==================== rep_code_tx_flat
[config.mk]
export PLATFORM = sky130hd
export DESIGN_NAME = rep_code_tx_flat
export DESIGN_NICKNAME = d
export VERILOG_FILES = /design/src/rtl/rep_code_tx_if.sv /design/src/rtl/rep_code_tx.sv /design/src/flat_wrapper.sv
export SDC_FILE = /design/constraint.sdc
export NUM_CORES = 1
export LEC_CHECK = 0
export CORE_AREA = 3 3 49 51
export DETAILED_ROUTE_END_ITERATION = 6
export DIE_AREA = 0 0 52 54
export PLACE_DENSITY = 0.84
export SLEW_MARGIN = 15
export SYNTH_ARGS = -nofsm -noshare
export SYNTH_HDL_FRONTEND = slang
export SYNTH_SLANG_ARGS = --single-unit
[constraint.sdc]
create_clock -name clk -period 1.8 [get_ports clk]
set_clock_uncertainty 0.15 [all_clocks]
set_input_delay 0.18 -clock clk [delete_from_list [all_inputs] [get_ports clk]]
set_output_delay 0.18 -clock clk [all_outputs]
set_load 0.01 [all_outputs]
[src/rtl/rep_code_tx_if.sv]
// rep_code_tx_if: word handshake and serial chip stream of rep_code_tx.
interface rep_code_tx_if #(parameter int DATA_W = 8);
  logic [DATA_W-1:0] data;
  logic valid;
  logic ready;
  logic txd;
  logic busy;
  logic done;
  modport master (output data, valid, input ready, txd, busy, done);
  modport slave (input data, valid, output ready, txd, busy, done);
endinterface

[src/rtl/rep_code_tx.sv]
// rep_code_tx: repetition-code serial transmitter, each frame bit sent as REP chips of DIV clocks.
// Define REP_CODE_TX_PARITY_EN to insert an even-parity bit between the data bits and the stop bit.
module rep_code_tx #(
  parameter int DATA_W = 8,
  parameter int REP = 3,
  parameter int DIV = 4
) (
  input logic clk,
  input logic rst,
  rep_code_tx_if.slave bus
);
  localparam int DW = DIV > 1 ? $clog2(DIV) : 1;
  localparam int CW = REP > 1 ? $clog2(REP) : 1;
  localparam int BW = DATA_W > 1 ? $clog2(DATA_W) : 1;
  localparam logic [DW-1:0] DIV_LAST = DW'(DIV - 1);
  localparam logic [CW-1:0] CHIP_LAST = CW'(REP - 1);
  localparam logic [BW-1:0] BIT_LAST = BW'(DATA_W - 1);
`ifdef REP_CODE_TX_PARITY_EN
  typedef enum logic [2:0] {S_IDLE, S_START, S_DATA, S_PARITY, S_STOP} state_t;
`else
  typedef enum logic [1:0] {S_IDLE, S_START, S_DATA, S_STOP} state_t;
`endif
  state_t state, state_n;
  logic [DW-1:0] div_cnt, div_n;
  logic [CW-1:0] chip_cnt, chip_n;
  logic [BW-1:0] bit_cnt, bit_n;
  logic [DATA_W-1:0] shift, shift_n;
  logic txd, busy, done;
  logic txd_n, busy_n, done_n;
  logic accept, chip_end, bit_end;
`ifdef REP_CODE_TX_PARITY_EN
  logic par, par_n;
`endif
  assign bus.ready = state == S_IDLE && !rst;
  assign bus.txd = txd;
  assign bus.busy = busy;
  assign bus.done = done;
  assign accept = bus.ready && bus.valid;
  assign chip_end = div_cnt == DIV_LAST;
  assign bit_end = chip_end && chip_cnt == CHIP_LAST;
  always_ff @(posedge clk or posedge rst)
    if (rst) begin
      state <= S_IDLE;
      div_cnt <= '0;
      chip_cnt <= '0;
      bit_cnt <= '0;
      shift <= '0;
      txd <= 1'b1;
      busy <= 1'b0;
      done <= 1'b0;
`ifdef REP_CODE_TX_PARITY_EN
      par <= 1'b0;
`endif
    end else begin
      state <= state_n;
      div_cnt <= div_n;
      chip_cnt <= chip_n;
      bit_cnt <= bit_n;
      shift <= shift_n;
      txd <= txd_n;
      busy <= busy_n;
      done <= done_n;
`ifdef REP_CODE_TX_PARITY_EN
      par <= par_n;
`endif
    end
  always_comb begin
    div_n = (state == S_IDLE || chip_end) ? '0 : div_cnt + 1'b1;
    chip_n = (state == S_IDLE || bit_end) ? '0 : chip_cnt + CW'(chip_end);
    bit_n = state != S_DATA ? '0 : !bit_end ? bit_cnt : bit_cnt == BIT_LAST ? '0 : bit_cnt + 1'b1;
    shift_n = accept ? bus.data : (state == S_DATA && bit_end) ? shift >> 1 : shift;
`ifdef REP_CODE_TX_PARITY_EN
    par_n = accept ? ^bus.data : par;
`endif
    state_n = state;
    case (state)
      S_IDLE: state_n = accept ? S_START : S_IDLE;
      S_START: state_n = bit_end ? S_DATA : S_START;
`ifdef REP_CODE_TX_PARITY_EN
      S_DATA: state_n = (bit_end && bit_cnt == BIT_LAST) ? S_PARITY : S_DATA;
      S_PARITY: state_n = bit_end ? S_STOP : S_PARITY;
`else
      S_DATA: state_n = (bit_end && bit_cnt == BIT_LAST) ? S_STOP : S_DATA;
`endif
      S_STOP: state_n = bit_end ? S_IDLE : S_STOP;
      default: state_n = S_IDLE;
    endcase
  end
  // Outputs are registered, so they are derived from the upcoming state and counters.
  always_comb begin
    busy_n = state_n != S_IDLE;
    done_n = state_n == S_STOP && div_n == DIV_LAST && chip_n == CHIP_LAST;
    txd_n = state_n == S_START ? 1'b0 :
            state_n == S_DATA ? shift_n[0] :
`ifdef REP_CODE_TX_PARITY_EN
            state_n == S_PARITY ? par_n :
`endif
            1'b1;
  end
endmodule

[src/flat_wrapper.sv]
// flat-port wrapper written by rule: the top's interface ports become plain ports
module rep_code_tx_flat 
#(
  parameter int DATA_W = 8,
  parameter int REP = 3,
  parameter int DIV = 4
)
  (clk, rst, bus_data, bus_valid, bus_ready, bus_txd, bus_busy, bus_done);
  rep_code_tx_if #(.DATA_W(DATA_W)) bus_i ();
  input logic clk;
  input logic rst;
  input wire logic [$bits(bus_i.data)-1:0] bus_data;
  input wire logic [$bits(bus_i.valid)-1:0] bus_valid;
  output wire logic [$bits(bus_i.ready)-1:0] bus_ready;
  output wire logic [$bits(bus_i.txd)-1:0] bus_txd;
  output wire logic [$bits(bus_i.busy)-1:0] bus_busy;
  output wire logic [$bits(bus_i.done)-1:0] bus_done;
  assign bus_i.data = bus_data;
  assign bus_i.valid = bus_valid;
  assign bus_ready = bus_i.ready;
  assign bus_txd = bus_i.txd;
  assign bus_busy = bus_i.busy;
  assign bus_done = bus_i.done;
  rep_code_tx #(.DATA_W(DATA_W), .REP(REP), .DIV(DIV)) u_core (.clk(clk), .rst(rst), .bus(bus_i));
endmodule
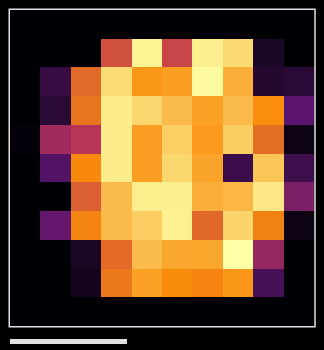
*Cell area per tile, rep_code_tx_flat*
Bar = 20 µm. The die is cut into 10 by 11 equal tiles; black is low, pale yellow is high, 0 to 100% covered.
fullest tile: 100%
tiles over 75% full: 36%
emptiest ninth of the die: lower left
nearly empty tiles: 34%
densest ninth of the die: centre
mean over tiles: 44%

==> reports/results.tsv <==
metric	value	unit
worst vdd ir	403	µV
non-clk buf share	17.4	%
post-DP HPWL	1.55	mm
largest net degree at the start of global routing	13	
Finished Layout Cells	149	
synth cell count leaders	dfrtp_1 (19), nand2_1 (12), a21oi_1 (9)	
comb pwr	0.0000460	W
ys flop type	dfrtp_1	
Yosys Chip Area	1010	µm²
RSZ-0062 raised after global routing	no	
adder share	4.96	%
area of the multi-input gates	460	µm²
net switching power	0.000152	W
status	finished, final reports clean	
routed wl met2	1.01	mm
Post-synth seq share	49.7	%
# Cells Yosys	103	
max-capacitance violation count	0	
Finished Cell Area	1260	µm²
Hold-fix buffers, CTS	0	
Pwr Density	601	nW/µm²
logic share of the area	36.5	%
[registers in the layout, indices dropped and copies added (netlist names)]
| name | count |
|---|---|
| u_core.shift | 8 |
| u_core.bit_cnt | 3 |
| u_core.chip_cnt | 2 |
| u_core.div_cnt | 2 |
| u_core.state | 2 |
| u_core.bus.busy | 1 |
| u_core.bus.done | 1 |
| u_core.bus.txd | 1 |
[worst max-delay path, cell delays in order (launching register included)]
cell,delay [ns]
dfrtp_1,0.43
ha_2,0.23
and3b_2,0.30
buf_4,0.17
a31oi_1,0.20
a21oi_1,0.11

==================== atm_account_arbiter_flat
$ cat config.mk
export PLATFORM = sky130hd
export DESIGN_NAME = atm_account_arbiter_flat
export DESIGN_NICKNAME = d
export VERILOG_FILES = /design/src/rtl/atm_account_arbiter_if.sv /design/src/rtl/atm_account_arbiter.sv /design/src/flat_wrapper.sv
export SDC_FILE = /design/constraint.sdc
export NUM_CORES = 1
export LEC_CHECK = 0
export CAP_MARGIN = 20
export CORE_ASPECT_RATIO = 1.4
export CORE_MARGIN = 3
export CORE_UTILIZATION = 60
export CTS_BUF_LIST = sky130_fd_sc_hd__clkbuf_8
export DETAILED_ROUTE_END_ITERATION = 10
export MAX_ROUTING_LAYER = met4
export PLACE_DENSITY = 0.83
export SLEW_MARGIN = 20
export SYNTH_ARGS = -nofsm -noshare
export SYNTH_HDL_FRONTEND = slang
export SYNTH_SLANG_ARGS = --single-unit
$ cat constraint.sdc
create_clock -name clk -period 4.5 [get_ports clk]
set_input_delay 0.675 -clock clk [delete_from_list [all_inputs] [get_ports clk]]
set_output_delay 0.675 -clock clk [all_outputs]
set_load 0.005 [all_outputs]
$ cat src/rtl/atm_account_arbiter_if.sv
// Terminal-side bundle of the shared account arbiter: the per-terminal
// request fields, the account lock vector and the response/status outputs.
interface atm_account_arbiter_if #(
  parameter int N_TERM = 4,
  parameter int TW     = 2,
  parameter int N_ACCT = 12,
  parameter int AW     = 4,
  parameter int BAL_W  = 16
);
  logic [N_TERM-1:0]       req;
  logic [2*N_TERM-1:0]     req_op;
  logic [AW*N_TERM-1:0]    req_acct;
  logic [BAL_W*N_TERM-1:0] req_amt;
  logic [N_ACCT-1:0]       acct_lock;

  logic [N_TERM-1:0]       ack;
  logic                    rsp_ok;
  logic [7:0]              rsp_err;
  logic [BAL_W-1:0]        rsp_bal;
  logic [TW-1:0]           grant_id;
  logic                    busy;

  // Terminal front-ends drive requests and observe responses.
  modport master (
    output req, req_op, req_acct, req_amt, acct_lock,
    input  ack, rsp_ok, rsp_err, rsp_bal, grant_id, busy
  );

  // The arbiter samples requests and drives responses.
  modport slave (
    input  req, req_op, req_acct, req_amt, acct_lock,
    output ack, rsp_ok, rsp_err, rsp_bal, grant_id, busy
  );
endinterface

$ cat src/rtl/atm_account_arbiter.sv
// Round-robin arbiter in front of a shared account-balance store. One granted
// request at a time runs as an atomic read-check-write sequence
// (IDLE -> READ -> EXEC -> RESP) and is answered with a one-cycle ack.
module atm_account_arbiter #(
  parameter int N_TERM = 4,
  parameter int TW     = 2,
  parameter int N_ACCT = 12,
  parameter int AW     = 4,
  parameter int BAL_W  = 16,
  parameter logic [BAL_W-1:0] INIT_BAL = 16'h1000
) (
  input logic clk,
  input logic rst_n,
  atm_account_arbiter_if.slave bus
);

  typedef enum logic [1:0] {IDLE, READ, EXEC, RESP} state_t;

  localparam logic [1:0] OP_WD  = 2'b01;
  localparam logic [1:0] OP_DEP = 2'b10;
  localparam logic [1:0] OP_BAD = 2'b11;

  localparam logic [7:0] ERR_NONE  = 8'h00;
  localparam logic [7:0] ERR_FUNDS = 8'h01;
  localparam logic [7:0] ERR_ACCT  = 8'h02;
  localparam logic [7:0] ERR_OVF   = 8'h03;
  localparam logic [7:0] ERR_OP    = 8'h04;
  localparam logic [7:0] ERR_LOCK  = 8'h05;

  state_t              state_reg;
  logic [TW-1:0]       last_grant_reg;
  logic [TW-1:0]       grant_id_reg;
  logic [1:0]          op_reg;
  logic [AW-1:0]       acct_reg;
  logic [BAL_W-1:0]    amt_reg;
  logic [7:0]          err_reg;
  logic [BAL_W-1:0]    work_bal_reg;
  logic [N_TERM-1:0]   ack_reg;
  logic                rsp_ok_reg;
  logic [7:0]          rsp_err_reg;
  logic [BAL_W-1:0]    rsp_bal_reg;
  logic                busy_reg;

  logic [BAL_W-1:0]    bal_mem [N_ACCT];

  logic [1:0]          term_op   [N_TERM];
  logic [AW-1:0]       term_acct [N_TERM];
  logic [BAL_W-1:0]    term_amt  [N_TERM];
  logic [TW-1:0]       scan_id   [N_TERM];

  logic                pick_found;
  logic [TW-1:0]       pick_id;
  logic                acct_valid;
  logic                lock_hit;
  logic [BAL_W-1:0]    rd_bal;
  logic [BAL_W:0]      dep_sum;
  logic [7:0]          exec_err;
  logic [BAL_W-1:0]    exec_bal;
  logic                wr_req;
  logic                wr_en;

  // Split the flat request buses per terminal and build the round-robin scan
  // order: scan_id[0] is the terminal right after the last one granted.
  for (genvar gi = 0; gi < N_TERM; gi++) begin : g_term
    assign term_op[gi]   = bus.req_op[2*gi +: 2];
    assign term_acct[gi] = bus.req_acct[AW*gi +: AW];
    assign term_amt[gi]  = bus.req_amt[BAL_W*gi +: BAL_W];
    assign scan_id[gi]   = TW'((int'(last_grant_reg) + gi + 1) % N_TERM);
  end

  // First active requester in round-robin order.
  always_comb begin
    pick_found = 1'b0;
    pick_id    = last_grant_reg;
    for (int i = 0; i < N_TERM; i++) begin
      if (!pick_found && bus.req[scan_id[i]]) begin
        pick_found = 1'b1;
        pick_id    = scan_id[i];
      end
    end
  end

  // An invalid account reads as zero, which is also the balance reported
  // with the invalid-account error.
  assign acct_valid = (acct_reg < AW'(N_ACCT));
  assign lock_hit   = acct_valid && bus.acct_lock[acct_reg];
  assign rd_bal     = acct_valid ? bal_mem[acct_reg] : '0;
  assign dep_sum    = {1'b0, work_bal_reg} + {1'b0, amt_reg};

  // Withdraw/deposit check on the latched balance; errors from READ pass through.
  always_comb begin
    exec_err = err_reg;
    exec_bal = work_bal_reg;
    wr_req   = 1'b0;
    if (err_reg == ERR_NONE) begin
      case (op_reg)
        OP_WD: begin
          if (amt_reg > work_bal_reg) begin
            exec_err = ERR_FUNDS;
          end else begin
            exec_bal = work_bal_reg - amt_reg;
            wr_req   = 1'b1;
          end
        end
        OP_DEP: begin
          if (dep_sum[BAL_W]) begin
            exec_err = ERR_OVF;
          end else begin
            exec_bal = dep_sum[BAL_W-1:0];
            wr_req   = 1'b1;
          end
        end
        default: ;
      endcase
    end
  end

  assign wr_en = wr_req && (state_reg == EXEC);

  // Account store: reset to the initial balance, written at the EXEC->RESP edge.
  always_ff @(posedge clk or negedge rst_n) begin
    if (!rst_n) begin
      for (int a = 0; a < N_ACCT; a++) bal_mem[a] <= INIT_BAL;
    end else if (wr_en) begin
      bal_mem[acct_reg] <= exec_bal;
    end
  end

  // Transaction FSM with registered response outputs.
  always_ff @(posedge clk or negedge rst_n) begin
    if (!rst_n) begin
      state_reg      <= IDLE;
      last_grant_reg <= TW'(N_TERM - 1);
      grant_id_reg   <= '0;
      op_reg         <= '0;
      acct_reg       <= '0;
      amt_reg        <= '0;
      err_reg        <= ERR_NONE;
      work_bal_reg   <= '0;
      ack_reg        <= '0;
      rsp_ok_reg     <= 1'b0;
      rsp_err_reg    <= ERR_NONE;
      rsp_bal_reg    <= '0;
      busy_reg       <= 1'b0;
    end else begin
      ack_reg <= '0;
      case (state_reg)
        IDLE: begin
          if (pick_found) begin
            op_reg         <= term_op[pick_id];
            acct_reg       <= term_acct[pick_id];
            amt_reg        <= term_amt[pick_id];
            grant_id_reg   <= pick_id;
            last_grant_reg <= pick_id;
            busy_reg       <= 1'b1;
            state_reg      <= READ;
          end
        end
        READ: begin
          work_bal_reg <= rd_bal;
          if (!acct_valid)           err_reg <= ERR_ACCT;
          else if (lock_hit)         err_reg <= ERR_LOCK;
          else if (op_reg == OP_BAD) err_reg <= ERR_OP;
          else                       err_reg <= ERR_NONE;
          state_reg <= EXEC;
        end
        EXEC: begin
          ack_reg     <= N_TERM'(1) << grant_id_reg;
          rsp_ok_reg  <= (exec_err == ERR_NONE);
          rsp_err_reg <= exec_err;
          rsp_bal_reg <= exec_bal;
          state_reg   <= RESP;
        end
        RESP: begin
          busy_reg  <= 1'b0;
          state_reg <= IDLE;
        end
        default: state_reg <= IDLE;
      endcase
    end
  end

  assign bus.ack      = ack_reg;
  assign bus.rsp_ok   = rsp_ok_reg;
  assign bus.rsp_err  = rsp_err_reg;
  assign bus.rsp_bal  = rsp_bal_reg;
  assign bus.grant_id = grant_id_reg;
  assign bus.busy     = busy_reg;

endmodule

$ cat src/flat_wrapper.sv
// flat-port wrapper written by rule: the top's interface ports become plain ports
module atm_account_arbiter_flat 
#(
  parameter int N_TERM = 4,
  parameter int TW     = 2,
  parameter int N_ACCT = 12,
  parameter int AW     = 4,
  parameter int BAL_W  = 16,
  parameter logic [BAL_W-1:0] INIT_BAL = 16'h1000
)
  (clk, rst_n, bus_req, bus_req_op, bus_req_acct, bus_req_amt, bus_acct_lock, bus_ack, bus_rsp_ok, bus_rsp_err, bus_rsp_bal, bus_grant_id, bus_busy);
  atm_account_arbiter_if #(.N_TERM(N_TERM), .TW(TW), .N_ACCT(N_ACCT), .AW(AW), .BAL_W(BAL_W)) bus_i ();
  input logic clk;
  input logic rst_n;
  input wire logic [$bits(bus_i.req)-1:0] bus_req;
  input wire logic [$bits(bus_i.req_op)-1:0] bus_req_op;
  input wire logic [$bits(bus_i.req_acct)-1:0] bus_req_acct;
  input wire logic [$bits(bus_i.req_amt)-1:0] bus_req_amt;
  input wire logic [$bits(bus_i.acct_lock)-1:0] bus_acct_lock;
  output wire logic [$bits(bus_i.ack)-1:0] bus_ack;
  output wire logic [$bits(bus_i.rsp_ok)-1:0] bus_rsp_ok;
  output wire logic [$bits(bus_i.rsp_err)-1:0] bus_rsp_err;
  output wire logic [$bits(bus_i.rsp_bal)-1:0] bus_rsp_bal;
  output wire logic [$bits(bus_i.grant_id)-1:0] bus_grant_id;
  output wire logic [$bits(bus_i.busy)-1:0] bus_busy;
  assign bus_i.req = bus_req;
  assign bus_i.req_op = bus_req_op;
  assign bus_i.req_acct = bus_req_acct;
  assign bus_i.req_amt = bus_req_amt;
  assign bus_i.acct_lock = bus_acct_lock;
  assign bus_ack = bus_i.ack;
  assign bus_rsp_ok = bus_i.rsp_ok;
  assign bus_rsp_err = bus_i.rsp_err;
  assign bus_rsp_bal = bus_i.rsp_bal;
  assign bus_grant_id = bus_i.grant_id;
  assign bus_busy = bus_i.busy;
  atm_account_arbiter #(.N_TERM(N_TERM), .TW(TW), .N_ACCT(N_ACCT), .AW(AW), .BAL_W(BAL_W), .INIT_BAL(INIT_BAL)) u_core (.clk(clk), .rst_n(rst_n), .bus(bus_i));
endmodule
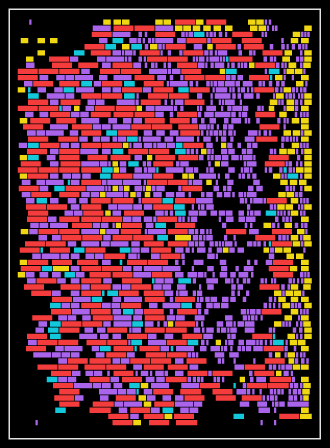
*Placed cells, one colour a class, atm_account_arbiter_flat*
| colour | class | cells | share of their area |
|---|---|---|---|
| cyan | clock drivers and dummy loads | 72 | 5.0% |
| purple | combinational and other logic | 925 | 45% |
| yellow | other buffers and delay cells | 168 | 9.9% |
| red | flops | 264 | 40% |

==> reports/results.tsv <==
metric	value	unit
status	finished, final reports clean	
post-DP HPWL	25.0	mm
simple-gate share of the synthesized area	11.0	%
Critical Path RT	4.92	ns
DRT Pass-1 Iters	6	
Starting Density	61.4	%
yosys aoi share	9.64	%
synthesized instance count	1277	
# diodes	0	
Vias/cell	6.01	
XOR Share, Synth	0.672	%
Yosys Chip Area	14300	µm²
Pwr Density	647	nW/µm²
Yosys top cell by area	dfrtp_1	
setup tns final	0	ns
Synth cell types	67	
Max clock buf depth	3	
number of cells after detailed placement	1663	
Fill cells	1610	
Power Total	0.0109	W
clock transition at the registers of the reported paths	0.06	ns
Syn. warnings	0	
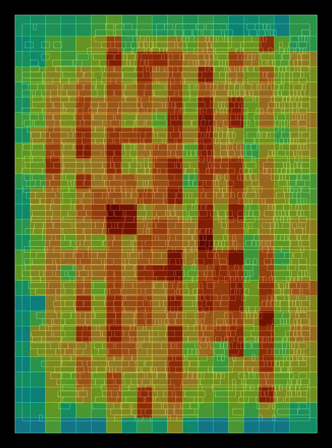
*Routing congestion map, atm_account_arbiter_flat*
met1 Track Usage GR: 33.2%
met2 GRT Util: 49.3%
Global Route Usage Sum: 28.4%

[final cells by class]
class	instances	share of cell area, %
Sequential cell	264	39.4
Multi-Input combinational cell	885	42.9
Clock buffer	53	4.34
Inverter	40	0.893
Timing Repair Buffer	168	9.65
Clock inverter	19	0.536
Tap cell	306	2.28

==================== count_tick_ctrl
### src/rtl/count_tick_ctrl.sv
// rtl/count_tick_ctrl.sv - tick generator for the 3-bit counter: prescaler, step button, run/pause
// Both buttons are synchronized and debounced; the run button toggles RUNNING/PAUSED.
module count_tick_ctrl #(
  parameter int DIV       = 100_000_000,
  parameter int DB_CYCLES = 1_000_000
) (
  input  logic clk,
  input  logic reset,
  input  logic btn_run,
  input  logic btn_step,
  output logic tick,
  output logic running
);

  localparam int DW = (DIV > 1) ? $clog2(DIV) : 1;
  localparam int CW = (DB_CYCLES > 0) ? $clog2(DB_CYCLES + 1) : 1;
  localparam logic [DW-1:0] DIV_LAST = DW'(DIV - 1);
  localparam logic [CW-1:0] DB_LAST  = CW'(DB_CYCLES - 1);

  typedef enum logic {
    PAUSED  = 1'b0,
    RUNNING = 1'b1
  } state_t;

  // Bit 0 carries the run button, bit 1 the step button.
  logic [1:0]    btn_raw;
  logic [1:0]    sync1_q, sync1_d;
  logic [1:0]    sync2_q, sync2_d;
  logic [1:0]    db_state_q, db_state_d;
  logic [1:0]    db_prev_q, db_prev_d;
  logic [CW-1:0] db_cnt_q [2];
  logic [CW-1:0] db_cnt_d [2];
  logic [1:0]    press;
  logic          run_press, step_press;

  state_t        state_q, state_d;
  logic [DW-1:0] div_cnt_q, div_cnt_d;
  logic          tick_q, tick_d;

  assign btn_raw = {btn_step, btn_run};

  always_comb begin
    sync1_d   = btn_raw;
    sync2_d   = sync1_q;
    db_prev_d = db_state_q;
  end

  // A change is accepted only after DB_CYCLES consecutive differing samples.
  always_comb begin
    db_state_d = db_state_q;
    for (int i = 0; i < 2; i++) begin
      db_cnt_d[i] = '0;
      if (sync2_q[i] != db_state_q[i]) begin
        if (db_cnt_q[i] == DB_LAST) begin
          db_state_d[i] = ~db_state_q[i];
        end else begin
          db_cnt_d[i] = db_cnt_q[i] + CW'(1);
        end
      end
    end
  end

  assign press      = db_state_q & ~db_prev_q;
  assign run_press  = press[0];
  assign step_press = press[1];

  always_ff @(posedge clk or negedge reset) begin
    if (!reset) begin
      sync1_q     <= '0;
      sync2_q     <= '0;
      db_state_q  <= '0;
      db_prev_q   <= '0;
      db_cnt_q[0] <= '0;
      db_cnt_q[1] <= '0;
      state_q     <= PAUSED;
      div_cnt_q   <= '0;
      tick_q      <= 1'b0;
    end else begin
      sync1_q     <= sync1_d;
      sync2_q     <= sync2_d;
      db_state_q  <= db_state_d;
      db_prev_q   <= db_prev_d;
      db_cnt_q[0] <= db_cnt_d[0];
      db_cnt_q[1] <= db_cnt_d[1];
      state_q     <= state_d;
      div_cnt_q   <= div_cnt_d;
      tick_q      <= tick_d;
    end
  end

  always_comb begin
    state_d = state_q;
    if (run_press) begin
      state_d = (state_q == PAUSED) ? RUNNING : PAUSED;
    end
  end

  // A run press takes priority over both a pending step and a due prescaler tick.
  always_comb begin
    div_cnt_d = div_cnt_q;
    tick_d    = 1'b0;
    case (state_q)
      PAUSED: begin
        if (run_press) begin
          div_cnt_d = '0;
        end else if (step_press) begin
          tick_d = 1'b1;
        end
      end
      RUNNING: begin
        if (run_press) begin
          div_cnt_d = '0;
        end else if (div_cnt_q == DIV_LAST) begin
          div_cnt_d = '0;
          tick_d    = 1'b1;
        end else begin
          div_cnt_d = div_cnt_q + DW'(1);
        end
      end
      default: begin
        div_cnt_d = '0;
      end
    endcase
  end

  assign tick    = tick_q;
  assign running = (state_q == RUNNING);

endmodule
### config.mk
export PLATFORM = sky130hd
export DESIGN_NAME = count_tick_ctrl
export DESIGN_NICKNAME = d
export VERILOG_FILES = /design/src/rtl/count_tick_ctrl.sv
export SDC_FILE = /design/constraint.sdc
export NUM_CORES = 1
export LEC_CHECK = 0
export CAP_MARGIN = 20
export CORE_MARGIN = 2
export CORE_UTILIZATION = 35
export DETAILED_ROUTE_END_ITERATION = 10
export PLACE_DENSITY = 0.57
export SLEW_MARGIN = 20
export SYNTH_ARGS = -nofsm -noshare
export SYNTH_HDL_FRONTEND = slang
export SYNTH_SLANG_ARGS = --single-unit
### constraint.sdc
create_clock -name clk -period 4.25 [get_ports clk]
set_input_delay 0.85 -clock clk [delete_from_list [all_inputs] [get_ports clk]]
set_output_delay 0.85 -clock clk [all_outputs]
set_load 0.005 [all_outputs]
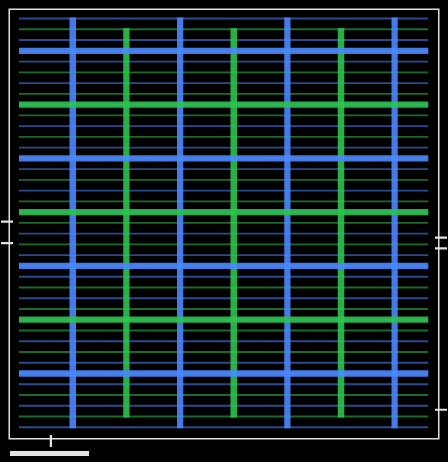
*PDN straps and rails, count_tick_ctrl*
Bar = 20 µm. Pins as bars on the die edge.
| colour | net |
|---|---|
| green | VDD |
| blue | VSS |
signal pins: 6
rows: 38
met1 rails: 39

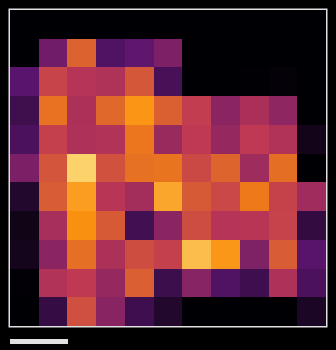
*Cell area per tile, count_tick_ctrl*
Bar = 20 µm. The die is cut into 11 by 11 equal tiles; black is low, pale yellow is high, 0 to 100% covered.
mean over tiles: 34%
densest ninth of the die: centre
tiles over 75% full: 5.8%
fullest tile: 90%
emptiest ninth of the die: upper right
nearly empty tiles: 25%

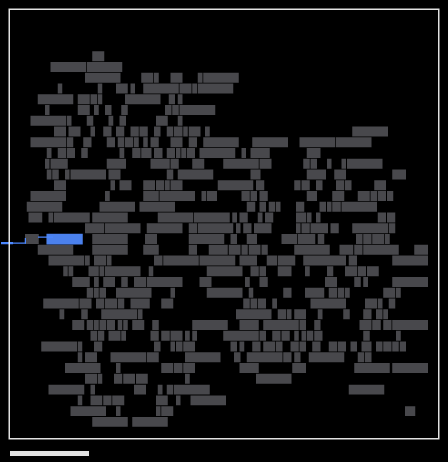
*Wires at chosen ports, followed through buffers, count_tick_ctrl*
Bar = 20 µm.
| colour | port | bits | direction | edge | end cells | buffers | wire |
|---|---|---|---|---|---|---|---|
| blue | `btn_run` | 1 | input | left | 1 | 1 | 8.30 µm |

critical path, cell delays in order, from the launching register on:
cell and delay [ns]:
dfrtp_1 0.41, ha_1 0.23, nand4_2 0.15, or4_4 0.59, o211a_1 0.58, and3_1 0.34, a31o_1 0.18
layer usage:
layer / routed length, µm / share of wire, % / track usage, % / up-vias
met3: 207 / 2.8 / 3.98 / 9
met2: 3530 / 47 / 22.8 / 42
met5: 0 / 0 / 0 / -
li1: - / - / - / 1406
met4: 94 / 1.3 / 4.67 / 0
met1: 3660 / 49 / 18.6 / 1391
==> reports/results.tsv <==
metric	value	unit
part of the power in combinational logic	2.4	%
CTS root buffer	clkbuf_8	
Finished Cell Area	4160	µm²
Final WS setup	1.66	ns
Synth mux share	0.855	%
cts repair resizes	0	
logic share of the area	42.5	%
bufs w/o clock	5	
syn_nets	397	
yosys aoi share	8.19	%
clock transition at the registers of the reported paths	0.08	ns
Ports	6	
Yosys top cell by area	dfrtp_1	
# DRC	0	
synth cell count leaders	dfrtp_1 (77), nor2_1 (54), nand3_1 (34)	
CTS H-Tree Depth	3	
Clock-cell share	4.81	%
status	finished, final reports clean	
die height	108	µm
Slew @ Worst Pin	0.957	ns
Setup crit start	div_cnt_q[0]$_DFFE_PN0P_	
Die Wd	108	µm

==================== btn_conditioner_flat
### Placed cells, one colour a class, btn_conditioner_flat

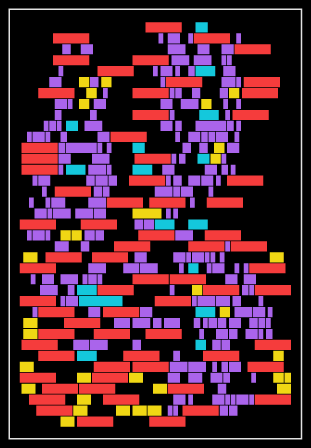
### Wires at chosen ports, followed through buffers, btn_conditioner_flat

Bar = 20 µm.
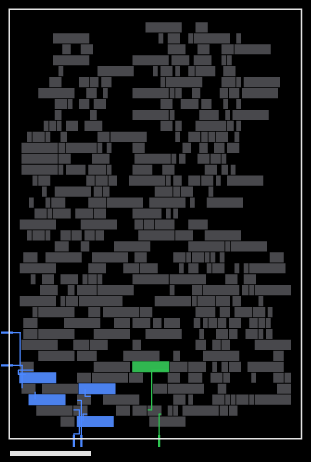
`config.mk`:
```
export PLATFORM = sky130hd
export DESIGN_NAME = btn_conditioner_flat
export DESIGN_NICKNAME = d
export VERILOG_FILES = /design/src/rtl/atm_pkg.sv /design/src/rtl/btn_conditioner_if.sv /design/src/rtl/btn_debounce.sv /design/src/rtl/btn_conditioner.sv /design/src/flat_wrapper.sv
export SDC_FILE = /design/constraint.sdc
export NUM_CORES = 1
export LEC_CHECK = 0
export CORE_ASPECT_RATIO = 1.5
export CORE_MARGIN = 2
export CORE_UTILIZATION = 45
export CTS_CLUSTER_DIAMETER = 50
export DETAILED_ROUTE_END_ITERATION = 10
export SLEW_MARGIN = 20
export SYNTH_ARGS = -nofsm -noshare
export SYNTH_HDL_FRONTEND = slang
export SYNTH_SLANG_ARGS = --single-unit
```
`constraint.sdc`:
```
create_clock -name clk -period 1.77 [get_ports clk]
set_input_delay 0.2655 -clock clk [delete_from_list [all_inputs] [get_ports clk]]
set_output_delay 0.2655 -clock clk [all_outputs]
set_load 0.01 [all_outputs]
```
`src/rtl/atm_pkg.sv`:
```
// Constants shared between the button conditioner and atm_board.
package atm_pkg;
   localparam int CNT_W               = 16;
   localparam int SW_W                = 4;
   localparam int DEF_DEBOUNCE_CYCLES = 1;
   localparam int DEF_SYNC_STAGES     = 2;
endpackage

```
`src/rtl/btn_conditioner_if.sv`:
```
// Raw button/switch inputs and conditioned outputs between the board and the conditioner.
interface btn_conditioner_if;
   import atm_pkg::*;

   logic            BTN3_raw;
   logic            BTN2_raw;
   logic            BTN1_raw;
   logic [SW_W-1:0] SW_raw;
   logic            BTN3;
   logic            BTN2;
   logic            BTN1;
   logic [SW_W-1:0] SW;
   logic            any_btn;

   modport master (
      output BTN3_raw, BTN2_raw, BTN1_raw, SW_raw,
      input  BTN3, BTN2, BTN1, SW, any_btn
   );

   modport slave (
      input  BTN3_raw, BTN2_raw, BTN1_raw, SW_raw,
      output BTN3, BTN2, BTN1, SW, any_btn
   );
endinterface

```
`src/rtl/btn_debounce.sv`:
```
// One-bit synchronizer, counting debouncer and press detector.
// rise_o is combinational; it is high in the cycle whose edge moves stable 0->1.
module btn_debounce
   import atm_pkg::*;
#(
   parameter int DEBOUNCE_CYCLES = DEF_DEBOUNCE_CYCLES,
   parameter int SYNC_STAGES     = DEF_SYNC_STAGES
) (
   input  logic clk,
   input  logic rst,
   input  logic raw_i,
   output logic rise_o
);
   localparam logic [CNT_W-1:0] CNT_TC = CNT_W'(DEBOUNCE_CYCLES - 1);

   logic [SYNC_STAGES-1:0] sync_q;
   logic [SYNC_STAGES-1:0] sync_d;
   logic                   stable_q;
   logic                   stable_d;
   logic [CNT_W-1:0]       cnt_q;
   logic [CNT_W-1:0]       cnt_d;
   logic                   s;

   assign sync_d = {sync_q[SYNC_STAGES-2:0], raw_i};
   assign s      = sync_q[SYNC_STAGES-1];

   // cnt only grows while s disagrees with stable, so it never passes CNT_TC.
   always_comb begin
      stable_d = stable_q;
      cnt_d    = '0;
      rise_o   = 1'b0;
      if (s != stable_q) begin
         if (cnt_q == CNT_TC) begin
            stable_d = s;
            rise_o   = s;
         end else begin
            cnt_d = cnt_q + 1'b1;
         end
      end
   end

   always_ff @(posedge clk or negedge rst) begin
      if (!rst) begin
         sync_q   <= '0;
         stable_q <= 1'b0;
         cnt_q    <= '0;
      end else begin
         sync_q   <= sync_d;
         stable_q <= stable_d;
         cnt_q    <= cnt_d;
      end
   end
endmodule

```
`src/rtl/btn_conditioner.sv`:
```
// Conditions three push-buttons into one-clock press pulses and synchronizes the switches.
// Define BTN_PRIORITY_EN to keep only the highest button (BTN3 > BTN2 > BTN1) when presses coincide.
module btn_conditioner
   import atm_pkg::*;
#(
   parameter int DEBOUNCE_CYCLES = DEF_DEBOUNCE_CYCLES,
   parameter int SYNC_STAGES     = DEF_SYNC_STAGES
) (
   input  logic            clk,
   input  logic            rst,
   btn_conditioner_if.slave bus
);
   logic [2:0] raw;
   logic [2:0] rise;
   logic [2:0] btn_d;
   logic [2:0] btn_q;
   logic       any_d;
   logic       any_q;

   logic [SYNC_STAGES-1:0][SW_W-1:0] sw_q;
   logic [SYNC_STAGES-1:0][SW_W-1:0] sw_d;

   assign raw = {bus.BTN3_raw, bus.BTN2_raw, bus.BTN1_raw};

   for (genvar i = 0; i < 3; i++) begin : g_btn
      btn_debounce #(
         .DEBOUNCE_CYCLES(DEBOUNCE_CYCLES),
         .SYNC_STAGES    (SYNC_STAGES)
      ) u_deb (
         .clk   (clk),
         .rst   (rst),
         .raw_i (raw[i]),
         .rise_o(rise[i])
      );
   end

   // Suppressed presses are dropped; the debouncers still track their levels.
   always_comb begin
      btn_d = rise;
`ifdef BTN_PRIORITY_EN
      if (rise[2]) begin
         btn_d = 3'b100;
      end else if (rise[1]) begin
         btn_d = 3'b010;
      end
`else
      btn_d = rise;
`endif
      any_d = |btn_d;
   end

   assign sw_d = {sw_q[SYNC_STAGES-2:0], bus.SW_raw};

   always_ff @(posedge clk or negedge rst) begin
      if (!rst) begin
         btn_q <= '0;
         any_q <= 1'b0;
         sw_q  <= '0;
      end else begin
         btn_q <= btn_d;
         any_q <= any_d;
         sw_q  <= sw_d;
      end
   end

   assign bus.BTN3    = btn_q[2];
   assign bus.BTN2    = btn_q[1];
   assign bus.BTN1    = btn_q[0];
   assign bus.any_btn = any_q;
   assign bus.SW      = sw_q[SYNC_STAGES-1];
endmodule

```
`src/flat_wrapper.sv`:
```
// flat-port wrapper written by rule: the top's interface ports become plain ports
module btn_conditioner_flat import atm_pkg::*;
#(
   parameter int DEBOUNCE_CYCLES = DEF_DEBOUNCE_CYCLES,
   parameter int SYNC_STAGES     = DEF_SYNC_STAGES
)
  (clk, rst, bus_BTN3_raw, bus_BTN2_raw, bus_BTN1_raw, bus_SW_raw, bus_BTN3, bus_BTN2, bus_BTN1, bus_SW, bus_any_btn);
  btn_conditioner_if bus_i ();
  input  logic clk;
  input  logic rst;
  input wire logic [$bits(bus_i.BTN3_raw)-1:0] bus_BTN3_raw;
  input wire logic [$bits(bus_i.BTN2_raw)-1:0] bus_BTN2_raw;
  input wire logic [$bits(bus_i.BTN1_raw)-1:0] bus_BTN1_raw;
  input wire logic [$bits(bus_i.SW_raw)-1:0] bus_SW_raw;
  output wire logic [$bits(bus_i.BTN3)-1:0] bus_BTN3;
  output wire logic [$bits(bus_i.BTN2)-1:0] bus_BTN2;
  output wire logic [$bits(bus_i.BTN1)-1:0] bus_BTN1;
  output wire logic [$bits(bus_i.SW)-1:0] bus_SW;
  output wire logic [$bits(bus_i.any_btn)-1:0] bus_any_btn;
  assign bus_i.BTN3_raw = bus_BTN3_raw;
  assign bus_i.BTN2_raw = bus_BTN2_raw;
  assign bus_i.BTN1_raw = bus_BTN1_raw;
  assign bus_i.SW_raw = bus_SW_raw;
  assign bus_BTN3 = bus_i.BTN3;
  assign bus_BTN2 = bus_i.BTN2;
  assign bus_BTN1 = bus_i.BTN1;
  assign bus_SW = bus_i.SW;
  assign bus_any_btn = bus_i.any_btn;
  btn_conditioner #(.DEBOUNCE_CYCLES(DEBOUNCE_CYCLES), .SYNC_STAGES(SYNC_STAGES)) u_core (.clk(clk), .rst(rst), .bus(bus_i));
endmodule
```
==> reports/results.tsv <==
metric	value	unit
ys flop type	dfrtp_1	
clk latency late pin	0.35	ns
Setup CP Type	register to register	
Seq power	0.00161	W
Starting Density	46.1	%
Die Wd	72.2	µm
wire length per cell	13.7	µm
min Tclk post-route	1.65	ns
Hold Path Class	primary input to register	
Final Hold Slack	0.353	ns
worst-case reg-to-reg path depth	7	
# diodes	0	
# Cells Yosys	277	
post-DP HPWL	3.77	mm
flop share of the area	46.4	%
CP Max Fanout	15	
antenna violations before repair	0	
Hold-fix buffers, CTS	1	
slowest stage cell, crit path	dfrtp_1	
first-pass GRT wire length	9.51	mm
yosys aoi share	0	%
Mapped Area	3140	µm²
status	finished, final reports clean	
Top cells by area	dfrtp_1 (55%), xnor2_1 (11%), nor2_1 (6.1%)	
Hold Startpoint	bus_BTN3_raw	
die height	106	µm
CP Launch Type	register	
placed cell areas	3480	µm²
## Picture notes: 'Placed cells, one colour a class' of btn_conditioner_flat
| colour | class | cells | share of their area |
|---|---|---|---|
| cyan | clock drivers and dummy loads | 16 | 5.6% |
| red | flops | 69 | 48% |
| purple | combinational and other logic | 206 | 39% |
| yellow | other buffers and delay cells | 32 | 8.0% |

## Picture notes: 'Wires at chosen ports, followed through buffers' of btn_conditioner_flat
| colour | port | bits | direction | edge | end cells | buffers | wire |
|---|---|---|---|---|---|---|---|
| green | `bus_any_btn` | 1 | output | bottom | 1 | 1 | 21.0 µm |
| blue | `bus_SW_raw` | 4 | input | 2 bottom, 2 left | 4 | 4 | 51.7 µm |

## sequential cells by signal (all words and copies together) (netlist names)
signal,flops
u_core.g_btn.u_deb.cnt_q,48
u_core.g_btn.u_deb.sync_q,6
u_core.bus.SW,4
u_core.sw_d,4
u_core.btn_q,3
u_core.g_btn.u_deb.stable_q,3
u_core.bus.any_btn,1
## layer usage
layer / vias to the layer above / wire, µm
li1: 1020 / -
met1: 993 / 2390
met2: 23 / 2860
met3: 9 / 141
met4: 0 / 105
met5: - / 0

==================== mmio_timer_responder
### Wires at chosen ports, followed through buffers, mmio_timer_responder

Bar = 50 µm.
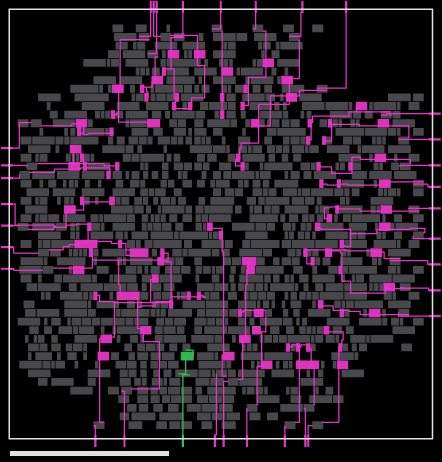
### Placed cells, one colour a class, mmio_timer_responder

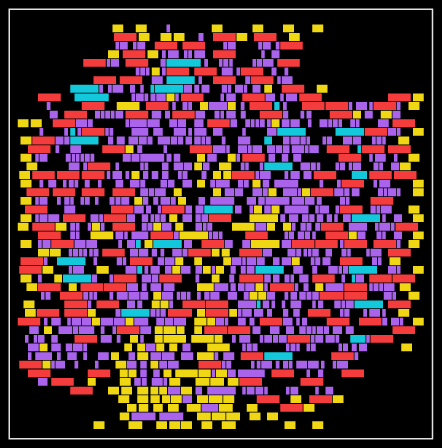
## config.mk

```make
export PLATFORM = sky130hd
export DESIGN_NAME = mmio_timer_responder
export DESIGN_NICKNAME = d
export VERILOG_FILES = /design/src/rtl/mmio_timer_responder.sv
export SDC_FILE = /design/constraint.sdc
export NUM_CORES = 1
export LEC_CHECK = 0
export CAP_MARGIN = 25
export CORE_AREA = 2 2 131 133
export DETAILED_ROUTE_END_ITERATION = 8
export DIE_AREA = 0 0 133 135
export PLACE_DENSITY = 0.68
export SYNTH_ARGS = -nofsm -noshare
export SYNTH_HDL_FRONTEND = slang
export SYNTH_SLANG_ARGS = --single-unit
```

## constraint.sdc

```tcl
create_clock -name clk -period 2.4 [get_ports clk]
set_clock_uncertainty 0.15 [all_clocks]
set_input_delay 0.48 -clock clk [delete_from_list [all_inputs] [get_ports clk]]
set_output_delay 0.48 -clock clk [all_outputs]
set_load 0.05 [all_outputs]
```

## src/rtl/mmio_timer_responder.sv

```systemverilog
// mmio_timer_responder
//
// Memory-mapped timer and scratch register on the CPU memory port. It decodes a
// 32-byte window at BASE_ADDR, accepts full-word writes at the clock edge, and
// returns registered read data one cycle after the address. The timer counts
// prescaled clock ticks, compares against COMPARE, optionally auto-reloads, and
// raises sticky MATCH/WRAP flags that can drive an interrupt.
//
// Build option:
//   MMIO_CYCCNT_EN  adds a free-running cycle counter readable at offset 0x14.
//                   When it is not defined, offset 0x14 reads 0.
//
// Ports:
//   clk     in   1   system clock, rising edge
//   reset   in   1   synchronous active-high reset
//   addr    in   32  byte address; bits [1:0] ignored
//   mem_wr  in   1   1 = write, 0 = read
//   wdata   in   32  store data
//   sel     out  1   combinational window decode
//   rdata   out  32  registered read data
//   rd_hit  out  1   rdata belongs to this block this cycle
//   irq     out  1   registered interrupt request
//
// Register map (offset = addr[4:2]*4):
//   0x00 CTRL     bit0 EN, bit1 AUTORELOAD, bit2 IRQEN
//   0x04 COUNT    read/write
//   0x08 COMPARE  read/write
//   0x0C STATUS   bit0 MATCH, bit1 WRAP, write-1-to-clear
//   0x10 SCRATCH  read/write
//   0x14 CYCCNT   read-only (optional)
//   0x18, 0x1C    read 0, writes ignored

module mmio_timer_responder #(
  parameter logic [31:0] BASE_ADDR = 32'h0000_FF00,
  parameter int unsigned PRESCALE  = 4
) (
  input  logic        clk,
  input  logic        reset,
  input  logic [31:0] addr,
  input  logic        mem_wr,
  input  logic [31:0] wdata,
  output logic        sel,
  output logic [31:0] rdata,
  output logic        rd_hit,
  output logic        irq
);

  // PRESCALE is limited to 1..256, so the prescaler fits in 8 bits.
  localparam logic [7:0] PCNT_LAST = 8'(PRESCALE - 1);

  logic [2:0]  ctrl;
  logic [31:0] count;
  logic [31:0] compare;
  logic [1:0]  status;
  logic [31:0] scratch;
  logic [7:0]  pcnt;

  logic        wr_en;
  logic        rd_en;
  logic [2:0]  reg_idx;
  logic        ctrl_wr;
  logic        count_wr;
  logic        compare_wr;
  logic        status_wr;
  logic        scratch_wr;
  logic        tick;
  logic        count_eq_cmp;
  logic        count_max;
  logic        match_set;
  logic        wrap_set;
  logic [1:0]  w1c_mask;
  logic [1:0]  status_next;
  logic [31:0] count_next;
  logic [7:0]  pcnt_next;
  logic [31:0] read_val;
  logic        unused_addr_bits;

  assign unused_addr_bits = ^addr[1:0];

  assign sel     = (addr[31:5] == BASE_ADDR[31:5]);
  assign wr_en   = sel && mem_wr;
  assign rd_en   = sel && !mem_wr;
  assign reg_idx = addr[4:2];

  assign ctrl_wr    = wr_en && (reg_idx == 3'd0);
  assign count_wr   = wr_en && (reg_idx == 3'd1);
  assign compare_wr = wr_en && (reg_idx == 3'd2);
  assign status_wr  = wr_en && (reg_idx == 3'd3);
  assign scratch_wr = wr_en && (reg_idx == 3'd4);

  assign tick         = ctrl[0] && (pcnt == PCNT_LAST);
  // Comparison always uses the pre-edge COMPARE, so a same-cycle COMPARE write
  // only affects later ticks.
  assign count_eq_cmp = (count == compare);
  assign count_max    = (count == 32'hFFFF_FFFF);

  // Timer next-state. A software COUNT write discards the whole tick, including
  // any flag it would have raised.
  always_comb begin
    count_next = count;
    match_set  = 1'b0;
    wrap_set   = 1'b0;
    if (count_wr) begin
      count_next = wdata;
    end else if (tick) begin
      match_set = count_eq_cmp;
      if (count_eq_cmp && ctrl[1]) begin
        count_next = '0;
      end else begin
        count_next = count + 32'd1;
        wrap_set   = count_max;
      end
    end
  end

  // Hardware set is OR-ed in after the W1C mask so a same-cycle set wins.
  always_comb begin
    w1c_mask    = status_wr ? wdata[1:0] : 2'b00;
    status_next = (status & ~w1c_mask) | {wrap_set, match_set};
  end

  always_comb begin
    pcnt_next = pcnt;
    if (ctrl_wr || tick) begin
      pcnt_next = '0;
    end else if (ctrl[0]) begin
      pcnt_next = pcnt + 8'd1;
    end
  end

`ifdef MMIO_CYCCNT_EN
  logic [31:0] cyccnt;

  always_ff @(posedge clk) begin
    if (reset) begin
      cyccnt <= '0;
    end else begin
      cyccnt <= cyccnt + 32'd1;
    end
  end
`endif

  always_comb begin
    read_val = '0;
    unique case (reg_idx)
      3'd0: read_val = {29'd0, ctrl};
      3'd1: read_val = count;
      3'd2: read_val = compare;
      3'd3: read_val = {30'd0, status};
      3'd4: read_val = scratch;
`ifdef MMIO_CYCCNT_EN
      3'd5: read_val = cyccnt;
`else
      3'd5: read_val = '0;
`endif
      default: read_val = '0;
    endcase
  end

  // irq samples the current STATUS/CTRL, so it follows a flag by one cycle.
  always_ff @(posedge clk) begin
    if (reset) begin
      ctrl    <= '0;
      count   <= '0;
      compare <= 32'hFFFF_FFFF;
      status  <= '0;
      scratch <= '0;
      pcnt    <= '0;
      rdata   <= '0;
      rd_hit  <= 1'b0;
      irq     <= 1'b0;
    end else begin
      if (ctrl_wr) begin
        ctrl <= wdata[2:0];
      end
      if (compare_wr) begin
        compare <= wdata;
      end
      if (scratch_wr) begin
        scratch <= wdata;
      end
      count  <= count_next;
      status <= status_next;
      pcnt   <= pcnt_next;
      if (rd_en) begin
        rdata <= read_val;
      end
      rd_hit <= rd_en;
      irq    <= |(status & {2{ctrl[2]}});
    end
  end

endmodule
```

==> reports/results.tsv <==
metric	value	unit
min Tclk post-route	2.32	ns
dominant class by area	multi-input combinational cells	
postcts setup bufs	5	
Avg Inst Size Synth	8.10	µm²
count of library flops with an enable pin	0	
Yosys Chip Area	7160	µm²
Die Wd	133	µm
Slew HR	66.2	%
die height	135	µm
invs w/o clock	8	
GP Congestion	0.889	
Yosys top cell by area	dfxtp_1	
wire length per cell	17.2	µm
status	finished, final reports clean	
Tap Count	220	
net switching power	0.00119	W
CTS tree	built	
Hold Path Class	primary input to register	
Dominant cell area share	40.0	%
Setup CP Type	primary input to primary output	
Hold-fix buffers, CTS	0	
worst-path cell chain	clkdlybuf4s50_1, nor4b_2, nand4_1, buf_6, nor2_4, buf_12	
# Cells Yosys	884	
XOR Share, Synth	5.75	%
drt initial violations	693	
Slew @ Worst Pin	0.505	ns
Sw Share	22.4	%
first-pass GRT wire length	34.7	mm
## Picture notes: 'Wires at chosen ports, followed through buffers' of mmio_timer_responder
| colour | port | bits | direction | edge | end cells | buffers | wire |
|---|---|---|---|---|---|---|---|
| green | `sel` | 1 | output | bottom | 1 | 1 | 33.8 µm |
| magenta | `wdata` | 32 | input | 9 right, 8 bottom, 8 top, 7 left | 102 | 32 | 1650 µm |

## Picture notes: 'Placed cells, one colour a class' of mmio_timer_responder
| colour | class | cells | share of their area |
|---|---|---|---|
| purple | combinational and other logic | 664 | 44% |
| cyan | clock drivers and dummy loads | 30 | 5.8% |
| yellow | other buffers and delay cells | 193 | 20% |
| red | flops | 143 | 30% |

## worst max-delay path: cells and delay by family
family	cells	cell delay [ns]
buffers and inverters	3	0.71
and+or+nand+nor	3	0.49
## registers in the layout (all words and copies together) (netlist names), 2 cells and up
signal,cells
compare,32
status,2
ctrl,3
count,32
rdata,32
scratch,32
pcnt,8
## routing by layer
metal  share of wire, %  up-vias  global-route usage (%)  wire length (µm)
li1                   -     3415                       -                 -
met3                6.1       36                    4.35              1320
met4                2.0        0                    9.20               436
met5                  0        -                       0                 0
met2                 46      253                    38.8             10000
met1                 46     3344                    32.3              9810

==================== enoc_node_interface
### Placed cells, one colour a class, enoc_node_interface

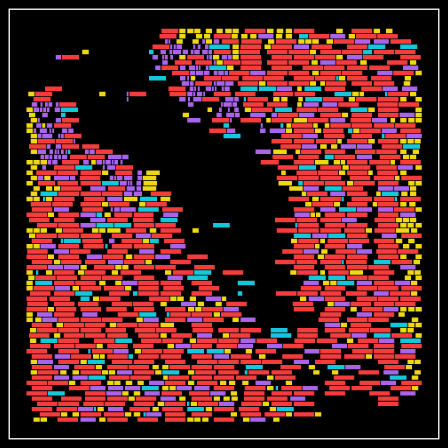
File: config.mk
export PLATFORM = sky130hd
export DESIGN_NAME = enoc_node_interface
export DESIGN_NICKNAME = d
export VERILOG_FILES = /design/src/rtl/enoc_node_interface.sv
export SDC_FILE = /design/constraint.sdc
export NUM_CORES = 1
export LEC_CHECK = 0
export ABC_CLOCK_PERIOD_IN_PS = 3000
export CAP_MARGIN = 10
export CORE_MARGIN = 8
export CORE_UTILIZATION = 49
export DETAILED_ROUTE_END_ITERATION = 12
export PLACE_DENSITY = 0.81
export SLEW_MARGIN = 20
export SYNTH_ARGS = -nofsm -noshare
export SYNTH_HDL_FRONTEND = slang
export SYNTH_SLANG_ARGS = --single-unit
File: constraint.sdc
create_clock -name clk -period 3 [get_ports clk]
set_input_delay 0.3 -clock clk [delete_from_list [all_inputs] [get_ports clk]]
set_output_delay 0.3 -clock clk [all_outputs]
set_load 0.01 [all_outputs]
File: src/rtl/enoc_node_interface.sv
// ENoC node endpoint: TX/RX packet FIFOs between the local source/sink and one
// network port, plus wrap-around transfer counters for statistics.

module enoc_fifo #(
  parameter int W     = 64,
  parameter int DEPTH = 4
) (
  input  logic         clk,
  input  logic         reset_n,
  input  logic         push,
  input  logic         pop,
  input  logic [W-1:0] wdata,
  output logic [W-1:0] rdata,
  output logic         empty,
  output logic         full
);
  localparam int AW = $clog2(DEPTH);

  logic [AW-1:0] wr_ptr_q, wr_ptr_d;
  logic [AW-1:0] rd_ptr_q, rd_ptr_d;
  logic [AW:0]   occ_q, occ_d;
  logic [W-1:0]  mem_q [DEPTH];
  logic [W-1:0]  mem_d [DEPTH];

  // push/pop are already qualified by the caller with !full / !empty
  always_comb begin
    mem_d    = mem_q;
    wr_ptr_d = wr_ptr_q;
    rd_ptr_d = rd_ptr_q;
    occ_d    = occ_q;
    if (push) begin
      mem_d[wr_ptr_q] = wdata;
      wr_ptr_d        = wr_ptr_q + AW'(1);
    end
    if (pop) begin
      rd_ptr_d = rd_ptr_q + AW'(1);
    end
    case ({push, pop})
      2'b10:   occ_d = occ_q + (AW+1)'(1);
      2'b01:   occ_d = occ_q - (AW+1)'(1);
      default: occ_d = occ_q;
    endcase
  end

  always_ff @(posedge clk or negedge reset_n) begin
    if (!reset_n) begin
      wr_ptr_q <= '0;
      rd_ptr_q <= '0;
      occ_q    <= '0;
    end else begin
      wr_ptr_q <= wr_ptr_d;
      rd_ptr_q <= rd_ptr_d;
      occ_q    <= occ_d;
    end
  end

  // Storage carries no reset; stale entries are unreachable once occ_q is 0.
  always_ff @(posedge clk) begin
    mem_q <= mem_d;
  end

  assign rdata = mem_q[rd_ptr_q];
  assign empty = (occ_q == '0);
  assign full  = (occ_q == (AW+1)'(DEPTH));
endmodule

module enoc_node_interface #(
  parameter int PACKET_WIDTH = 64,
  parameter int TX_DEPTH     = 4,
  parameter int RX_DEPTH     = 4,
  parameter int COUNT_WIDTH  = 16
) (
  input  logic                    clk,
  input  logic                    reset_n,
  input  logic [PACKET_WIDTH-1:0] i_src_data,
  input  logic                    i_src_val,
  output logic                    o_src_en,
  output logic [PACKET_WIDTH-1:0] o_net_data,
  output logic                    o_net_data_val,
  input  logic                    i_net_en,
  input  logic [PACKET_WIDTH-1:0] i_net_data,
  input  logic                    i_net_data_val,
  output logic                    o_net_en,
  output logic [PACKET_WIDTH-1:0] o_snk_data,
  output logic                    o_snk_val,
  input  logic                    i_snk_en,
  output logic [COUNT_WIDTH-1:0]  o_tx_count,
  output logic [COUNT_WIDTH-1:0]  o_rx_count
);
  logic rdy_q, rdy_d;
  logic tx_push, tx_pop, tx_empty, tx_full;
  logic rx_push, rx_pop, rx_empty, rx_full;
  logic [COUNT_WIDTH-1:0] tx_count_q, tx_count_d;
  logic [COUNT_WIDTH-1:0] rx_count_q, rx_count_d;

  // Enables come only from registered state, so there is no comb path from the network side.
  assign o_src_en       = rdy_q && !tx_full;
  assign o_net_en       = rdy_q && !rx_full;
  assign o_net_data_val = !tx_empty;
  assign o_snk_val      = !rx_empty;

  assign tx_push = i_src_val && o_src_en;
  assign tx_pop  = o_net_data_val && i_net_en;
  assign rx_push = i_net_data_val && o_net_en;
  assign rx_pop  = o_snk_val && i_snk_en;

  enoc_fifo #(.W(PACKET_WIDTH), .DEPTH(TX_DEPTH)) u_tx_fifo (
    .clk     (clk),
    .reset_n (reset_n),
    .push    (tx_push),
    .pop     (tx_pop),
    .wdata   (i_src_data),
    .rdata   (o_net_data),
    .empty   (tx_empty),
    .full    (tx_full)
  );

  enoc_fifo #(.W(PACKET_WIDTH), .DEPTH(RX_DEPTH)) u_rx_fifo (
    .clk     (clk),
    .reset_n (reset_n),
    .push    (rx_push),
    .pop     (rx_pop),
    .wdata   (i_net_data),
    .rdata   (o_snk_data),
    .empty   (rx_empty),
    .full    (rx_full)
  );

  always_comb begin
    rdy_d      = 1'b1;
    tx_count_d = tx_count_q;
    rx_count_d = rx_count_q;
    if (tx_pop)  tx_count_d = tx_count_q + COUNT_WIDTH'(1);
    if (rx_push) rx_count_d = rx_count_q + COUNT_WIDTH'(1);
  end

  always_ff @(posedge clk or negedge reset_n) begin
    if (!reset_n) begin
      rdy_q      <= 1'b0;
      tx_count_q <= '0;
      rx_count_q <= '0;
    end else begin
      rdy_q      <= rdy_d;
      tx_count_q <= tx_count_d;
      rx_count_q <= rx_count_d;
    end
  end

  assign o_tx_count = tx_count_q;
  assign o_rx_count = rx_count_q;
endmodule

==> reports/results.tsv <==
metric	value	unit
Synth cell types	34	
comb pwr	0.00764	W
Setup CP Type	register to primary output	
R2R Path Start	u_rx_fifo.occ_q[0]$_DFFE_PN0P_	
post-DP HPWL	28.7	mm
Ports	298	
part of the power in combinational logic	31.4	%
leakage power	8.89	nW
tool warnings	32	
Die Wd	222	µm
Slew @ Worst Pin	0.840	ns
Avg Inst Size Synth	23.7	µm²
CTS buffer count	54	
met2 GRT Util	30.1	%
Sw Share	27.4	%
min Tclk post-route	2.84	ns
Setup crit start	u_rx_fifo.rd_ptr_q[1]$_DFFE_PN0P_	
# setup viols final	0	
Top Layout Cells	edfxtp_1 (512), clkdlybuf4s50_1 (296), mux4_2 (128), clkbuf_16 (55), dfrtp_1 (43)	
Clock Skew	0.0126	ns
synth cell count leaders	edfxtp_1 (512), mux4_2 (128), dfrtp_1 (47)	
area of the multi-input gates	3960	µm²
Synth-to-Final Area Change	27.9	%
ys flop type	edfxtp_1	
status	finished, final reports clean	
About 'Placed cells, one colour a class' of enoc_node_interface:
| colour | class | cells | share of their area |
|---|---|---|---|
| purple | combinational and other logic | 286 | 16% |
| red | flops | 559 | 64% |
| yellow | other buffers and delay cells | 344 | 14% |
| cyan | clock drivers and dummy loads | 95 | 6.8% |

-- kinds of logic after synthesis --
kind of cell,Yosys count
DFF,559
muxes,132
and+or+nand+nor,77
buffers and inverters,47
xor gates and xnor gates,42
adders and majority gates,14
AOI/OAI and AO/OA,3
other,1
-- registers in the layout, indices dropped and copies added, names as in the netlist, 3 cells and up --
| signal | count |
|---|---|
| o_tx_count | 16 |
| u_rx_fifo.mem_q | 256 |
| u_rx_fifo.occ_q | 3 |
| u_tx_fifo.occ_q | 3 |
| u_tx_fifo.mem_q | 256 |
| o_rx_count | 16 |

==================== pwm_duty_ramp_flat
==> config.mk <==
export PLATFORM = sky130hd
export DESIGN_NAME = pwm_duty_ramp_flat
export DESIGN_NICKNAME = d
export VERILOG_FILES = /design/src/rtl/pwm_ramp_pkg.sv /design/src/rtl/pwm_duty_ramp_if.sv /design/src/rtl/pwm_ramp_prescaler.sv /design/src/rtl/pwm_duty_ramp.sv /design/src/flat_wrapper.sv
export SDC_FILE = /design/constraint.sdc
export NUM_CORES = 1
export LEC_CHECK = 0
export ABC_CLOCK_PERIOD_IN_PS = 8500
export CORE_ASPECT_RATIO = 1.75
export CORE_MARGIN = 2
export CORE_UTILIZATION = 50
export DETAILED_ROUTE_END_ITERATION = 6
export GPL_TIMING_DRIVEN = 0
export PLACE_DENSITY_LB_ADDON = 0.05
export SYNTH_ARGS = -nofsm -noshare
export SYNTH_HDL_FRONTEND = slang
export SYNTH_SLANG_ARGS = --single-unit
==> constraint.sdc <==
create_clock -name clk -period 8.5 [get_ports clk]
set_input_delay 1.7 -clock clk [delete_from_list [all_inputs] [get_ports clk]]
set_output_delay 1.7 -clock clk [all_outputs]
set_load 0.01 [all_outputs]
==> src/rtl/pwm_ramp_pkg.sv <==
// Shared types, default widths and slew arithmetic for the PWM duty ramp.
// Optional retarget-during-ramp feature: PWM_RAMP_RETARGET_EN.
package pwm_ramp_pkg;

   localparam int DW_D      = 8;
   localparam int SW_D      = 4;
   localparam int PRESC_W_D = 16;

   typedef enum logic {
      ST_IDLE = 1'b0,
      ST_RAMP = 1'b1
   } state_t;

   // One slew step toward tgt, clamped at tgt so it never overshoots or wraps.
   function automatic int unsigned ramp_step(
      input int unsigned duty,
      input int unsigned tgt,
      input int unsigned stp
   );
      if (tgt > duty)
         return (duty + stp >= tgt) ? tgt : duty + stp;
      else if (duty < tgt + stp)
         return tgt;
      else
         return duty - stp;
   endfunction

endpackage

==> src/rtl/pwm_duty_ramp_if.sv <==
// Target-duty valid/ready channel into the PWM duty ramp.
// Master offers a duty word, slave accepts on valid && ready.
interface pwm_duty_ramp_if #(
   parameter int DW = 8
);
   logic          tgt_valid;
   logic          tgt_ready;
   logic [DW-1:0] tgt_duty;

   modport master (
      output tgt_valid,
      output tgt_duty,
      input  tgt_ready
   );

   modport slave (
      input  tgt_valid,
      input  tgt_duty,
      output tgt_ready
   );
endinterface

==> src/rtl/pwm_ramp_prescaler.sv <==
// Counts PWM period starts and pulses upd every ramp_div+1 of them.
// Held clear while clr is high; frozen while ena is low.
module pwm_ramp_prescaler #(
   parameter int PRESC_W = 16
) (
   input  logic               clk,
   input  logic               rst_n,
   input  logic               ena,
   input  logic               clr,
   input  logic               period_start,
   input  logic [PRESC_W-1:0] ramp_div,
   output logic               upd
);

   logic [PRESC_W-1:0] pcnt_q;

   // >= so a live shrink of ramp_div below pcnt fires at once instead of wrapping.
   assign upd = ena && !clr && period_start && (pcnt_q >= ramp_div);

   always_ff @(posedge clk or negedge rst_n) begin
      if (!rst_n) begin
         pcnt_q <= '0;
      end else if (ena) begin
         if (clr || upd)
            pcnt_q <= '0;
         else if (period_start)
            pcnt_q <= pcnt_q + 1'b1;
      end
   end

endmodule

==> src/rtl/pwm_duty_ramp.sv <==
// Slews duty_o toward an accepted target once every ramp_div+1 PWM periods.
// Define PWM_RAMP_RETARGET_EN to allow a new target to be accepted mid-ramp.
module pwm_duty_ramp
   import pwm_ramp_pkg::*;
#(
   parameter int DW      = DW_D,
   parameter int SW      = SW_D,
   parameter int PRESC_W = PRESC_W_D
) (
   input  logic               clk,
   input  logic               rst_n,
   input  logic               ena,
   pwm_duty_ramp_if.slave     tgt,
   input  logic [SW-1:0]      step,
   input  logic [PRESC_W-1:0] ramp_div,
   input  logic               period_start,
   output logic [DW-1:0]      duty_o,
   output logic               busy,
   output logic               done
);

   state_t        state_q, state_d;
   logic [DW-1:0] tgt_q, tgt_d;
   logic [DW-1:0] duty_q, duty_d;
   logic          done_q, done_d;
   logic [SW-1:0] stp;
   logic [DW-1:0] duty_step;
   logic          accept;
   logic          upd;

`ifdef PWM_RAMP_RETARGET_EN
   assign tgt.tgt_ready = ena;
`else
   assign tgt.tgt_ready = ena && (state_q == ST_IDLE);
`endif

   assign accept    = tgt.tgt_valid && tgt.tgt_ready;
   assign stp       = (step == '0) ? SW'(1) : step;
   assign duty_step = DW'(ramp_step(32'(duty_q), 32'(tgt_q), 32'(stp)));

   assign duty_o = duty_q;
   assign busy   = (state_q == ST_RAMP);
   assign done   = done_q;

   pwm_ramp_prescaler #(
      .PRESC_W(PRESC_W)
   ) u_presc (
      .clk          (clk),
      .rst_n        (rst_n),
      .ena          (ena),
      .clr          (state_q == ST_IDLE),
      .period_start (period_start),
      .ramp_div     (ramp_div),
      .upd          (upd)
   );

   always_comb begin
      state_d = state_q;
      tgt_d   = tgt_q;
      duty_d  = duty_q;
      done_d  = ena ? 1'b0 : done_q;
      if (ena) begin
         unique case (state_q)
            ST_IDLE: begin
               if (accept) begin
                  tgt_d = tgt.tgt_duty;
                  if (tgt.tgt_duty == duty_q)
                     done_d = 1'b1;
                  else
                     state_d = ST_RAMP;
               end
            end
            ST_RAMP: begin
               if (upd) begin
                  duty_d = duty_step;
                  if (duty_step == tgt_q) begin
                     done_d  = 1'b1;
                     state_d = ST_IDLE;
                  end
               end
`ifdef PWM_RAMP_RETARGET_EN
               // The step above used the old target; the new one takes over after it.
               if (accept) begin
                  tgt_d = tgt.tgt_duty;
                  if (tgt.tgt_duty == duty_d) begin
                     done_d  = 1'b1;
                     state_d = ST_IDLE;
                  end else begin
                     done_d  = 1'b0;
                     state_d = ST_RAMP;
                  end
               end
`endif
            end
            default: ;
         endcase
      end
   end

   always_ff @(posedge clk or negedge rst_n) begin
      if (!rst_n) begin
         state_q <= ST_IDLE;
         tgt_q   <= '0;
         duty_q  <= '0;
         done_q  <= 1'b0;
      end else begin
         state_q <= state_d;
         tgt_q   <= tgt_d;
         duty_q  <= duty_d;
         done_q  <= done_d;
      end
   end

endmodule

==> src/flat_wrapper.sv <==
// flat-port wrapper written by rule: the top's interface ports become plain ports
module pwm_duty_ramp_flat import pwm_ramp_pkg::*;
#(
   parameter int DW      = DW_D,
   parameter int SW      = SW_D,
   parameter int PRESC_W = PRESC_W_D
)
  (clk, rst_n, ena, step, ramp_div, period_start, duty_o, busy, done, tgt_tgt_valid, tgt_tgt_duty, tgt_tgt_ready);
  pwm_duty_ramp_if #(.DW(DW)) tgt_i ();
  input  logic clk;
  input  logic rst_n;
  input  logic ena;
  input  logic [SW-1:0] step;
  input  logic [PRESC_W-1:0] ramp_div;
  input  logic period_start;
  output logic [DW-1:0] duty_o;
  output logic busy;
  output logic done;
  input wire logic [$bits(tgt_i.tgt_valid)-1:0] tgt_tgt_valid;
  input wire logic [$bits(tgt_i.tgt_duty)-1:0] tgt_tgt_duty;
  output wire logic [$bits(tgt_i.tgt_ready)-1:0] tgt_tgt_ready;
  assign tgt_i.tgt_valid = tgt_tgt_valid;
  assign tgt_i.tgt_duty = tgt_tgt_duty;
  assign tgt_tgt_ready = tgt_i.tgt_ready;
  pwm_duty_ramp #(.DW(DW), .SW(SW), .PRESC_W(PRESC_W)) u_core (.clk(clk), .rst_n(rst_n), .ena(ena), .tgt(tgt_i), .step(step), .ramp_div(ramp_div), .period_start(period_start), .duty_o(duty_o), .busy(busy), .done(done));
endmodule
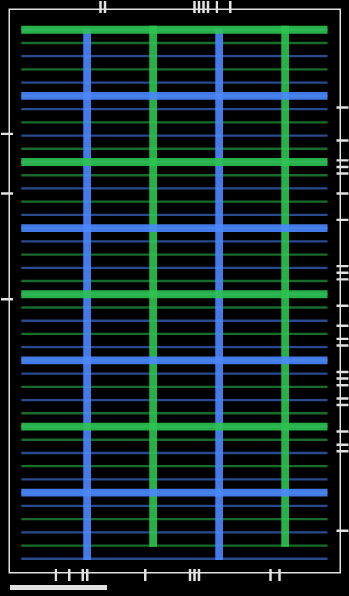
*PDN straps and rails, pwm_duty_ramp_flat*
Bar = 20 µm. Pins as bars on the die edge.
| colour | net |
|---|---|
| green | VDD |
| blue | VSS |
signal pins: 44
met4 straps: 4
met5 straps: 8
met1 rails: 41
rows: 40

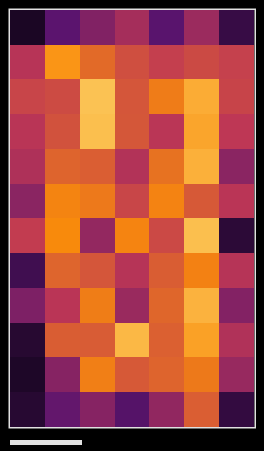
*Cell area per tile, pwm_duty_ramp_flat*
Bar = 20 µm. The die is cut into 7 by 12 equal tiles; black is low, pale yellow is high, 0 to 100% covered.
tiles over 75% full: 12%
emptiest ninth of the die: lower left
fullest tile: 87%
mean over tiles: 53%

[cells by family after synthesis]
logic type                 share of synthesized area (%)
AOI/OAI and AO/OA                                   17.0
xor gates and xnor gates                            14.4
muxes                                               3.48
DFF                                                 23.9
and+or+nand+nor                                     15.9
adders and majority gates                           20.0
buffers and inverters                               5.28
[critical path: cells and delay by family]
| family | cells | cell delay (ns) |
|---|---|---|
| and+or+nand+nor | 5 | 1.10 |
| buffers and inverters | 2 | 0.59 |
| AOI/OAI and AO/OA | 5 | 1.37 |
| muxes | 1 | 0.28 |
| adders and majority gates | 3 | 0.92 |
| xor gates and xnor gates | 1 | 0.14 |
==> reports/results.tsv <==
metric	value	unit
status	finished, final reports clean	
Slew HR	31.9	%
non-clk buf share	11.1	%
Biggest register	u_core.u_presc.pcnt_q	
f_max	169	MHz
dominant logic cell type in the layout	ha_1	
postcts setup bufs	0	
Fin. Hold Viols	0	
DRT Pass-1 Iters	5	
largest net degree at the start of global routing	35	
syn_nets	489	
Hold Path Class	register to register	
Total Die Area	7830	µm²
Hold-fix buffers, CTS	0	
count of library flops with an enable pin	0	
Yosys Chip Area	3560	µm²
Setup crit start	step[2]	

==================== alu_result_serializer
### PDN straps and rails, alu_result_serializer

Bar = 20 µm. Pins as bars on the die edge.
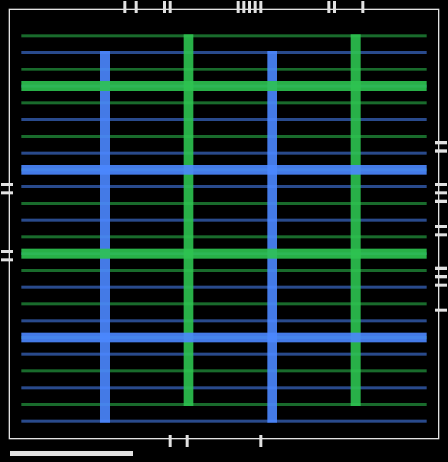
### Placed cells, one colour a class, alu_result_serializer

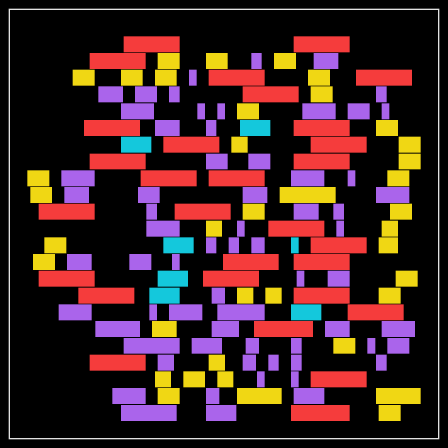
<file path="src/rtl/alu_result_serializer.sv">
// alu_result_serializer
// Captures an ALU result word on its valid strobe and hands it to the UART
// transmitter one byte at a time, least-significant byte first, using a
// valid/busy handshake. Ready tells the controller when a new result can be
// accepted.
//
// Optional feature: define ALU_SER_OVERRUN_FLAG_EN to add a sticky Overrun
// output that flags any result strobed in while the serializer was busy.
module alu_result_serializer #(
  parameter int Result_width = 16,
  parameter int Byte_width   = 8
) (
  input  logic                    CLK,
  input  logic                    RST,
  input  logic [Result_width-1:0] ALU_Out,
  input  logic                    ALU_Out_Valid,
  input  logic                    Tx_Busy,
  output logic [Byte_width-1:0]   Tx_Data,
  output logic                    Tx_Data_Valid,
  output logic                    Ready
`ifdef ALU_SER_OVERRUN_FLAG_EN
  ,
  output logic                    Overrun
`endif
);

  localparam int NB = Result_width / Byte_width;
  localparam int CW = (NB > 1) ? $clog2(NB) : 1;
  localparam logic [CW-1:0] LAST_IDX = CW'(NB - 1);

  typedef enum logic [1:0] {
    IDLE       = 2'd0,
    LOAD       = 2'd1,
    WAIT_START = 2'd2,
    WAIT_DONE  = 2'd3
  } state_t;

  state_t                  state_q;
  logic [Result_width-1:0] hold_q;
  logic [CW-1:0]           cnt_q;
  logic [Byte_width-1:0]   tx_data_q;
  logic                    tx_valid_q;
  logic                    ready_q;

  // Byte lanes of the holding register, lane 0 is the least-significant byte
  logic [Byte_width-1:0]   lane [NB];

  genvar gi;
  generate
    for (gi = 0; gi < NB; gi++) begin : g_lane
      assign lane[gi] = hold_q[gi*Byte_width +: Byte_width];
    end
  endgenerate

  // Handshake FSM; every output comes straight from a register
  always_ff @(posedge CLK or negedge RST) begin
    if (!RST) begin
      state_q    <= IDLE;
      hold_q     <= '0;
      cnt_q      <= '0;
      tx_data_q  <= '0;
      tx_valid_q <= 1'b0;
      ready_q    <= 1'b1;
    end else begin
      // The start strobe is a single-cycle pulse unless LOAD re-arms it
      tx_valid_q <= 1'b0;
      case (state_q)
        IDLE: begin
          if (ALU_Out_Valid) begin
            hold_q  <= ALU_Out;
            cnt_q   <= '0;
            ready_q <= 1'b0;
            state_q <= LOAD;
          end
        end
        LOAD: begin
          // Never start a frame while the transmitter is still busy
          if (!Tx_Busy) begin
            tx_data_q  <= lane[cnt_q];
            tx_valid_q <= 1'b1;
            state_q    <= WAIT_START;
          end
        end
        WAIT_START: begin
          // Wait for the transmitter to acknowledge by raising busy
          if (Tx_Busy) begin
            state_q <= WAIT_DONE;
          end
        end
        WAIT_DONE: begin
          if (!Tx_Busy) begin
            if (cnt_q == LAST_IDX) begin
              ready_q <= 1'b1;
              state_q <= IDLE;
            end else begin
              cnt_q   <= cnt_q + CW'(1);
              state_q <= LOAD;
            end
          end
        end
        default: begin
          ready_q <= 1'b1;
          state_q <= IDLE;
        end
      endcase
    end
  end

  assign Tx_Data       = tx_data_q;
  assign Tx_Data_Valid = tx_valid_q;
  assign Ready         = ready_q;

`ifdef ALU_SER_OVERRUN_FLAG_EN
  logic overrun_q;

  // Sticky flag: a result arrived while the previous one was still in flight
  always_ff @(posedge CLK or negedge RST) begin
    if (!RST) begin
      overrun_q <= 1'b0;
    end else if (ALU_Out_Valid && !ready_q) begin
      overrun_q <= 1'b1;
    end
  end

  assign Overrun = overrun_q;
`endif

endmodule

</file>
<file path="config.mk">
export PLATFORM = sky130hd
export DESIGN_NAME = alu_result_serializer
export DESIGN_NICKNAME = d
export VERILOG_FILES = /design/src/rtl/alu_result_serializer.sv
export SDC_FILE = /design/constraint.sdc
export NUM_CORES = 1
export LEC_CHECK = 0
export ABC_AREA = 0
export CELL_PAD_IN_SITES_DETAIL_PLACEMENT = 2
export CELL_PAD_IN_SITES_GLOBAL_PLACEMENT = 2
export CORE_MARGIN = 1.5
export CORE_UTILIZATION = 29
export DETAILED_ROUTE_END_ITERATION = 10
export PLACE_DENSITY = 0.72
export SLEW_MARGIN = 20
export SYNTH_ARGS = -nofsm -noshare
export SYNTH_HDL_FRONTEND = slang
export SYNTH_SLANG_ARGS = --single-unit
</file>
<file path="constraint.sdc">
create_clock -name CLK -period 1.3 [get_ports CLK]
set_input_delay 0.26 -clock CLK [delete_from_list [all_inputs] [get_ports CLK]]
set_output_delay 0.26 -clock CLK [all_outputs]
set_load 0.03 [all_outputs]
</file>
==> reports/results.tsv <==
metric	value	unit
worst path arrival time	1.49	ns
Reg2Reg Setup Slack	-0.05	ns
Final WS setup	-0.0457	ns
CTS H-Tree Depth	2	
antenna violations before repair	0	
Top Layout Cells	dfrtp_1 (27), clkdlybuf4s50_1 (19), mux2_4 (9)	
cts repair resizes	8	
Finished Layout Cells	189	
invs w/o clock	4	
CTS buffer count	5	
violated checks	setup timing	
slowest stage cell, crit path	dfrtp_1	
status	complete, but fails checks	
top sig layer	met4	
Starting Density	31.1	%
Final Hold Slack	0.348	ns
CP Launch Type	register	
dominant class by area	registers	
Fin. Hold Viols	0	
Pwr Density	2360	nW/µm²
f_max	743	MHz
# setup viols final	14	
count leader, synth	dfrtp_1	
clk latency late pin	0.27	ns
Logic family by area	multiplexers	
flop share of the area	38.6	%
Notes on 'PDN straps and rails' of alu_result_serializer above:
| colour | net |
|---|---|
| blue | VSS |
| green | VDD |
met1 rails: 24
signal pins: 30
met5 straps: 4
rows: 23
met4 straps: 4

Notes on 'Placed cells, one colour a class' of alu_result_serializer above:
| colour | class | cells | share of their area |
|---|---|---|---|
| purple | combinational and other logic | 65 | 34% |
| red | flops | 29 | 40% |
| yellow | other buffers and delay cells | 38 | 22% |
| cyan | clock drivers and dummy loads | 7 | 4.7% |

[sequential cells by signal (all words and copies together) (netlist names)]
name and flops:
hold_q 16, Tx_Data 8, state_q 2, Ready 1, Tx_Data_Valid 1, cnt_q 1
[metal layers]
| metal | GRT usage [%] | up-vias |
|---|---|---|
| met1 | 16.0 | 461 |
| li1 | - | 419 |
| met4 | 6.54 | 0 |
| met5 | 0 | - |
| met3 | 5.09 | 8 |
| met2 | 24.3 | 24 |
[power by group]
group	leakage [nW]	internal [W]	switching, W
combinational	0.470	0.00108	0.000965
clock	0.0443	0.000419	0.000309
sequential	0.349	0.00136	0.000320

==================== program_sequencer
### Cell area per tile, program_sequencer

Bar = 20 µm. The die is cut into 9 by 9 equal tiles; black is low, pale yellow is high, 0 to 100% covered.
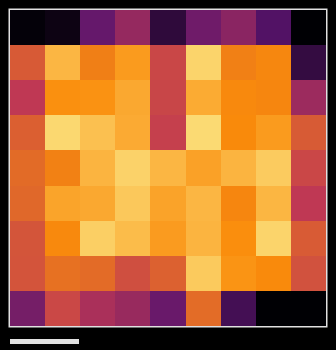
**config.mk**
```make
export PLATFORM = sky130hd
export DESIGN_NAME = program_sequencer
export DESIGN_NICKNAME = d
export VERILOG_FILES = /design/src/rtl/program_sequencer.sv
export SDC_FILE = /design/constraint.sdc
export NUM_CORES = 1
export LEC_CHECK = 0
export ABC_AREA = 1
export CORE_MARGIN = 2
export CORE_UTILIZATION = 50
export CTS_CLUSTER_DIAMETER = 120
export DETAILED_ROUTE_END_ITERATION = 12
export PLACE_DENSITY = 0.87
export SLEW_MARGIN = 10
export SYNTH_ARGS = -nofsm -noshare
export SYNTH_HDL_FRONTEND = slang
export SYNTH_SLANG_ARGS = --single-unit
```
**constraint.sdc**
```tcl
create_clock -name clk -period 1.7 [get_ports clk]
set_input_delay 0.255 -clock clk [delete_from_list [all_inputs] [get_ports clk]]
set_output_delay 0.255 -clock clk [all_outputs]
set_load 0.01 [all_outputs]
```
**src/rtl/program_sequencer.sv**
```systemverilog
// program_sequencer
//
// Run controller for the 3-bit machine's instruction fetch unit. A program is
// streamed in one word per accepted cycle and kept in a flat program store that
// the fetch unit reads directly. During a run, each instruction is a one-cycle
// FETCH, where halt drops and instr_ptr selects the opcode/operand pair,
// followed by EXEC, which is held until the execute stage reports exec_done.
// The instruction pointer then advances by two or follows a jump. A run ends
// when the next pointer falls off the end of the program, or when a jump
// targets an odd (misaligned) address.
//
// Ports:
//   clk, rst_n        clock and asynchronous active-low reset
//   abort             synchronous return to IDLE from any state
//   load_start        pulse, begin a program load
//   prog_valid/data   streamed program word; prog_ready while loading
//   run_start         pulse, begin execution at ip 0
//   exec_done         execute stage finished the current instruction
//   jump_taken        qualifies exec_done; jump to jump_target
//   program_flat      program store, entry i at [i*WORD_W +: WORD_W]
//   instr_ptr, halt   fetch unit pointer and hold
//   op_valid          fetched opcode/operand valid for execute
//   loaded, done      program resident / run terminated
//   err_misaligned    sticky, run ended on an odd jump target
//   retired           saturating count of completed instructions

module program_sequencer #(
    parameter int PROG_LEN = 16,
    parameter int WORD_W   = 3,
    parameter int CNT_W    = 16
) (
    input  logic                       clk,
    input  logic                       rst_n,
    input  logic                       abort,
    input  logic                       load_start,
    input  logic                       prog_valid,
    input  logic [WORD_W-1:0]          prog_data,
    output logic                       prog_ready,
    input  logic                       run_start,
    input  logic                       exec_done,
    input  logic                       jump_taken,
    input  logic [3:0]                 jump_target,
    output logic [PROG_LEN*WORD_W-1:0] program_flat,
    output logic [3:0]                 instr_ptr,
    output logic                       halt,
    output logic                       op_valid,
    output logic                       loaded,
    output logic                       done,
    output logic                       err_misaligned,
    output logic [CNT_W-1:0]           retired
);

    // Five bits hold any index 0..PROG_LEN (PROG_LEN is at most 16).
    localparam int IDX_W = 5;

    typedef enum logic [2:0] {
        IDLE,
        LOAD,
        FETCH,
        EXEC,
        DONE
    } state_t;

    state_t                     state;
    state_t                     state_next;

    logic [PROG_LEN*WORD_W-1:0] store;
    logic [IDX_W-1:0]           load_idx;
    logic [3:0]                 ip;
    logic                       loaded_q;
    logic                       err_q;
    logic [CNT_W-1:0]           retired_q;

    logic [4:0]                 seq_ip;
    logic [4:0]                 next_ip;
    logic                       misaligned;
    logic                       past_end;
    logic                       load_last;

    // The sequential advance is formed 5 bits wide so that ip 14 + 2 reads as
    // 16 and terminates the run, rather than wrapping back to 0.
    assign seq_ip     = {1'b0, ip} + 5'd2;
    assign next_ip    = jump_taken ? {1'b0, jump_target} : seq_ip;
    assign misaligned = jump_taken & jump_target[0];
    assign past_end   = (next_ip >= 5'(PROG_LEN));
    assign load_last  = (load_idx == IDX_W'(PROG_LEN - 1));

    // State register.
    always_ff @(posedge clk or negedge rst_n) begin
        if (!rst_n) begin
            state <= IDLE;
        end else begin
            state <= state_next;
        end
    end

    // Next-state logic. Abort overrides every transition. load_start takes
    // precedence over run_start wherever both are honoured.
    always_comb begin
        state_next = state;
        if (abort) begin
            state_next = IDLE;
        end else begin
            case (state)
                IDLE: begin
                    if (load_start) begin
                        state_next = LOAD;
                    end else if (run_start && loaded_q) begin
                        state_next = FETCH;
                    end
                end
                LOAD: begin
                    if (prog_valid && load_last) begin
                        state_next = IDLE;
                    end
                end
                FETCH: begin
                    state_next = EXEC;
                end
                EXEC: begin
                    if (exec_done) begin
                        if (misaligned || past_end) begin
                            state_next = DONE;
                        end else begin
                            state_next = FETCH;
                        end
                    end
                end
                DONE: begin
                    if (load_start) begin
                        state_next = LOAD;
                    end else if (run_start) begin
                        state_next = FETCH;
                    end
                end
                default: state_next = IDLE;
            endcase
        end
    end

    // Outputs decoded from the state. halt is released only for the single
    // FETCH cycle, so the fetch unit captures exactly one pair per instruction.
    always_comb begin
        halt       = 1'b1;
        op_valid   = 1'b0;
        prog_ready = 1'b0;
        done       = 1'b0;
        case (state)
            LOAD:    prog_ready = 1'b1;
            FETCH:   halt       = 1'b0;
            EXEC:    op_valid   = 1'b1;
            DONE:    done       = 1'b1;
            default: ;
        endcase
    end

    // Datapath registers: program store, load index, instruction pointer,
    // flags and the retired counter. On a terminating exec_done, ip is left
    // at the last valid pointer.
    always_ff @(posedge clk or negedge rst_n) begin
        if (!rst_n) begin
            store     <= '0;
            load_idx  <= '0;
            ip        <= '0;
            loaded_q  <= 1'b0;
            err_q     <= 1'b0;
            retired_q <= '0;
        end else if (abort) begin
            // A load that is cut short leaves an incomplete program behind.
            if (state == LOAD) begin
                loaded_q <= 1'b0;
            end
        end else begin
            case (state)
                IDLE, DONE: begin
                    if (load_start) begin
                        load_idx <= '0;
                        loaded_q <= 1'b0;
                        err_q    <= 1'b0;
                    end else if (run_start && (loaded_q || state == DONE)) begin
                        ip        <= '0;
                        retired_q <= '0;
                        err_q     <= 1'b0;
                    end
                end
                LOAD: begin
                    if (prog_valid) begin
                        for (int i = 0; i < PROG_LEN; i++) begin
                            if (load_idx == IDX_W'(i)) begin
                                store[i*WORD_W +: WORD_W] <= prog_data;
                            end
                        end
                        load_idx <= load_idx + 1'b1;
                        if (load_last) begin
                            loaded_q <= 1'b1;
                        end
                    end
                end
                EXEC: begin
                    if (exec_done) begin
                        if (retired_q != '1) begin
                            retired_q <= retired_q + 1'b1;
                        end
                        if (misaligned) begin
                            err_q <= 1'b1;
                        end else if (!past_end) begin
                            ip <= next_ip[3:0];
                        end
                    end
                end
                default: ;
            endcase
        end
    end

    assign program_flat   = store;
    assign instr_ptr      = ip;
    assign loaded         = loaded_q;
    assign err_misaligned = err_q;
    assign retired        = retired_q;

endmodule

```
==> reports/results.tsv <==
metric	value	unit
first-pass GRT wire length	16.9	mm
status	complete, but fails checks	
Setup crit end	halt	
Synth cell types	34	
Avg Inst Size Synth	7.94	µm²
# DRC	0	
Final WS setup	-0.0158	ns
worst path arrival time	1.46	ns
die height	91.4	µm
max-capacitance violation count	0	
Setup crit start	state[0]$_DFFE_PN0P_	
setup tns final	-0.0158	ns
ys flop type	dfrtp_1	
Synth flops	78	
CTS buffer count	9	
RSZ-0062 raised after global routing	yes	
Post-synth seq share	51.1	%
Routed WL	10.2	mm
worst-case reg-to-reg path depth	7	
violated checks	setup timing	
Critical Path Max Stage Delay	0.46	ns
# setup viols final	1	
Tap Count	99	
R2R Path Start	state[0]$_DFFE_PN0P_	
delay-heaviest family, CP	flip-flops	
Hold-fix buffers, CTS	1	
IO Port Bufs	88	
Max clock buf depth	2	
## Picture notes: 'Cell area per tile' of program_sequencer
fullest tile: 92%
tiles over 75% full: 40%
nearly empty tiles: 4.9%

## state kept, by name, indices dropped and copies added (netlist names)
name,count
instr_ptr,4
err_misaligned,1
state,3
load_idx,5
program_flat,48
loaded,1
retired,16
## layer usage
metal / GRT usage [%] / vias to the layer above
li1: - / 1801
met1: 31.3 / 1728
met2: 41.6 / 140
met3: 7.22 / 17
met4: 10.5 / 0
met5: 0 / -
## cell families (layout without fill, tap and decap cells)
kind of cell	count (synthesis)	in the layout	share of synthesized area, %
compound gates	80	80	11.3
xor+xnor	3	3	0.688
fa+ha+maj	7	7	2.29
buf+inv	43	173	4.65
flops	78	78	51.1
simple gates	270	270	29.9

==================== apb_master_bridge
### Placed cells, one colour a class, apb_master_bridge

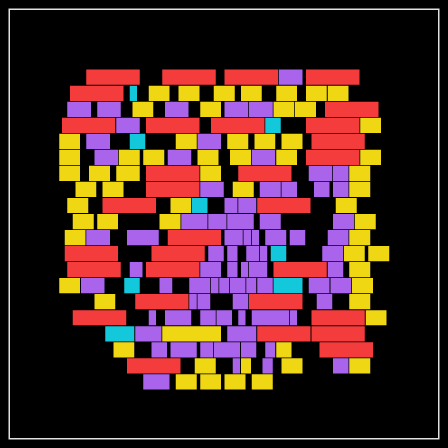
### Cell area per tile, apb_master_bridge

Bar = 20 µm. The die is cut into 7 by 7 equal tiles; black is low, pale yellow is high, 0 to 100% covered.
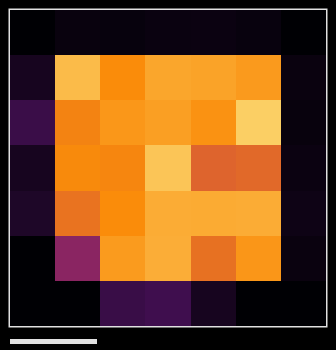
===== src/rtl/apb_master_bridge.sv =====
// APB initiator: turns single-beat commands into one SETUP+ACCESS transfer each,
// waits on PREADY (bounded by a timeout) and returns data/error on a response channel.
module apb_master_bridge #(
    parameter int unsigned data_size      = 8,
    parameter int unsigned addr_size      = 7,
    parameter int unsigned timeout_cycles = 15
) (
    input  logic                 PCLK,
    input  logic                 PRESETn,
    input  logic                 cmd_valid,
    output logic                 cmd_ready,
    input  logic                 cmd_write,
    input  logic [addr_size-1:0] cmd_addr,
    input  logic [data_size-1:0] cmd_wdata,
    output logic                 rsp_valid,
    input  logic                 rsp_ready,
    output logic [data_size-1:0] rsp_rdata,
    output logic                 rsp_error,
    output logic                 PSELx,
    output logic                 PENABLE,
    output logic                 PWRITE,
    output logic [addr_size-1:0] PADDR,
    output logic [data_size-1:0] PWDATA,
    input  logic [data_size-1:0] PRDATA,
    input  logic                 PREADY
);

    localparam int unsigned CNT_W   = (timeout_cycles > 1) ? $clog2(timeout_cycles) : 1;
    localparam int unsigned TO_LAST = (timeout_cycles > 0) ? timeout_cycles - 1 : 0;
    localparam bit          TO_EN   = (timeout_cycles != 0);

    typedef enum logic [1:0] {
        IDLE   = 2'd0,
        SETUP  = 2'd1,
        ACCESS = 2'd2,
        RESP   = 2'd3
    } state_t;

    state_t               r_state,  w_state_nxt;
    logic                 r_pwrite, w_pwrite_nxt;
    logic [addr_size-1:0] r_paddr,  w_paddr_nxt;
    logic [data_size-1:0] r_pwdata, w_pwdata_nxt;
    logic [data_size-1:0] r_rdata,  w_rdata_nxt;
    logic                 r_error,  w_error_nxt;
    logic [CNT_W-1:0]     r_cnt,    w_cnt_nxt;
    logic                 w_timeout;

    // Last permitted ACCESS cycle reached without PREADY
    assign w_timeout = TO_EN && (r_cnt == CNT_W'(TO_LAST));

    always_ff @(posedge PCLK or negedge PRESETn) begin
        if (!PRESETn) begin
            r_state  <= IDLE;
            r_pwrite <= 1'b0;
            r_paddr  <= '0;
            r_pwdata <= '0;
            r_rdata  <= '0;
            r_error  <= 1'b0;
            r_cnt    <= '0;
        end else begin
            r_state  <= w_state_nxt;
            r_pwrite <= w_pwrite_nxt;
            r_paddr  <= w_paddr_nxt;
            r_pwdata <= w_pwdata_nxt;
            r_rdata  <= w_rdata_nxt;
            r_error  <= w_error_nxt;
            r_cnt    <= w_cnt_nxt;
        end
    end

    always_comb begin
        w_state_nxt  = r_state;
        w_pwrite_nxt = r_pwrite;
        w_paddr_nxt  = r_paddr;
        w_pwdata_nxt = r_pwdata;
        w_rdata_nxt  = r_rdata;
        w_error_nxt  = r_error;
        w_cnt_nxt    = r_cnt;
        case (r_state)
            IDLE: begin
                if (cmd_valid) begin
                    w_pwrite_nxt = cmd_write;
                    w_paddr_nxt  = cmd_addr;
                    w_pwdata_nxt = cmd_wdata;
                    w_cnt_nxt    = '0;
                    w_state_nxt  = SETUP;
                end
            end
            SETUP: begin
                w_state_nxt = ACCESS;
            end
            ACCESS: begin
                if (PREADY) begin
                    w_rdata_nxt = r_pwrite ? '0 : PRDATA;
                    w_error_nxt = 1'b0;
                    w_state_nxt = RESP;
                end else if (w_timeout) begin
                    w_rdata_nxt = '0;
                    w_error_nxt = 1'b1;
                    w_state_nxt = RESP;
                end else begin
                    w_cnt_nxt = r_cnt + CNT_W'(1);
                end
            end
            RESP: begin
                if (rsp_ready) begin
                    w_state_nxt = IDLE;
                end
            end
            default: begin
                w_state_nxt = IDLE;
            end
        endcase
    end

    // Handshake and bus strobes decode straight from the state register
    assign cmd_ready = (r_state == IDLE);
    assign PSELx     = (r_state == SETUP) || (r_state == ACCESS);
    assign PENABLE   = (r_state == ACCESS);
    assign rsp_valid = (r_state == RESP);
    assign PWRITE    = r_pwrite;
    assign PADDR     = r_paddr;
    assign PWDATA    = r_pwdata;
    assign rsp_rdata = r_rdata;
    assign rsp_error = r_error;

endmodule


===== config.mk =====
export PLATFORM = sky130hd
export DESIGN_NAME = apb_master_bridge
export DESIGN_NICKNAME = d
export VERILOG_FILES = /design/src/rtl/apb_master_bridge.sv
export SDC_FILE = /design/constraint.sdc
export NUM_CORES = 1
export LEC_CHECK = 0
export CAP_MARGIN = 20
export CORE_MARGIN = 8
export CORE_UTILIZATION = 46
export DETAILED_ROUTE_END_ITERATION = 10
export GPL_ROUTABILITY_DRIVEN = 0
export GPL_TIMING_DRIVEN = 0
export HOLD_SLACK_MARGIN = 0.12
export PLACE_DENSITY = 0.84
export SETUP_SLACK_MARGIN = 0.5
export SYNTH_ARGS = -nofsm -noshare
export SYNTH_HDL_FRONTEND = slang
export SYNTH_SLANG_ARGS = --single-unit

===== constraint.sdc =====
create_clock -name PCLK -period 4.45 [get_ports PCLK]
set_clock_uncertainty 0.05 [all_clocks]
set_input_delay 0.6675 -clock PCLK [delete_from_list [all_inputs] [get_ports PCLK]]
set_output_delay 0.6675 -clock PCLK [all_outputs]
set_load 0.02 [all_outputs]

==> reports/results.tsv <==
metric	value	unit
die height	72.6	µm
part of the power in combinational logic	55.7	%
Hold-fix buffers, CTS	0	
Hold Startpoint	rsp_rdata[7]$_DFFE_PN0P_	
dominant logic cell type in the layout	clkdlybuf4s50_1	
comb pwr	0.000845	W
setup tns final	0	ns
first-pass GRT wire length	6.28	mm
# Cells Yosys	112	
synth cell count leaders	dfrtp_1 (31), mux2_2 (16), a21o_1 (8), and4b_1 (8), inv_1 (7)	
max-slew violations	0	
number of logic gates	71	
CP Launch Type	register	
Critical Path RT	3.73	ns
status	finished, final reports clean	
Sw Share	38.2	%
Yosys top cell by area	dfrtp_1	
Notes on 'Placed cells, one colour a class' of apb_master_bridge above:
| colour | class | cells | share of their area |
|---|---|---|---|
| yellow | other buffers and delay cells | 61 | 29% |
| cyan | clock drivers and dummy loads | 8 | 3.2% |
| red | flops | 31 | 36% |
| purple | combinational and other logic | 78 | 32% |

Notes on 'Cell area per tile' of apb_master_bridge above:
nearly empty tiles: 14%
emptiest ninth of the die: lower left
densest ninth of the die: centre

worst paths after layout:
check	end	slack [ns]
worst max-delay path	PENABLE	1.96
worst min-delay path	rsp_rdata[7]$_DFFE_PN0P_	0.44
worst max register to register	r_state[1]$_DFFE_PN0P_	2.77
worst min register to register	rsp_rdata[7]$_DFFE_PN0P_	0.44
max in group asynchronous	r_cnt[1]$_DFFE_PN0P_	3.16
min in group asynchronous	rsp_error$_DFFE_PN0P_	0.67
sequential cells by signal (all words and copies together) (netlist names):
register,flops
rsp_error,1
r_state,2
PADDR,7
PWDATA,8
r_cnt,4
rsp_rdata,8
PWRITE,1

==================== color_sensor_decoder_flat
### Wires at chosen ports, followed through buffers, color_sensor_decoder_flat

Bar = 20 µm.
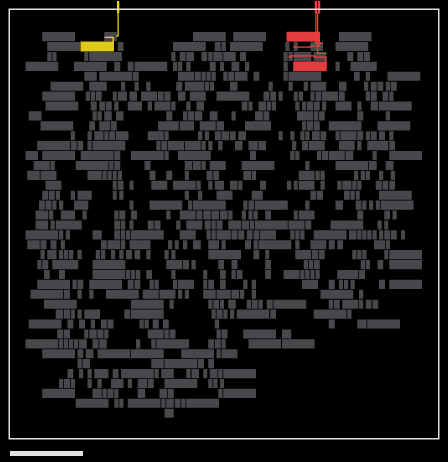
### Placed cells, one colour a class, color_sensor_decoder_flat

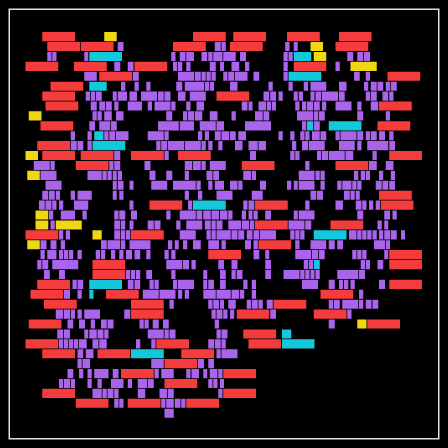
## config.mk

```make
export PLATFORM = sky130hd
export DESIGN_NAME = color_sensor_decoder_flat
export DESIGN_NICKNAME = d
export VERILOG_FILES = /design/src/rtl/color_sensor_decoder_if.sv /design/src/rtl/color_sensor_decoder.sv /design/src/flat_wrapper.sv
export SDC_FILE = /design/constraint.sdc
export NUM_CORES = 1
export LEC_CHECK = 0
export ABC_AREA = 1
export CAP_MARGIN = 20
export CORE_MARGIN = 4
export CORE_UTILIZATION = 42
export CTS_CLUSTER_DIAMETER = 200
export CTS_CLUSTER_SIZE = 40
export DETAILED_ROUTE_END_ITERATION = 8
export GPL_ROUTABILITY_DRIVEN = 0
export PLACE_DENSITY_LB_ADDON = 0.12
export SYNTH_ARGS = -nofsm -noshare
export SYNTH_HDL_FRONTEND = slang
export SYNTH_SLANG_ARGS = --single-unit
```

## constraint.sdc

```tcl
create_clock -name clk -period 4.5 [get_ports clk]
set_input_delay 0.675 -clock clk [delete_from_list [all_inputs] [get_ports clk]]
set_output_delay 0.675 -clock clk [all_outputs]
set_load 0.01 [all_outputs]
```

## src/rtl/color_sensor_decoder_if.sv

```systemverilog
// Signal bundle between a TCS3200-type colour sensor front end and its
// decoder.
//   enable       - measurement request (from the controlling logic)
//   sensor_out   - raw, asynchronous frequency output of the sensor
//   s2, s3       - sensor filter select bits (driven by the decoder)
//   color_select - detected colour: 00 OFF, 01 RED, 10 GREEN, 11 BLUE
//   color_valid  - one-cycle strobe when color_select is updated
//   busy         - measurement in progress
// Modports: slave = the decoder, master = whoever drives enable/sensor_out.
interface color_sensor_decoder_if;
    logic       enable;
    logic       sensor_out;
    logic       s2;
    logic       s3;
    logic [1:0] color_select;
    logic       color_valid;
    logic       busy;

    modport master (
        output enable,
        output sensor_out,
        input  s2,
        input  s3,
        input  color_select,
        input  color_valid,
        input  busy
    );

    modport slave (
        input  enable,
        input  sensor_out,
        output s2,
        output s3,
        output color_select,
        output color_valid,
        output busy
    );
endinterface

```

## src/rtl/color_sensor_decoder.sv

```systemverilog
// Colour decoder for a TCS3200-type light-to-frequency sensor.
// A measurement steps the sensor filter through RED, GREEN and BLUE. For each
// filter it waits SETTLE cycles and then counts rising edges of the sensor
// output for WINDOW cycles. The largest count wins (ties: RED > GREEN > BLUE).
// A winner below THRESH reports OFF.
// Ports:
//   clk - system clock
//   rst - asynchronous active-high reset
//   bus - color_sensor_decoder_if.slave (enable, sensor_out in; s2, s3,
//         color_select, color_valid, busy out)
module color_sensor_decoder #(
    parameter int CNT_W  = 16,
    parameter int SETTLE = 1000,
    parameter int WINDOW = 50000,
    parameter int THRESH = 20
) (
    input  logic                   clk,
    input  logic                   rst,
    color_sensor_decoder_if.slave  bus
);

    // One timer serves both the settle and the count intervals.
    localparam int TMR_MAX = (SETTLE > WINDOW) ? SETTLE : WINDOW;
    localparam int TMR_W   = $clog2(TMR_MAX + 1);
    localparam logic [TMR_W-1:0] SETTLE_LAST = TMR_W'(SETTLE - 1);
    localparam logic [TMR_W-1:0] WINDOW_LAST = TMR_W'(WINDOW - 1);
    localparam logic [CNT_W-1:0] CNT_MAX     = '1;
    localparam logic [CNT_W-1:0] THRESH_C    = CNT_W'(THRESH);

    localparam logic [1:0] COL_OFF   = 2'b00;
    localparam logic [1:0] COL_RED   = 2'b01;
    localparam logic [1:0] COL_GREEN = 2'b10;
    localparam logic [1:0] COL_BLUE  = 2'b11;

    typedef enum logic [1:0] {
        ST_IDLE   = 2'd0,
        ST_SETTLE = 2'd1,
        ST_COUNT  = 2'd2,
        ST_DECIDE = 2'd3
    } state_t;

    // The phase value doubles as the index of the counter it feeds.
    typedef enum logic [1:0] {
        PH_RED   = 2'd0,
        PH_GREEN = 2'd1,
        PH_BLUE  = 2'd2
    } phase_t;

    state_t            state_reg, state_next;
    phase_t            phase_reg, phase_next;
    logic [TMR_W-1:0]  tmr_reg;
    logic              tmr_clr;
    logic              cnt_clr;
    logic              load_color;

    logic [1:0]        sync_reg;
    logic              prev_reg;
    logic              edge_reg;
    logic              count_en;

    logic [CNT_W-1:0]  cnt_q [3];
    logic [CNT_W-1:0]  win_cnt;
    logic [1:0]        win_color;
    logic [1:0]        color_select_reg;
    logic              color_valid_reg;

    // ------------------------------------------------------------------
    // Input conditioning: 2-flop synchronizer then registered edge detect.
    // ------------------------------------------------------------------
    always_ff @(posedge clk or posedge rst) begin
        if (rst) begin
            sync_reg <= '0;
            prev_reg <= 1'b0;
            edge_reg <= 1'b0;
        end else begin
            sync_reg <= {sync_reg[0], bus.sensor_out};
            prev_reg <= sync_reg[1];
            edge_reg <= sync_reg[1] & ~prev_reg;
        end
    end

    // ------------------------------------------------------------------
    // FSM state, phase and interval timer.
    // ------------------------------------------------------------------
    always_ff @(posedge clk or posedge rst) begin
        if (rst) begin
            state_reg <= ST_IDLE;
            phase_reg <= PH_RED;
            tmr_reg   <= '0;
        end else begin
            state_reg <= state_next;
            phase_reg <= phase_next;
            if (tmr_clr || state_reg == ST_IDLE)
                tmr_reg <= '0;
            else
                tmr_reg <= tmr_reg + TMR_W'(1);
        end
    end

    always_comb begin
        state_next = state_reg;
        phase_next = phase_reg;
        tmr_clr    = 1'b0;
        cnt_clr    = 1'b0;
        load_color = 1'b0;
        case (state_reg)
            ST_IDLE: begin
                if (bus.enable) begin
                    state_next = ST_SETTLE;
                    phase_next = PH_RED;
                    tmr_clr    = 1'b1;
                    cnt_clr    = 1'b1;
                end
            end
            ST_SETTLE: begin
                if (tmr_reg == SETTLE_LAST) begin
                    state_next = ST_COUNT;
                    tmr_clr    = 1'b1;
                end
            end
            ST_COUNT: begin
                if (tmr_reg == WINDOW_LAST) begin
                    tmr_clr = 1'b1;
                    case (phase_reg)
                        PH_RED: begin
                            state_next = ST_SETTLE;
                            phase_next = PH_GREEN;
                        end
                        PH_GREEN: begin
                            state_next = ST_SETTLE;
                            phase_next = PH_BLUE;
                        end
                        default: state_next = ST_DECIDE;
                    endcase
                end
            end
            ST_DECIDE: begin
                // Park the filter on RED so the idle sensor setting matches
                // the first phase of the next measurement.
                state_next = ST_IDLE;
                phase_next = PH_RED;
                load_color = 1'b1;
            end
            default: state_next = ST_IDLE;
        endcase
    end

    // ------------------------------------------------------------------
    // Per-filter saturating pulse counters.
    // ------------------------------------------------------------------
    assign count_en = (state_reg == ST_COUNT) && edge_reg;

    generate
        for (genvar gi = 0; gi < 3; gi++) begin : g_cnt
            logic [CNT_W-1:0] cnt_reg;

            always_ff @(posedge clk or posedge rst) begin
                if (rst)
                    cnt_reg <= '0;
                else if (cnt_clr)
                    cnt_reg <= '0;
                else if (count_en && phase_reg == 2'(gi) && cnt_reg != CNT_MAX)
                    cnt_reg <= cnt_reg + CNT_W'(1);
            end

            assign cnt_q[gi] = cnt_reg;
        end
    endgenerate

    // ------------------------------------------------------------------
    // Decision: a later colour must be strictly larger to take over, which
    // gives the RED > GREEN > BLUE tie priority.
    // ------------------------------------------------------------------
    always_comb begin
        win_cnt   = cnt_q[0];
        win_color = COL_RED;
        if (cnt_q[1] > win_cnt) begin
            win_cnt   = cnt_q[1];
            win_color = COL_GREEN;
        end
        if (cnt_q[2] > win_cnt) begin
            win_cnt   = cnt_q[2];
            win_color = COL_BLUE;
        end
        if (win_cnt < THRESH_C)
            win_color = COL_OFF;
    end

    always_ff @(posedge clk or posedge rst) begin
        if (rst) begin
            color_select_reg <= COL_OFF;
            color_valid_reg  <= 1'b0;
        end else begin
            color_valid_reg <= load_color;
            if (load_color)
                color_select_reg <= win_color;
        end
    end

    // ------------------------------------------------------------------
    // Outputs. Filter select is decoded from the phase register, so it
    // changes on the same edge that enters the new SETTLE interval.
    // ------------------------------------------------------------------
    always_comb begin
        bus.s2 = 1'b0;
        bus.s3 = 1'b0;
        case (phase_reg)
            PH_GREEN: begin
                bus.s2 = 1'b1;
                bus.s3 = 1'b1;
            end
            PH_BLUE: bus.s3 = 1'b1;
            default: ;
        endcase
    end

    assign bus.busy         = (state_reg != ST_IDLE);
    assign bus.color_select = color_select_reg;
    assign bus.color_valid  = color_valid_reg;

endmodule

```

## src/flat_wrapper.sv

```systemverilog
// flat-port wrapper written by rule: the top's interface ports become plain ports
module color_sensor_decoder_flat 
#(
    parameter int CNT_W  = 16,
    parameter int SETTLE = 1000,
    parameter int WINDOW = 50000,
    parameter int THRESH = 20
)
  (clk, rst, bus_enable, bus_sensor_out, bus_s2, bus_s3, bus_color_select, bus_color_valid, bus_busy);
  color_sensor_decoder_if bus_i ();
  input  logic clk;
  input  logic rst;
  input wire logic [$bits(bus_i.enable)-1:0] bus_enable;
  input wire logic [$bits(bus_i.sensor_out)-1:0] bus_sensor_out;
  output wire logic [$bits(bus_i.s2)-1:0] bus_s2;
  output wire logic [$bits(bus_i.s3)-1:0] bus_s3;
  output wire logic [$bits(bus_i.color_select)-1:0] bus_color_select;
  output wire logic [$bits(bus_i.color_valid)-1:0] bus_color_valid;
  output wire logic [$bits(bus_i.busy)-1:0] bus_busy;
  assign bus_i.enable = bus_enable;
  assign bus_i.sensor_out = bus_sensor_out;
  assign bus_s2 = bus_i.s2;
  assign bus_s3 = bus_i.s3;
  assign bus_color_select = bus_i.color_select;
  assign bus_color_valid = bus_i.color_valid;
  assign bus_busy = bus_i.busy;
  color_sensor_decoder #(.CNT_W(CNT_W), .SETTLE(SETTLE), .WINDOW(WINDOW), .THRESH(THRESH)) u_core (.clk(clk), .rst(rst), .bus(bus_i));
endmodule
```

==> reports/results.tsv <==
metric	value	unit
count of library flops with an enable pin	0	
Pwr Density	269	nW/µm²
Setup crit start	u_core.g_cnt[0].cnt_reg[11]$_DFFE_PP0P_	
Synth flops	75	
antenna violations before repair	0	
Synth-to-Final Area Change	11.0	%
CP Max Fanout	28	
clk sinks	75	
CTS root buffer	clkbuf_16	
Post-synth seq share	37.3	%
Largest register FFs	48	
Post-synth ARST share	100	%
status	finished, final reports clean	
dominant class by area	multi-input combinational cells	
XOR Share, Synth	0	%
Placement Rows	39	
## Picture notes: 'Wires at chosen ports, followed through buffers' of color_sensor_decoder_flat
| colour | port | bits | direction | edge | end cells | buffers | wire |
|---|---|---|---|---|---|---|---|
| yellow | `bus_color_valid` | 1 | output | top | 1 | 1 | 11.4 µm |
| red | `bus_color_select` | 2 | output | top | 2 | 2 | 48.1 µm |

## Picture notes: 'Placed cells, one colour a class' of color_sensor_decoder_flat
| colour | class | cells | share of their area |
|---|---|---|---|
| cyan | clock drivers and dummy loads | 16 | 5.2% |
| yellow | other buffers and delay cells | 13 | 2.7% |
| red | flops | 75 | 35% |
| purple | combinational and other logic | 565 | 57% |

## per-layer routing
layer  up-vias  share of wire [%]  GRT usage (%)
li1       2188                  -              -
met1      1991                 49           24.4
met2        52                 47           28.3
met3        10                2.9           3.56
met4         0                1.2           6.45
met5         -                  0              0
## where the power goes
part / switching, W / internal (W)
Sequential: 0.00000787 / 0.000681
Clock: 0.000287 / 0.000401
Combinational: 0.0000829 / 0.0000421
## cell families (layout without fill, tap and decap cells)
family	after synthesis	after routing
flops	75	75
compound gates	121	121
simple gates	306	306
buf+inv	106	128
fa+ha+maj	39	39

==================== multiplicador_seq8
==> config.mk <==
export PLATFORM = sky130hd
export DESIGN_NAME = multiplicador_seq8
export DESIGN_NICKNAME = d
export VERILOG_FILES = /design/src/rtl/multiplicador_seq8_pkg.sv /design/src/rtl/somador8bits.sv /design/src/rtl/multiplicador_seq8.sv
export SDC_FILE = /design/constraint.sdc
export NUM_CORES = 1
export LEC_CHECK = 0
export CAP_MARGIN = 20
export CORE_MARGIN = 4
export CORE_UTILIZATION = 40
export DETAILED_ROUTE_END_ITERATION = 10
export HOLD_SLACK_MARGIN = 0.15
export PLACE_DENSITY = 0.65
export SETUP_SLACK_MARGIN = 0.2
export SLEW_MARGIN = 5
export SYNTH_ARGS = -nofsm -noshare
export SYNTH_HDL_FRONTEND = slang
export SYNTH_HIERARCHICAL = 1
export SYNTH_SLANG_ARGS = --single-unit
==> constraint.sdc <==
create_clock -name clk -period 3.9 [get_ports clk]
set_input_delay 0.78 -clock clk [delete_from_list [all_inputs] [get_ports clk]]
set_output_delay 0.78 -clock clk [all_outputs]
set_load 0.02 [all_outputs]
==> src/rtl/multiplicador_seq8_pkg.sv <==
// Shared constants for the sequential 8x8 shift-and-add multiplier.
// State encodings are fixed two-bit codes so older netlists and waveforms still decode them.
package multiplicador_seq8_pkg;

  localparam int W      = 8;
  localparam int N_ITER = 8;

  localparam logic [1:0] ST_IDLE = 2'b00;
  localparam logic [1:0] ST_CALC = 2'b01;
  localparam logic [1:0] ST_FIM  = 2'b10;

  // Counter value seen on the edge that performs the final iteration
  localparam logic [2:0] CNT_LAST = 3'(N_ITER - 1);

endpackage

==> src/rtl/somador8bits.sv <==
// 8-bit ripple-carry adder: S = A + B + Cin, with the carry out of the top bit on Cout.
module somador8bits
  import multiplicador_seq8_pkg::*;
(
  input  logic [W-1:0] A,
  input  logic [W-1:0] B,
  input  logic         Cin,
  output logic [W-1:0] S,
  output logic         Cout
);

  logic [W:0] c;

  assign c[0] = Cin;

  for (genvar i = 0; i < W; i++) begin : g_fa
    assign S[i]   = A[i] ^ B[i] ^ c[i];
    assign c[i+1] = (A[i] & B[i]) | (c[i] & (A[i] ^ B[i]));
  end

  assign Cout = c[W];

endmodule

==> src/rtl/multiplicador_seq8.sv <==
// Sequential 8x8 unsigned multiplier: one adder iteration per cycle over eight cycles,
// with a start/busy/done handshake and a product register that holds between results.
module multiplicador_seq8
  import multiplicador_seq8_pkg::*;
(
  input  logic           clk,
  input  logic           rst,
  input  logic           start,
  input  logic [W-1:0]   A,
  input  logic [W-1:0]   B,
  output logic [2*W-1:0] P,
  output logic           busy,
  output logic           done
);

  logic [1:0]   st;
  logic [W-1:0] m;
  logic [W-1:0] acc;
  logic [W-1:0] q;
  logic [2:0]   cnt;

  logic [W-1:0] sum;
  logic         cout;
  logic         c_sel;
  logic [W-1:0] r_sel;
  logic [W-1:0] acc_nx;
  logic [W-1:0] q_nx;

  somador8bits u_somador (
    .A    (acc),
    .B    (m),
    .Cin  (1'b0),
    .S    (sum),
    .Cout (cout)
  );

  // NOTE: every output of a combinational block gets a default first, so no path can infer a latch.
  always_comb begin
    c_sel = 1'b0;
    r_sel = acc;
    if (q[0]) begin
      c_sel = cout;
      r_sel = sum;
    end
  end

  // The adder carry shifts into ACC's top bit, so no overflow is ever dropped
  assign acc_nx = {c_sel, r_sel[W-1:1]};
  assign q_nx   = {r_sel[0], q[W-1:1]};

  // NOTE: sequential state uses non-blocking assignments so every register samples pre-edge values.
  always_ff @(posedge clk) begin
    if (rst) begin
      st  <= ST_IDLE;
      m   <= '0;
      acc <= '0;
      q   <= '0;
      cnt <= '0;
      P   <= '0;
    end else begin
      case (st)
        ST_IDLE: begin
          if (start) begin
            m   <= A;
            q   <= B;
            acc <= '0;
            cnt <= '0;
            st  <= ST_CALC;
          end
        end
        ST_CALC: begin
          acc <= acc_nx;
          q   <= q_nx;
          cnt <= cnt + 3'd1;
          if (cnt == CNT_LAST) begin
            P  <= {acc_nx, q_nx};
            st <= ST_FIM;
          end
        end
        ST_FIM:  st <= ST_IDLE;
        default: st <= ST_IDLE;
      endcase
    end
  end

  // Pure decodes of the state register: start never reaches the outputs combinationally
  assign busy = (st == ST_CALC) || (st == ST_FIM);
  assign done = (st == ST_FIM);

endmodule

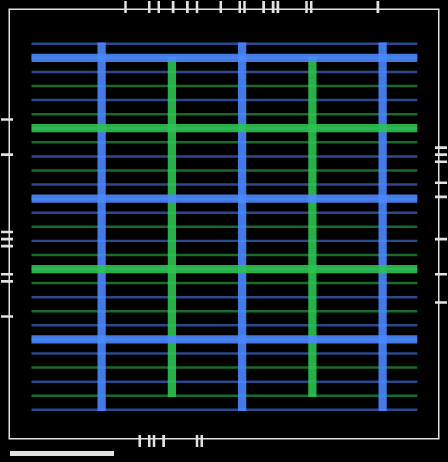
*PDN straps and rails, multiplicador_seq8*
Bar = 20 µm. Pins as bars on the die edge.
| colour | net |
|---|---|
| green | VDD |
| blue | VSS |
met4 straps: 5
rows: 26
met5 straps: 5

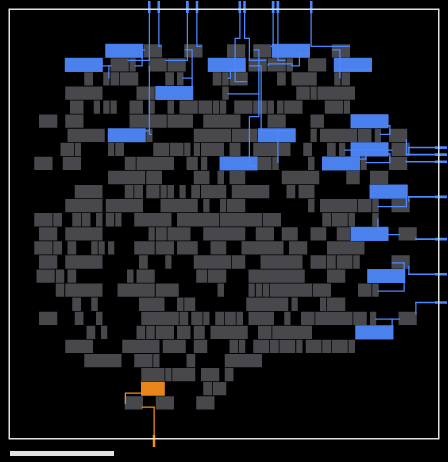
*Wires at chosen ports, followed through buffers, multiplicador_seq8*
Bar = 20 µm.
| colour | port | bits | direction | edge | end cells | buffers | wire |
|---|---|---|---|---|---|---|---|
| orange | `busy` | 1 | output | bottom | 1 | 1 | 13.2 µm |
| blue | `P` | 16 | output | 9 top, 7 right | 16 | 16 | 330 µm |

==> reports/results.tsv <==
metric	value	unit
Vias	1750	
Global Route Usage Sum	15.4	%
leakage power	0.991	nW
XOR Share, Synth	0.393	%
status	finished, final reports clean	
Max clock buf depth	2	
slowest stage cell, crit path	fa_1	
first-pass GRT wire length	8.05	mm
total grt overflow	0	
DRT Pass-1 Iters	4	
delay-heaviest family, CP	adder cells	
top sig layer	met4	
Vias/cell	5.04	
Most Crowded Layer GR	met2	
Critical Path Max Stage Delay	0.39	ns
Synth-to-Final Area Change	23.4	%
count leader, synth	dfxtp_1	
worst-case reg-to-reg path depth	15	
Finished Layout Cells	347	
cts repair resizes	2	
Finished Cell Area	2750	µm²
met3 Use GR	3.25	%
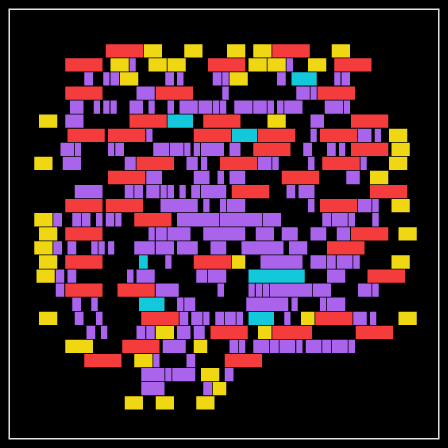
*Placed cells, one colour a class, multiplicador_seq8*
| colour | class | cells | share of their area |
|---|---|---|---|
| purple | combinational and other logic | 183 | 47% |
| red | flops | 45 | 34% |
| cyan | clock drivers and dummy loads | 7 | 3.9% |
| yellow | other buffers and delay cells | 42 | 15% |

-- report_power, final --
group          total [W]  internal, W  switching (W)
Combinational   0.000218    0.0000993       0.000118
Clock           0.000339     0.000186       0.000152
Sequential      0.000519     0.000488      0.0000315
-- final cells by class --
class                           instances  area [µm²]  share of cell area, %
Multi-Input combinational cell        166        1180                   43.0
Clock inverter                          2        35.0                   1.27
Sequential cell                        45         902                   32.8
Timing Repair Buffer                   42         413                   15.0
Clock buffer                            5        68.8                   2.50
Tap cell                               70        87.6                   3.18
Inverter                               17        63.8                   2.32

==================== ex_iterative_unit
===== config.mk =====
export PLATFORM = sky130hd
export DESIGN_NAME = ex_iterative_unit
export DESIGN_NICKNAME = d
export VERILOG_FILES = /design/src/rtl/ex_iterative_unit_pkg.sv /design/src/rtl/ex_muldiv_iter.sv /design/src/rtl/ex_iterative_unit.sv
export SDC_FILE = /design/constraint.sdc
export NUM_CORES = 1
export LEC_CHECK = 0
export ABC_CLOCK_PERIOD_IN_PS = 4100
export CAP_MARGIN = 20
export CORE_MARGIN = 3
export CORE_UTILIZATION = 50
export CTS_BUF_LIST = sky130_fd_sc_hd__clkbuf_4 sky130_fd_sc_hd__clkbuf_8
export DETAILED_ROUTE_END_ITERATION = 16
export PLACE_DENSITY = 0.66
export SYNTH_ARGS = -nofsm -noshare
export SYNTH_HDL_FRONTEND = slang
export SYNTH_HIERARCHICAL = 1
export SYNTH_SLANG_ARGS = --single-unit

===== constraint.sdc =====
create_clock -name clk -period 4.1 [get_ports clk]
set_input_delay 0.82 -clock clk [delete_from_list [all_inputs] [get_ports clk]]
set_output_delay 0.82 -clock clk [all_outputs]
set_load 0.01 [all_outputs]

===== src/rtl/ex_iterative_unit_pkg.sv =====
// Shared definitions for the iterative execute stage: default widths, funct codes, iteration states.
package ex_iterative_unit_pkg;

  localparam int unsigned DATA_W_DEF     = 32;
  localparam int unsigned REG_ADDR_W_DEF = 5;

  localparam logic [5:0] F_OR    = 6'b100101;
  localparam logic [5:0] F_AND   = 6'b100100;
  localparam logic [5:0] F_XOR   = 6'b100110;
  localparam logic [5:0] F_NOR   = 6'b100111;
  localparam logic [5:0] F_ADDU  = 6'b100001;
  localparam logic [5:0] F_SUBU  = 6'b100011;
  localparam logic [5:0] F_SLT   = 6'b101010;
  localparam logic [5:0] F_SLTU  = 6'b101011;
  localparam logic [5:0] F_SLL   = 6'b000000;
  localparam logic [5:0] F_SRL   = 6'b000010;
  localparam logic [5:0] F_SRA   = 6'b000011;
  localparam logic [5:0] F_MFHI  = 6'b010000;
  localparam logic [5:0] F_MFLO  = 6'b010010;
  localparam logic [5:0] F_MULTU = 6'b011001;
  localparam logic [5:0] F_DIVU  = 6'b011011;

  typedef enum logic [1:0] {
    ST_IDLE = 2'd0,
    ST_MUL  = 2'd1,
    ST_DIV  = 2'd2
  } state_e;

endpackage


===== src/rtl/ex_muldiv_iter.sv =====
// Iterative unsigned multiply (shift-add) and restoring divide, one bit per cycle,
// owning the HI/LO architectural registers.
module ex_muldiv_iter
  import ex_iterative_unit_pkg::*;
#(
  parameter int unsigned DATA_W = DATA_W_DEF,
  parameter int unsigned CNT_W  = $clog2(DATA_W) + 1
) (
  input  logic              clk,
  input  logic              rst_n,
  input  logic              start,
  input  logic              is_div,
  input  logic [DATA_W-1:0] op_a,
  input  logic [DATA_W-1:0] op_b,
  output logic              busy,
  output logic [DATA_W-1:0] hi,
  output logic [DATA_W-1:0] lo
);

  state_e            state_q, state_d;
  logic [CNT_W-1:0]  cnt_q;
  logic [DATA_W-1:0] acc_q, sh_q, b_q;
  logic [DATA_W-1:0] acc_d, sh_d;
  logic [DATA_W:0]   sum_c, shifted_c;
  logic              last_c;

  assign last_c = (cnt_q == CNT_W'(1));

  // One iteration step; acc holds the upper half (mul) or partial remainder (div).
  always_comb begin
    acc_d     = acc_q;
    sh_d      = sh_q;
    sum_c     = {1'b0, acc_q} + (sh_q[0] ? {1'b0, b_q} : '0);
    shifted_c = {acc_q, sh_q[DATA_W-1]};
    case (state_q)
      ST_MUL: {acc_d, sh_d} = {sum_c, sh_q[DATA_W-1:1]};
      ST_DIV: begin
        if (shifted_c >= {1'b0, b_q}) begin
          acc_d = DATA_W'(shifted_c - {1'b0, b_q});
          sh_d  = {sh_q[DATA_W-2:0], 1'b1};
        end else begin
          acc_d = shifted_c[DATA_W-1:0];
          sh_d  = {sh_q[DATA_W-2:0], 1'b0};
        end
      end
      default: ;
    endcase
  end

  always_comb begin
    state_d = state_q;
    case (state_q)
      ST_IDLE: if (start) state_d = is_div ? ST_DIV : ST_MUL;
      ST_MUL,
      ST_DIV:  if (last_c) state_d = ST_IDLE;
      default: state_d = ST_IDLE;
    endcase
  end

  always_ff @(posedge clk or negedge rst_n) begin
    if (!rst_n) begin
      state_q <= ST_IDLE;
      busy    <= 1'b0;
      cnt_q   <= '0;
      acc_q   <= '0;
      sh_q    <= '0;
      b_q     <= '0;
      hi      <= '0;
      lo      <= '0;
    end else begin
      state_q <= state_d;
      busy    <= (state_d != ST_IDLE);
      if (state_q == ST_IDLE && start) begin
        cnt_q <= CNT_W'(DATA_W);
        acc_q <= '0;
        sh_q  <= is_div ? op_a : op_b;
        b_q   <= is_div ? op_b : op_a;
      end else if (state_q != ST_IDLE) begin
        acc_q <= acc_d;
        sh_q  <= sh_d;
        if (cnt_q != '0) cnt_q <= cnt_q - CNT_W'(1);
        if (last_c) begin
          hi <= acc_d;
          lo <= sh_d;
        end
      end
    end
  end

endmodule


===== src/rtl/ex_iterative_unit.sv =====
// Execute stage: single-cycle ALU with registered output slot, plus iterative MULTU/DIVU
// that stalls upstream while running.
module ex_iterative_unit
  import ex_iterative_unit_pkg::*;
#(
  parameter int unsigned DATA_W     = DATA_W_DEF,
  parameter int unsigned REG_ADDR_W = REG_ADDR_W_DEF,
  parameter int unsigned SHAMT_W    = $clog2(DATA_W),
  parameter int unsigned CNT_W      = $clog2(DATA_W) + 1
) (
  input  logic                  clk,
  input  logic                  rst_n,
  input  logic                  in_valid,
  output logic                  in_ready,
  input  logic [5:0]            funct,
  input  logic [DATA_W-1:0]     operand_1,
  input  logic [DATA_W-1:0]     operand_2,
  input  logic [SHAMT_W-1:0]    shamt,
  input  logic                  write_reg_en_in,
  input  logic [REG_ADDR_W-1:0] write_reg_addr_in,
  output logic                  out_valid,
  input  logic                  out_ready,
  output logic [DATA_W-1:0]     result_out,
  output logic                  write_reg_en_out,
  output logic [REG_ADDR_W-1:0] write_reg_addr_out,
  output logic                  busy
);

  logic              accept_c, is_iter_c, known_c;
  logic [DATA_W-1:0] result_c, hi, lo;

  assign in_ready  = !busy && (!out_valid || out_ready);
  assign accept_c  = in_valid && in_ready;
  assign is_iter_c = (funct == F_MULTU) || (funct == F_DIVU);

  ex_muldiv_iter #(
    .DATA_W (DATA_W),
    .CNT_W  (CNT_W)
  ) u_muldiv (
    .clk    (clk),
    .rst_n  (rst_n),
    .start  (accept_c && is_iter_c),
    .is_div (funct == F_DIVU),
    .op_a   (operand_1),
    .op_b   (operand_2),
    .busy   (busy),
    .hi     (hi),
    .lo     (lo)
  );

  // Single-cycle ALU; unknown codes yield 0 and suppress write-back.
  always_comb begin
    result_c = '0;
    known_c  = 1'b1;
    case (funct)
      F_OR:    result_c = operand_1 | operand_2;
      F_AND:   result_c = operand_1 & operand_2;
      F_XOR:   result_c = operand_1 ^ operand_2;
      F_NOR:   result_c = ~(operand_1 | operand_2);
      F_ADDU:  result_c = operand_1 + operand_2;
      F_SUBU:  result_c = operand_1 - operand_2;
      F_SLT:   result_c = DATA_W'($signed(operand_1) < $signed(operand_2));
      F_SLTU:  result_c = DATA_W'(operand_1 < operand_2);
      F_SLL:   result_c = operand_2 << shamt;
      F_SRL:   result_c = operand_2 >> shamt;
      F_SRA:   result_c = DATA_W'($signed(operand_2) >>> shamt);
      F_MFHI:  result_c = hi;
      F_MFLO:  result_c = lo;
      F_MULTU,
      F_DIVU:  result_c = '0;
      default: known_c  = 1'b0;
    endcase
  end

  always_ff @(posedge clk or negedge rst_n) begin
    if (!rst_n) begin
      out_valid          <= 1'b0;
      result_out         <= '0;
      write_reg_en_out   <= 1'b0;
      write_reg_addr_out <= '0;
    end else if (accept_c && !is_iter_c) begin
      out_valid          <= 1'b1;
      result_out         <= result_c;
      write_reg_en_out   <= write_reg_en_in && known_c;
      write_reg_addr_out <= write_reg_addr_in;
    end else if (out_ready) begin
      out_valid          <= 1'b0;
    end
  end

endmodule


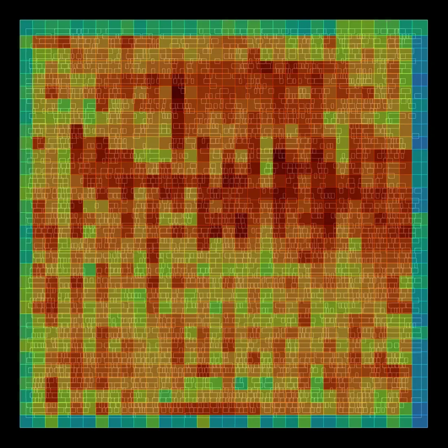
*Routing congestion map, ex_iterative_unit*
Most Crowded Layer GR: met2
Global Route Usage Sum: 39.3%
met1 Track Usage GR: 53.8%
met2 GRT Util: 59.0%
wire length per cell: 26.0 µm

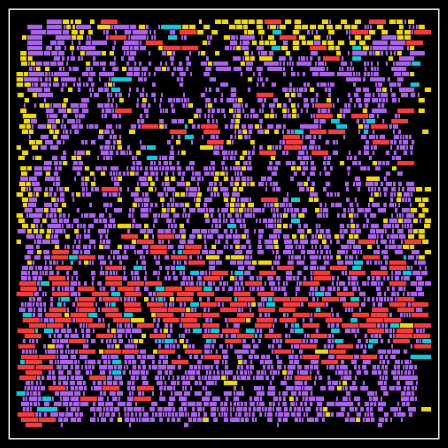
*Placed cells, one colour a class, ex_iterative_unit*
| colour | class | cells | share of their area |
|---|---|---|---|
| yellow | other buffers and delay cells | 397 | 13% |
| red | flops | 208 | 19% |
| purple | combinational and other logic | 2606 | 64% |
| cyan | clock drivers and dummy loads | 76 | 3.7% |

==> reports/results.tsv <==
metric	value	unit
synthesized instance count	3046	
flop share of the area	18.8	%
simple-gate share of the synthesized area	17.0	%
Yosys top cell by area	dfrtp_1	
RR Endpoint	u_muldiv/hi[26]$_DFFE_PN0P_	
clk sinks	208	
status	finished, final reports clean	
share of cells above drive strength 1	14.0	%
bufs w/o clock	397	
clkbuf count	59	
CTS buffer count	41	
Clock Skew	0.0364	ns
tool warnings	98	
Yosys Chip Area	23400	µm²
Post-synth seq share	22.2	%
crit share post-route	95.1	%
Placement Rows	78	
Top Layout Cells	nand2_1 (328), o21ai_0 (314), a21oi_1 (279), nor2_1 (276), buf_4 (260)	
largest power group	combinational logic	
worst path buffer plus inverter count	3	
critical path depth	14	
number of logic gates	2442	
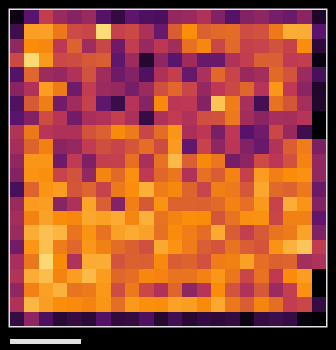
*Cell area per tile, ex_iterative_unit*
Bar = 50 µm. The die is cut into 22 by 22 equal tiles; black is low, pale yellow is high, 0 to 100% covered.
nearly empty tiles: 1.0%
tiles over 75% full: 18%
mean over tiles: 54%

## worst register-to-register path, delay by kind of cell, from the launching register on
| kind | cells | cell delay (ns) |
|---|---|---|
| buf+inv | 3 | 0.35 |
| xor+xnor | 1 | 0.06 |
| mux | 1 | 0.16 |
| compound gates | 7 | 1.99 |
| fa+ha+maj | 2 | 0.61 |
| flops | 1 | 0.45 |
| simple gates | 1 | 0.08 |
## metal layers
layer / part of all wire [%] / global-route usage [%]
met4: 5.1 / 17.0
met1: 41 / 53.8
met3: 11 / 9.87
met2: 43 / 59.0
met5: 0.027 / 0


==> gallery <==
Routing congestion map.
shot_01.png
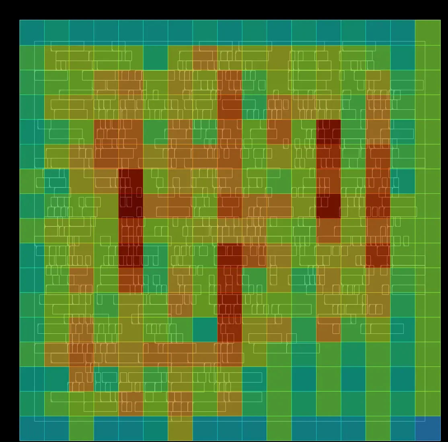
shot_02.png
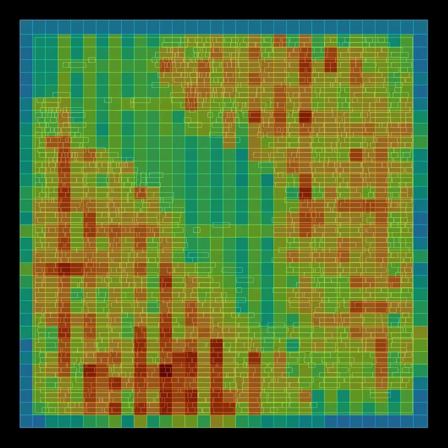
shot_03.png
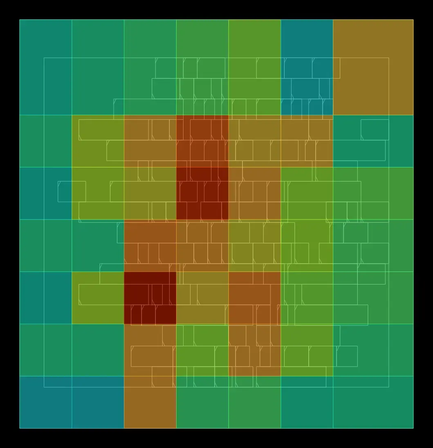
shot_04.png
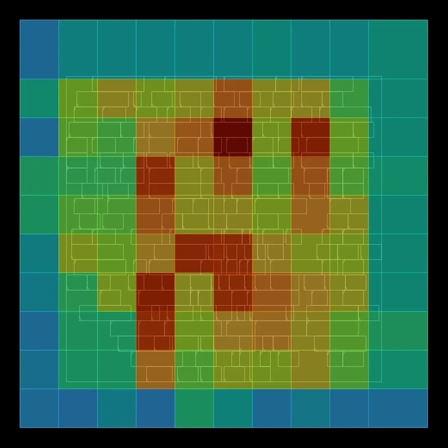
shot_05.png
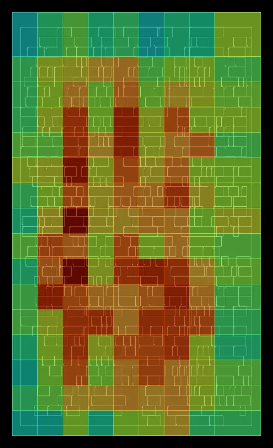
shot_06.png
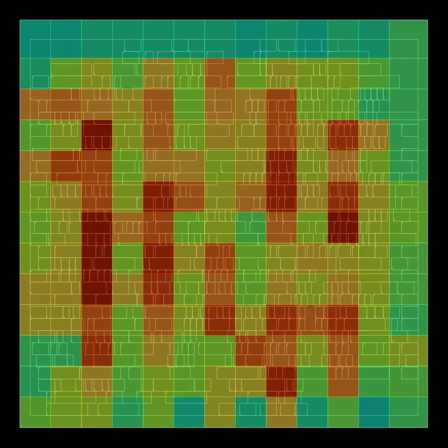
For rep_code_tx_flat, see shot_03.png.
For enoc_node_interface, see shot_02.png.
For program_sequencer, see shot_06.png.
For pwm_duty_ramp_flat, see shot_05.png.
For apb_master_bridge, see shot_04.png.
For color_sensor_decoder_flat, see shot_01.png.
- most wire per cell: shot_02.png
- lowest utilization: shot_01.png


==> notes/layouts.md <==
Pictures saved along the way, in no particular order.

Routing congestion map.
panel A
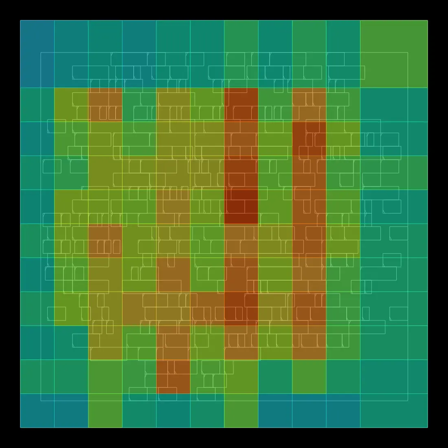
panel B
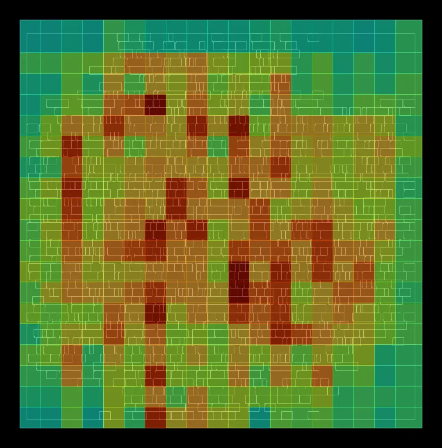
panel C
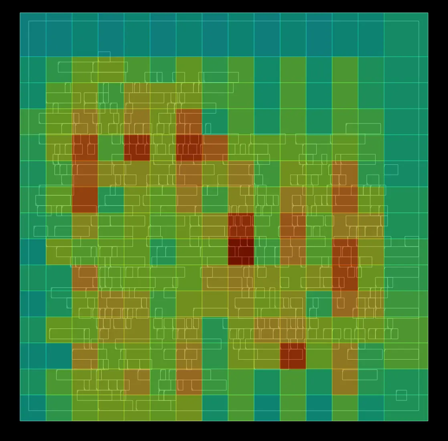
panel D
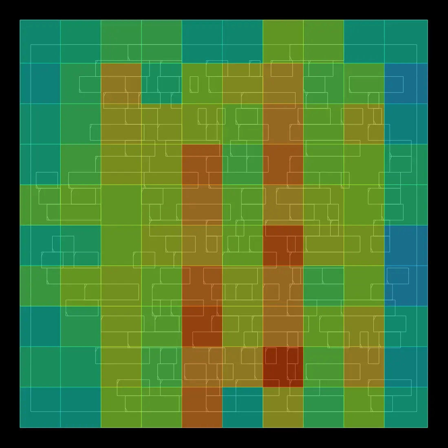
For count_tick_ctrl, see panel C.
For mmio_timer_responder, see panel B.
For multiplicador_seq8, see panel A.
For alu_result_serializer, see panel D.
The one with the highest track usage is panel B.
The one with the lowest utilization is panel C.

No activity file was given, so power comes from the tool's default toggle rates.
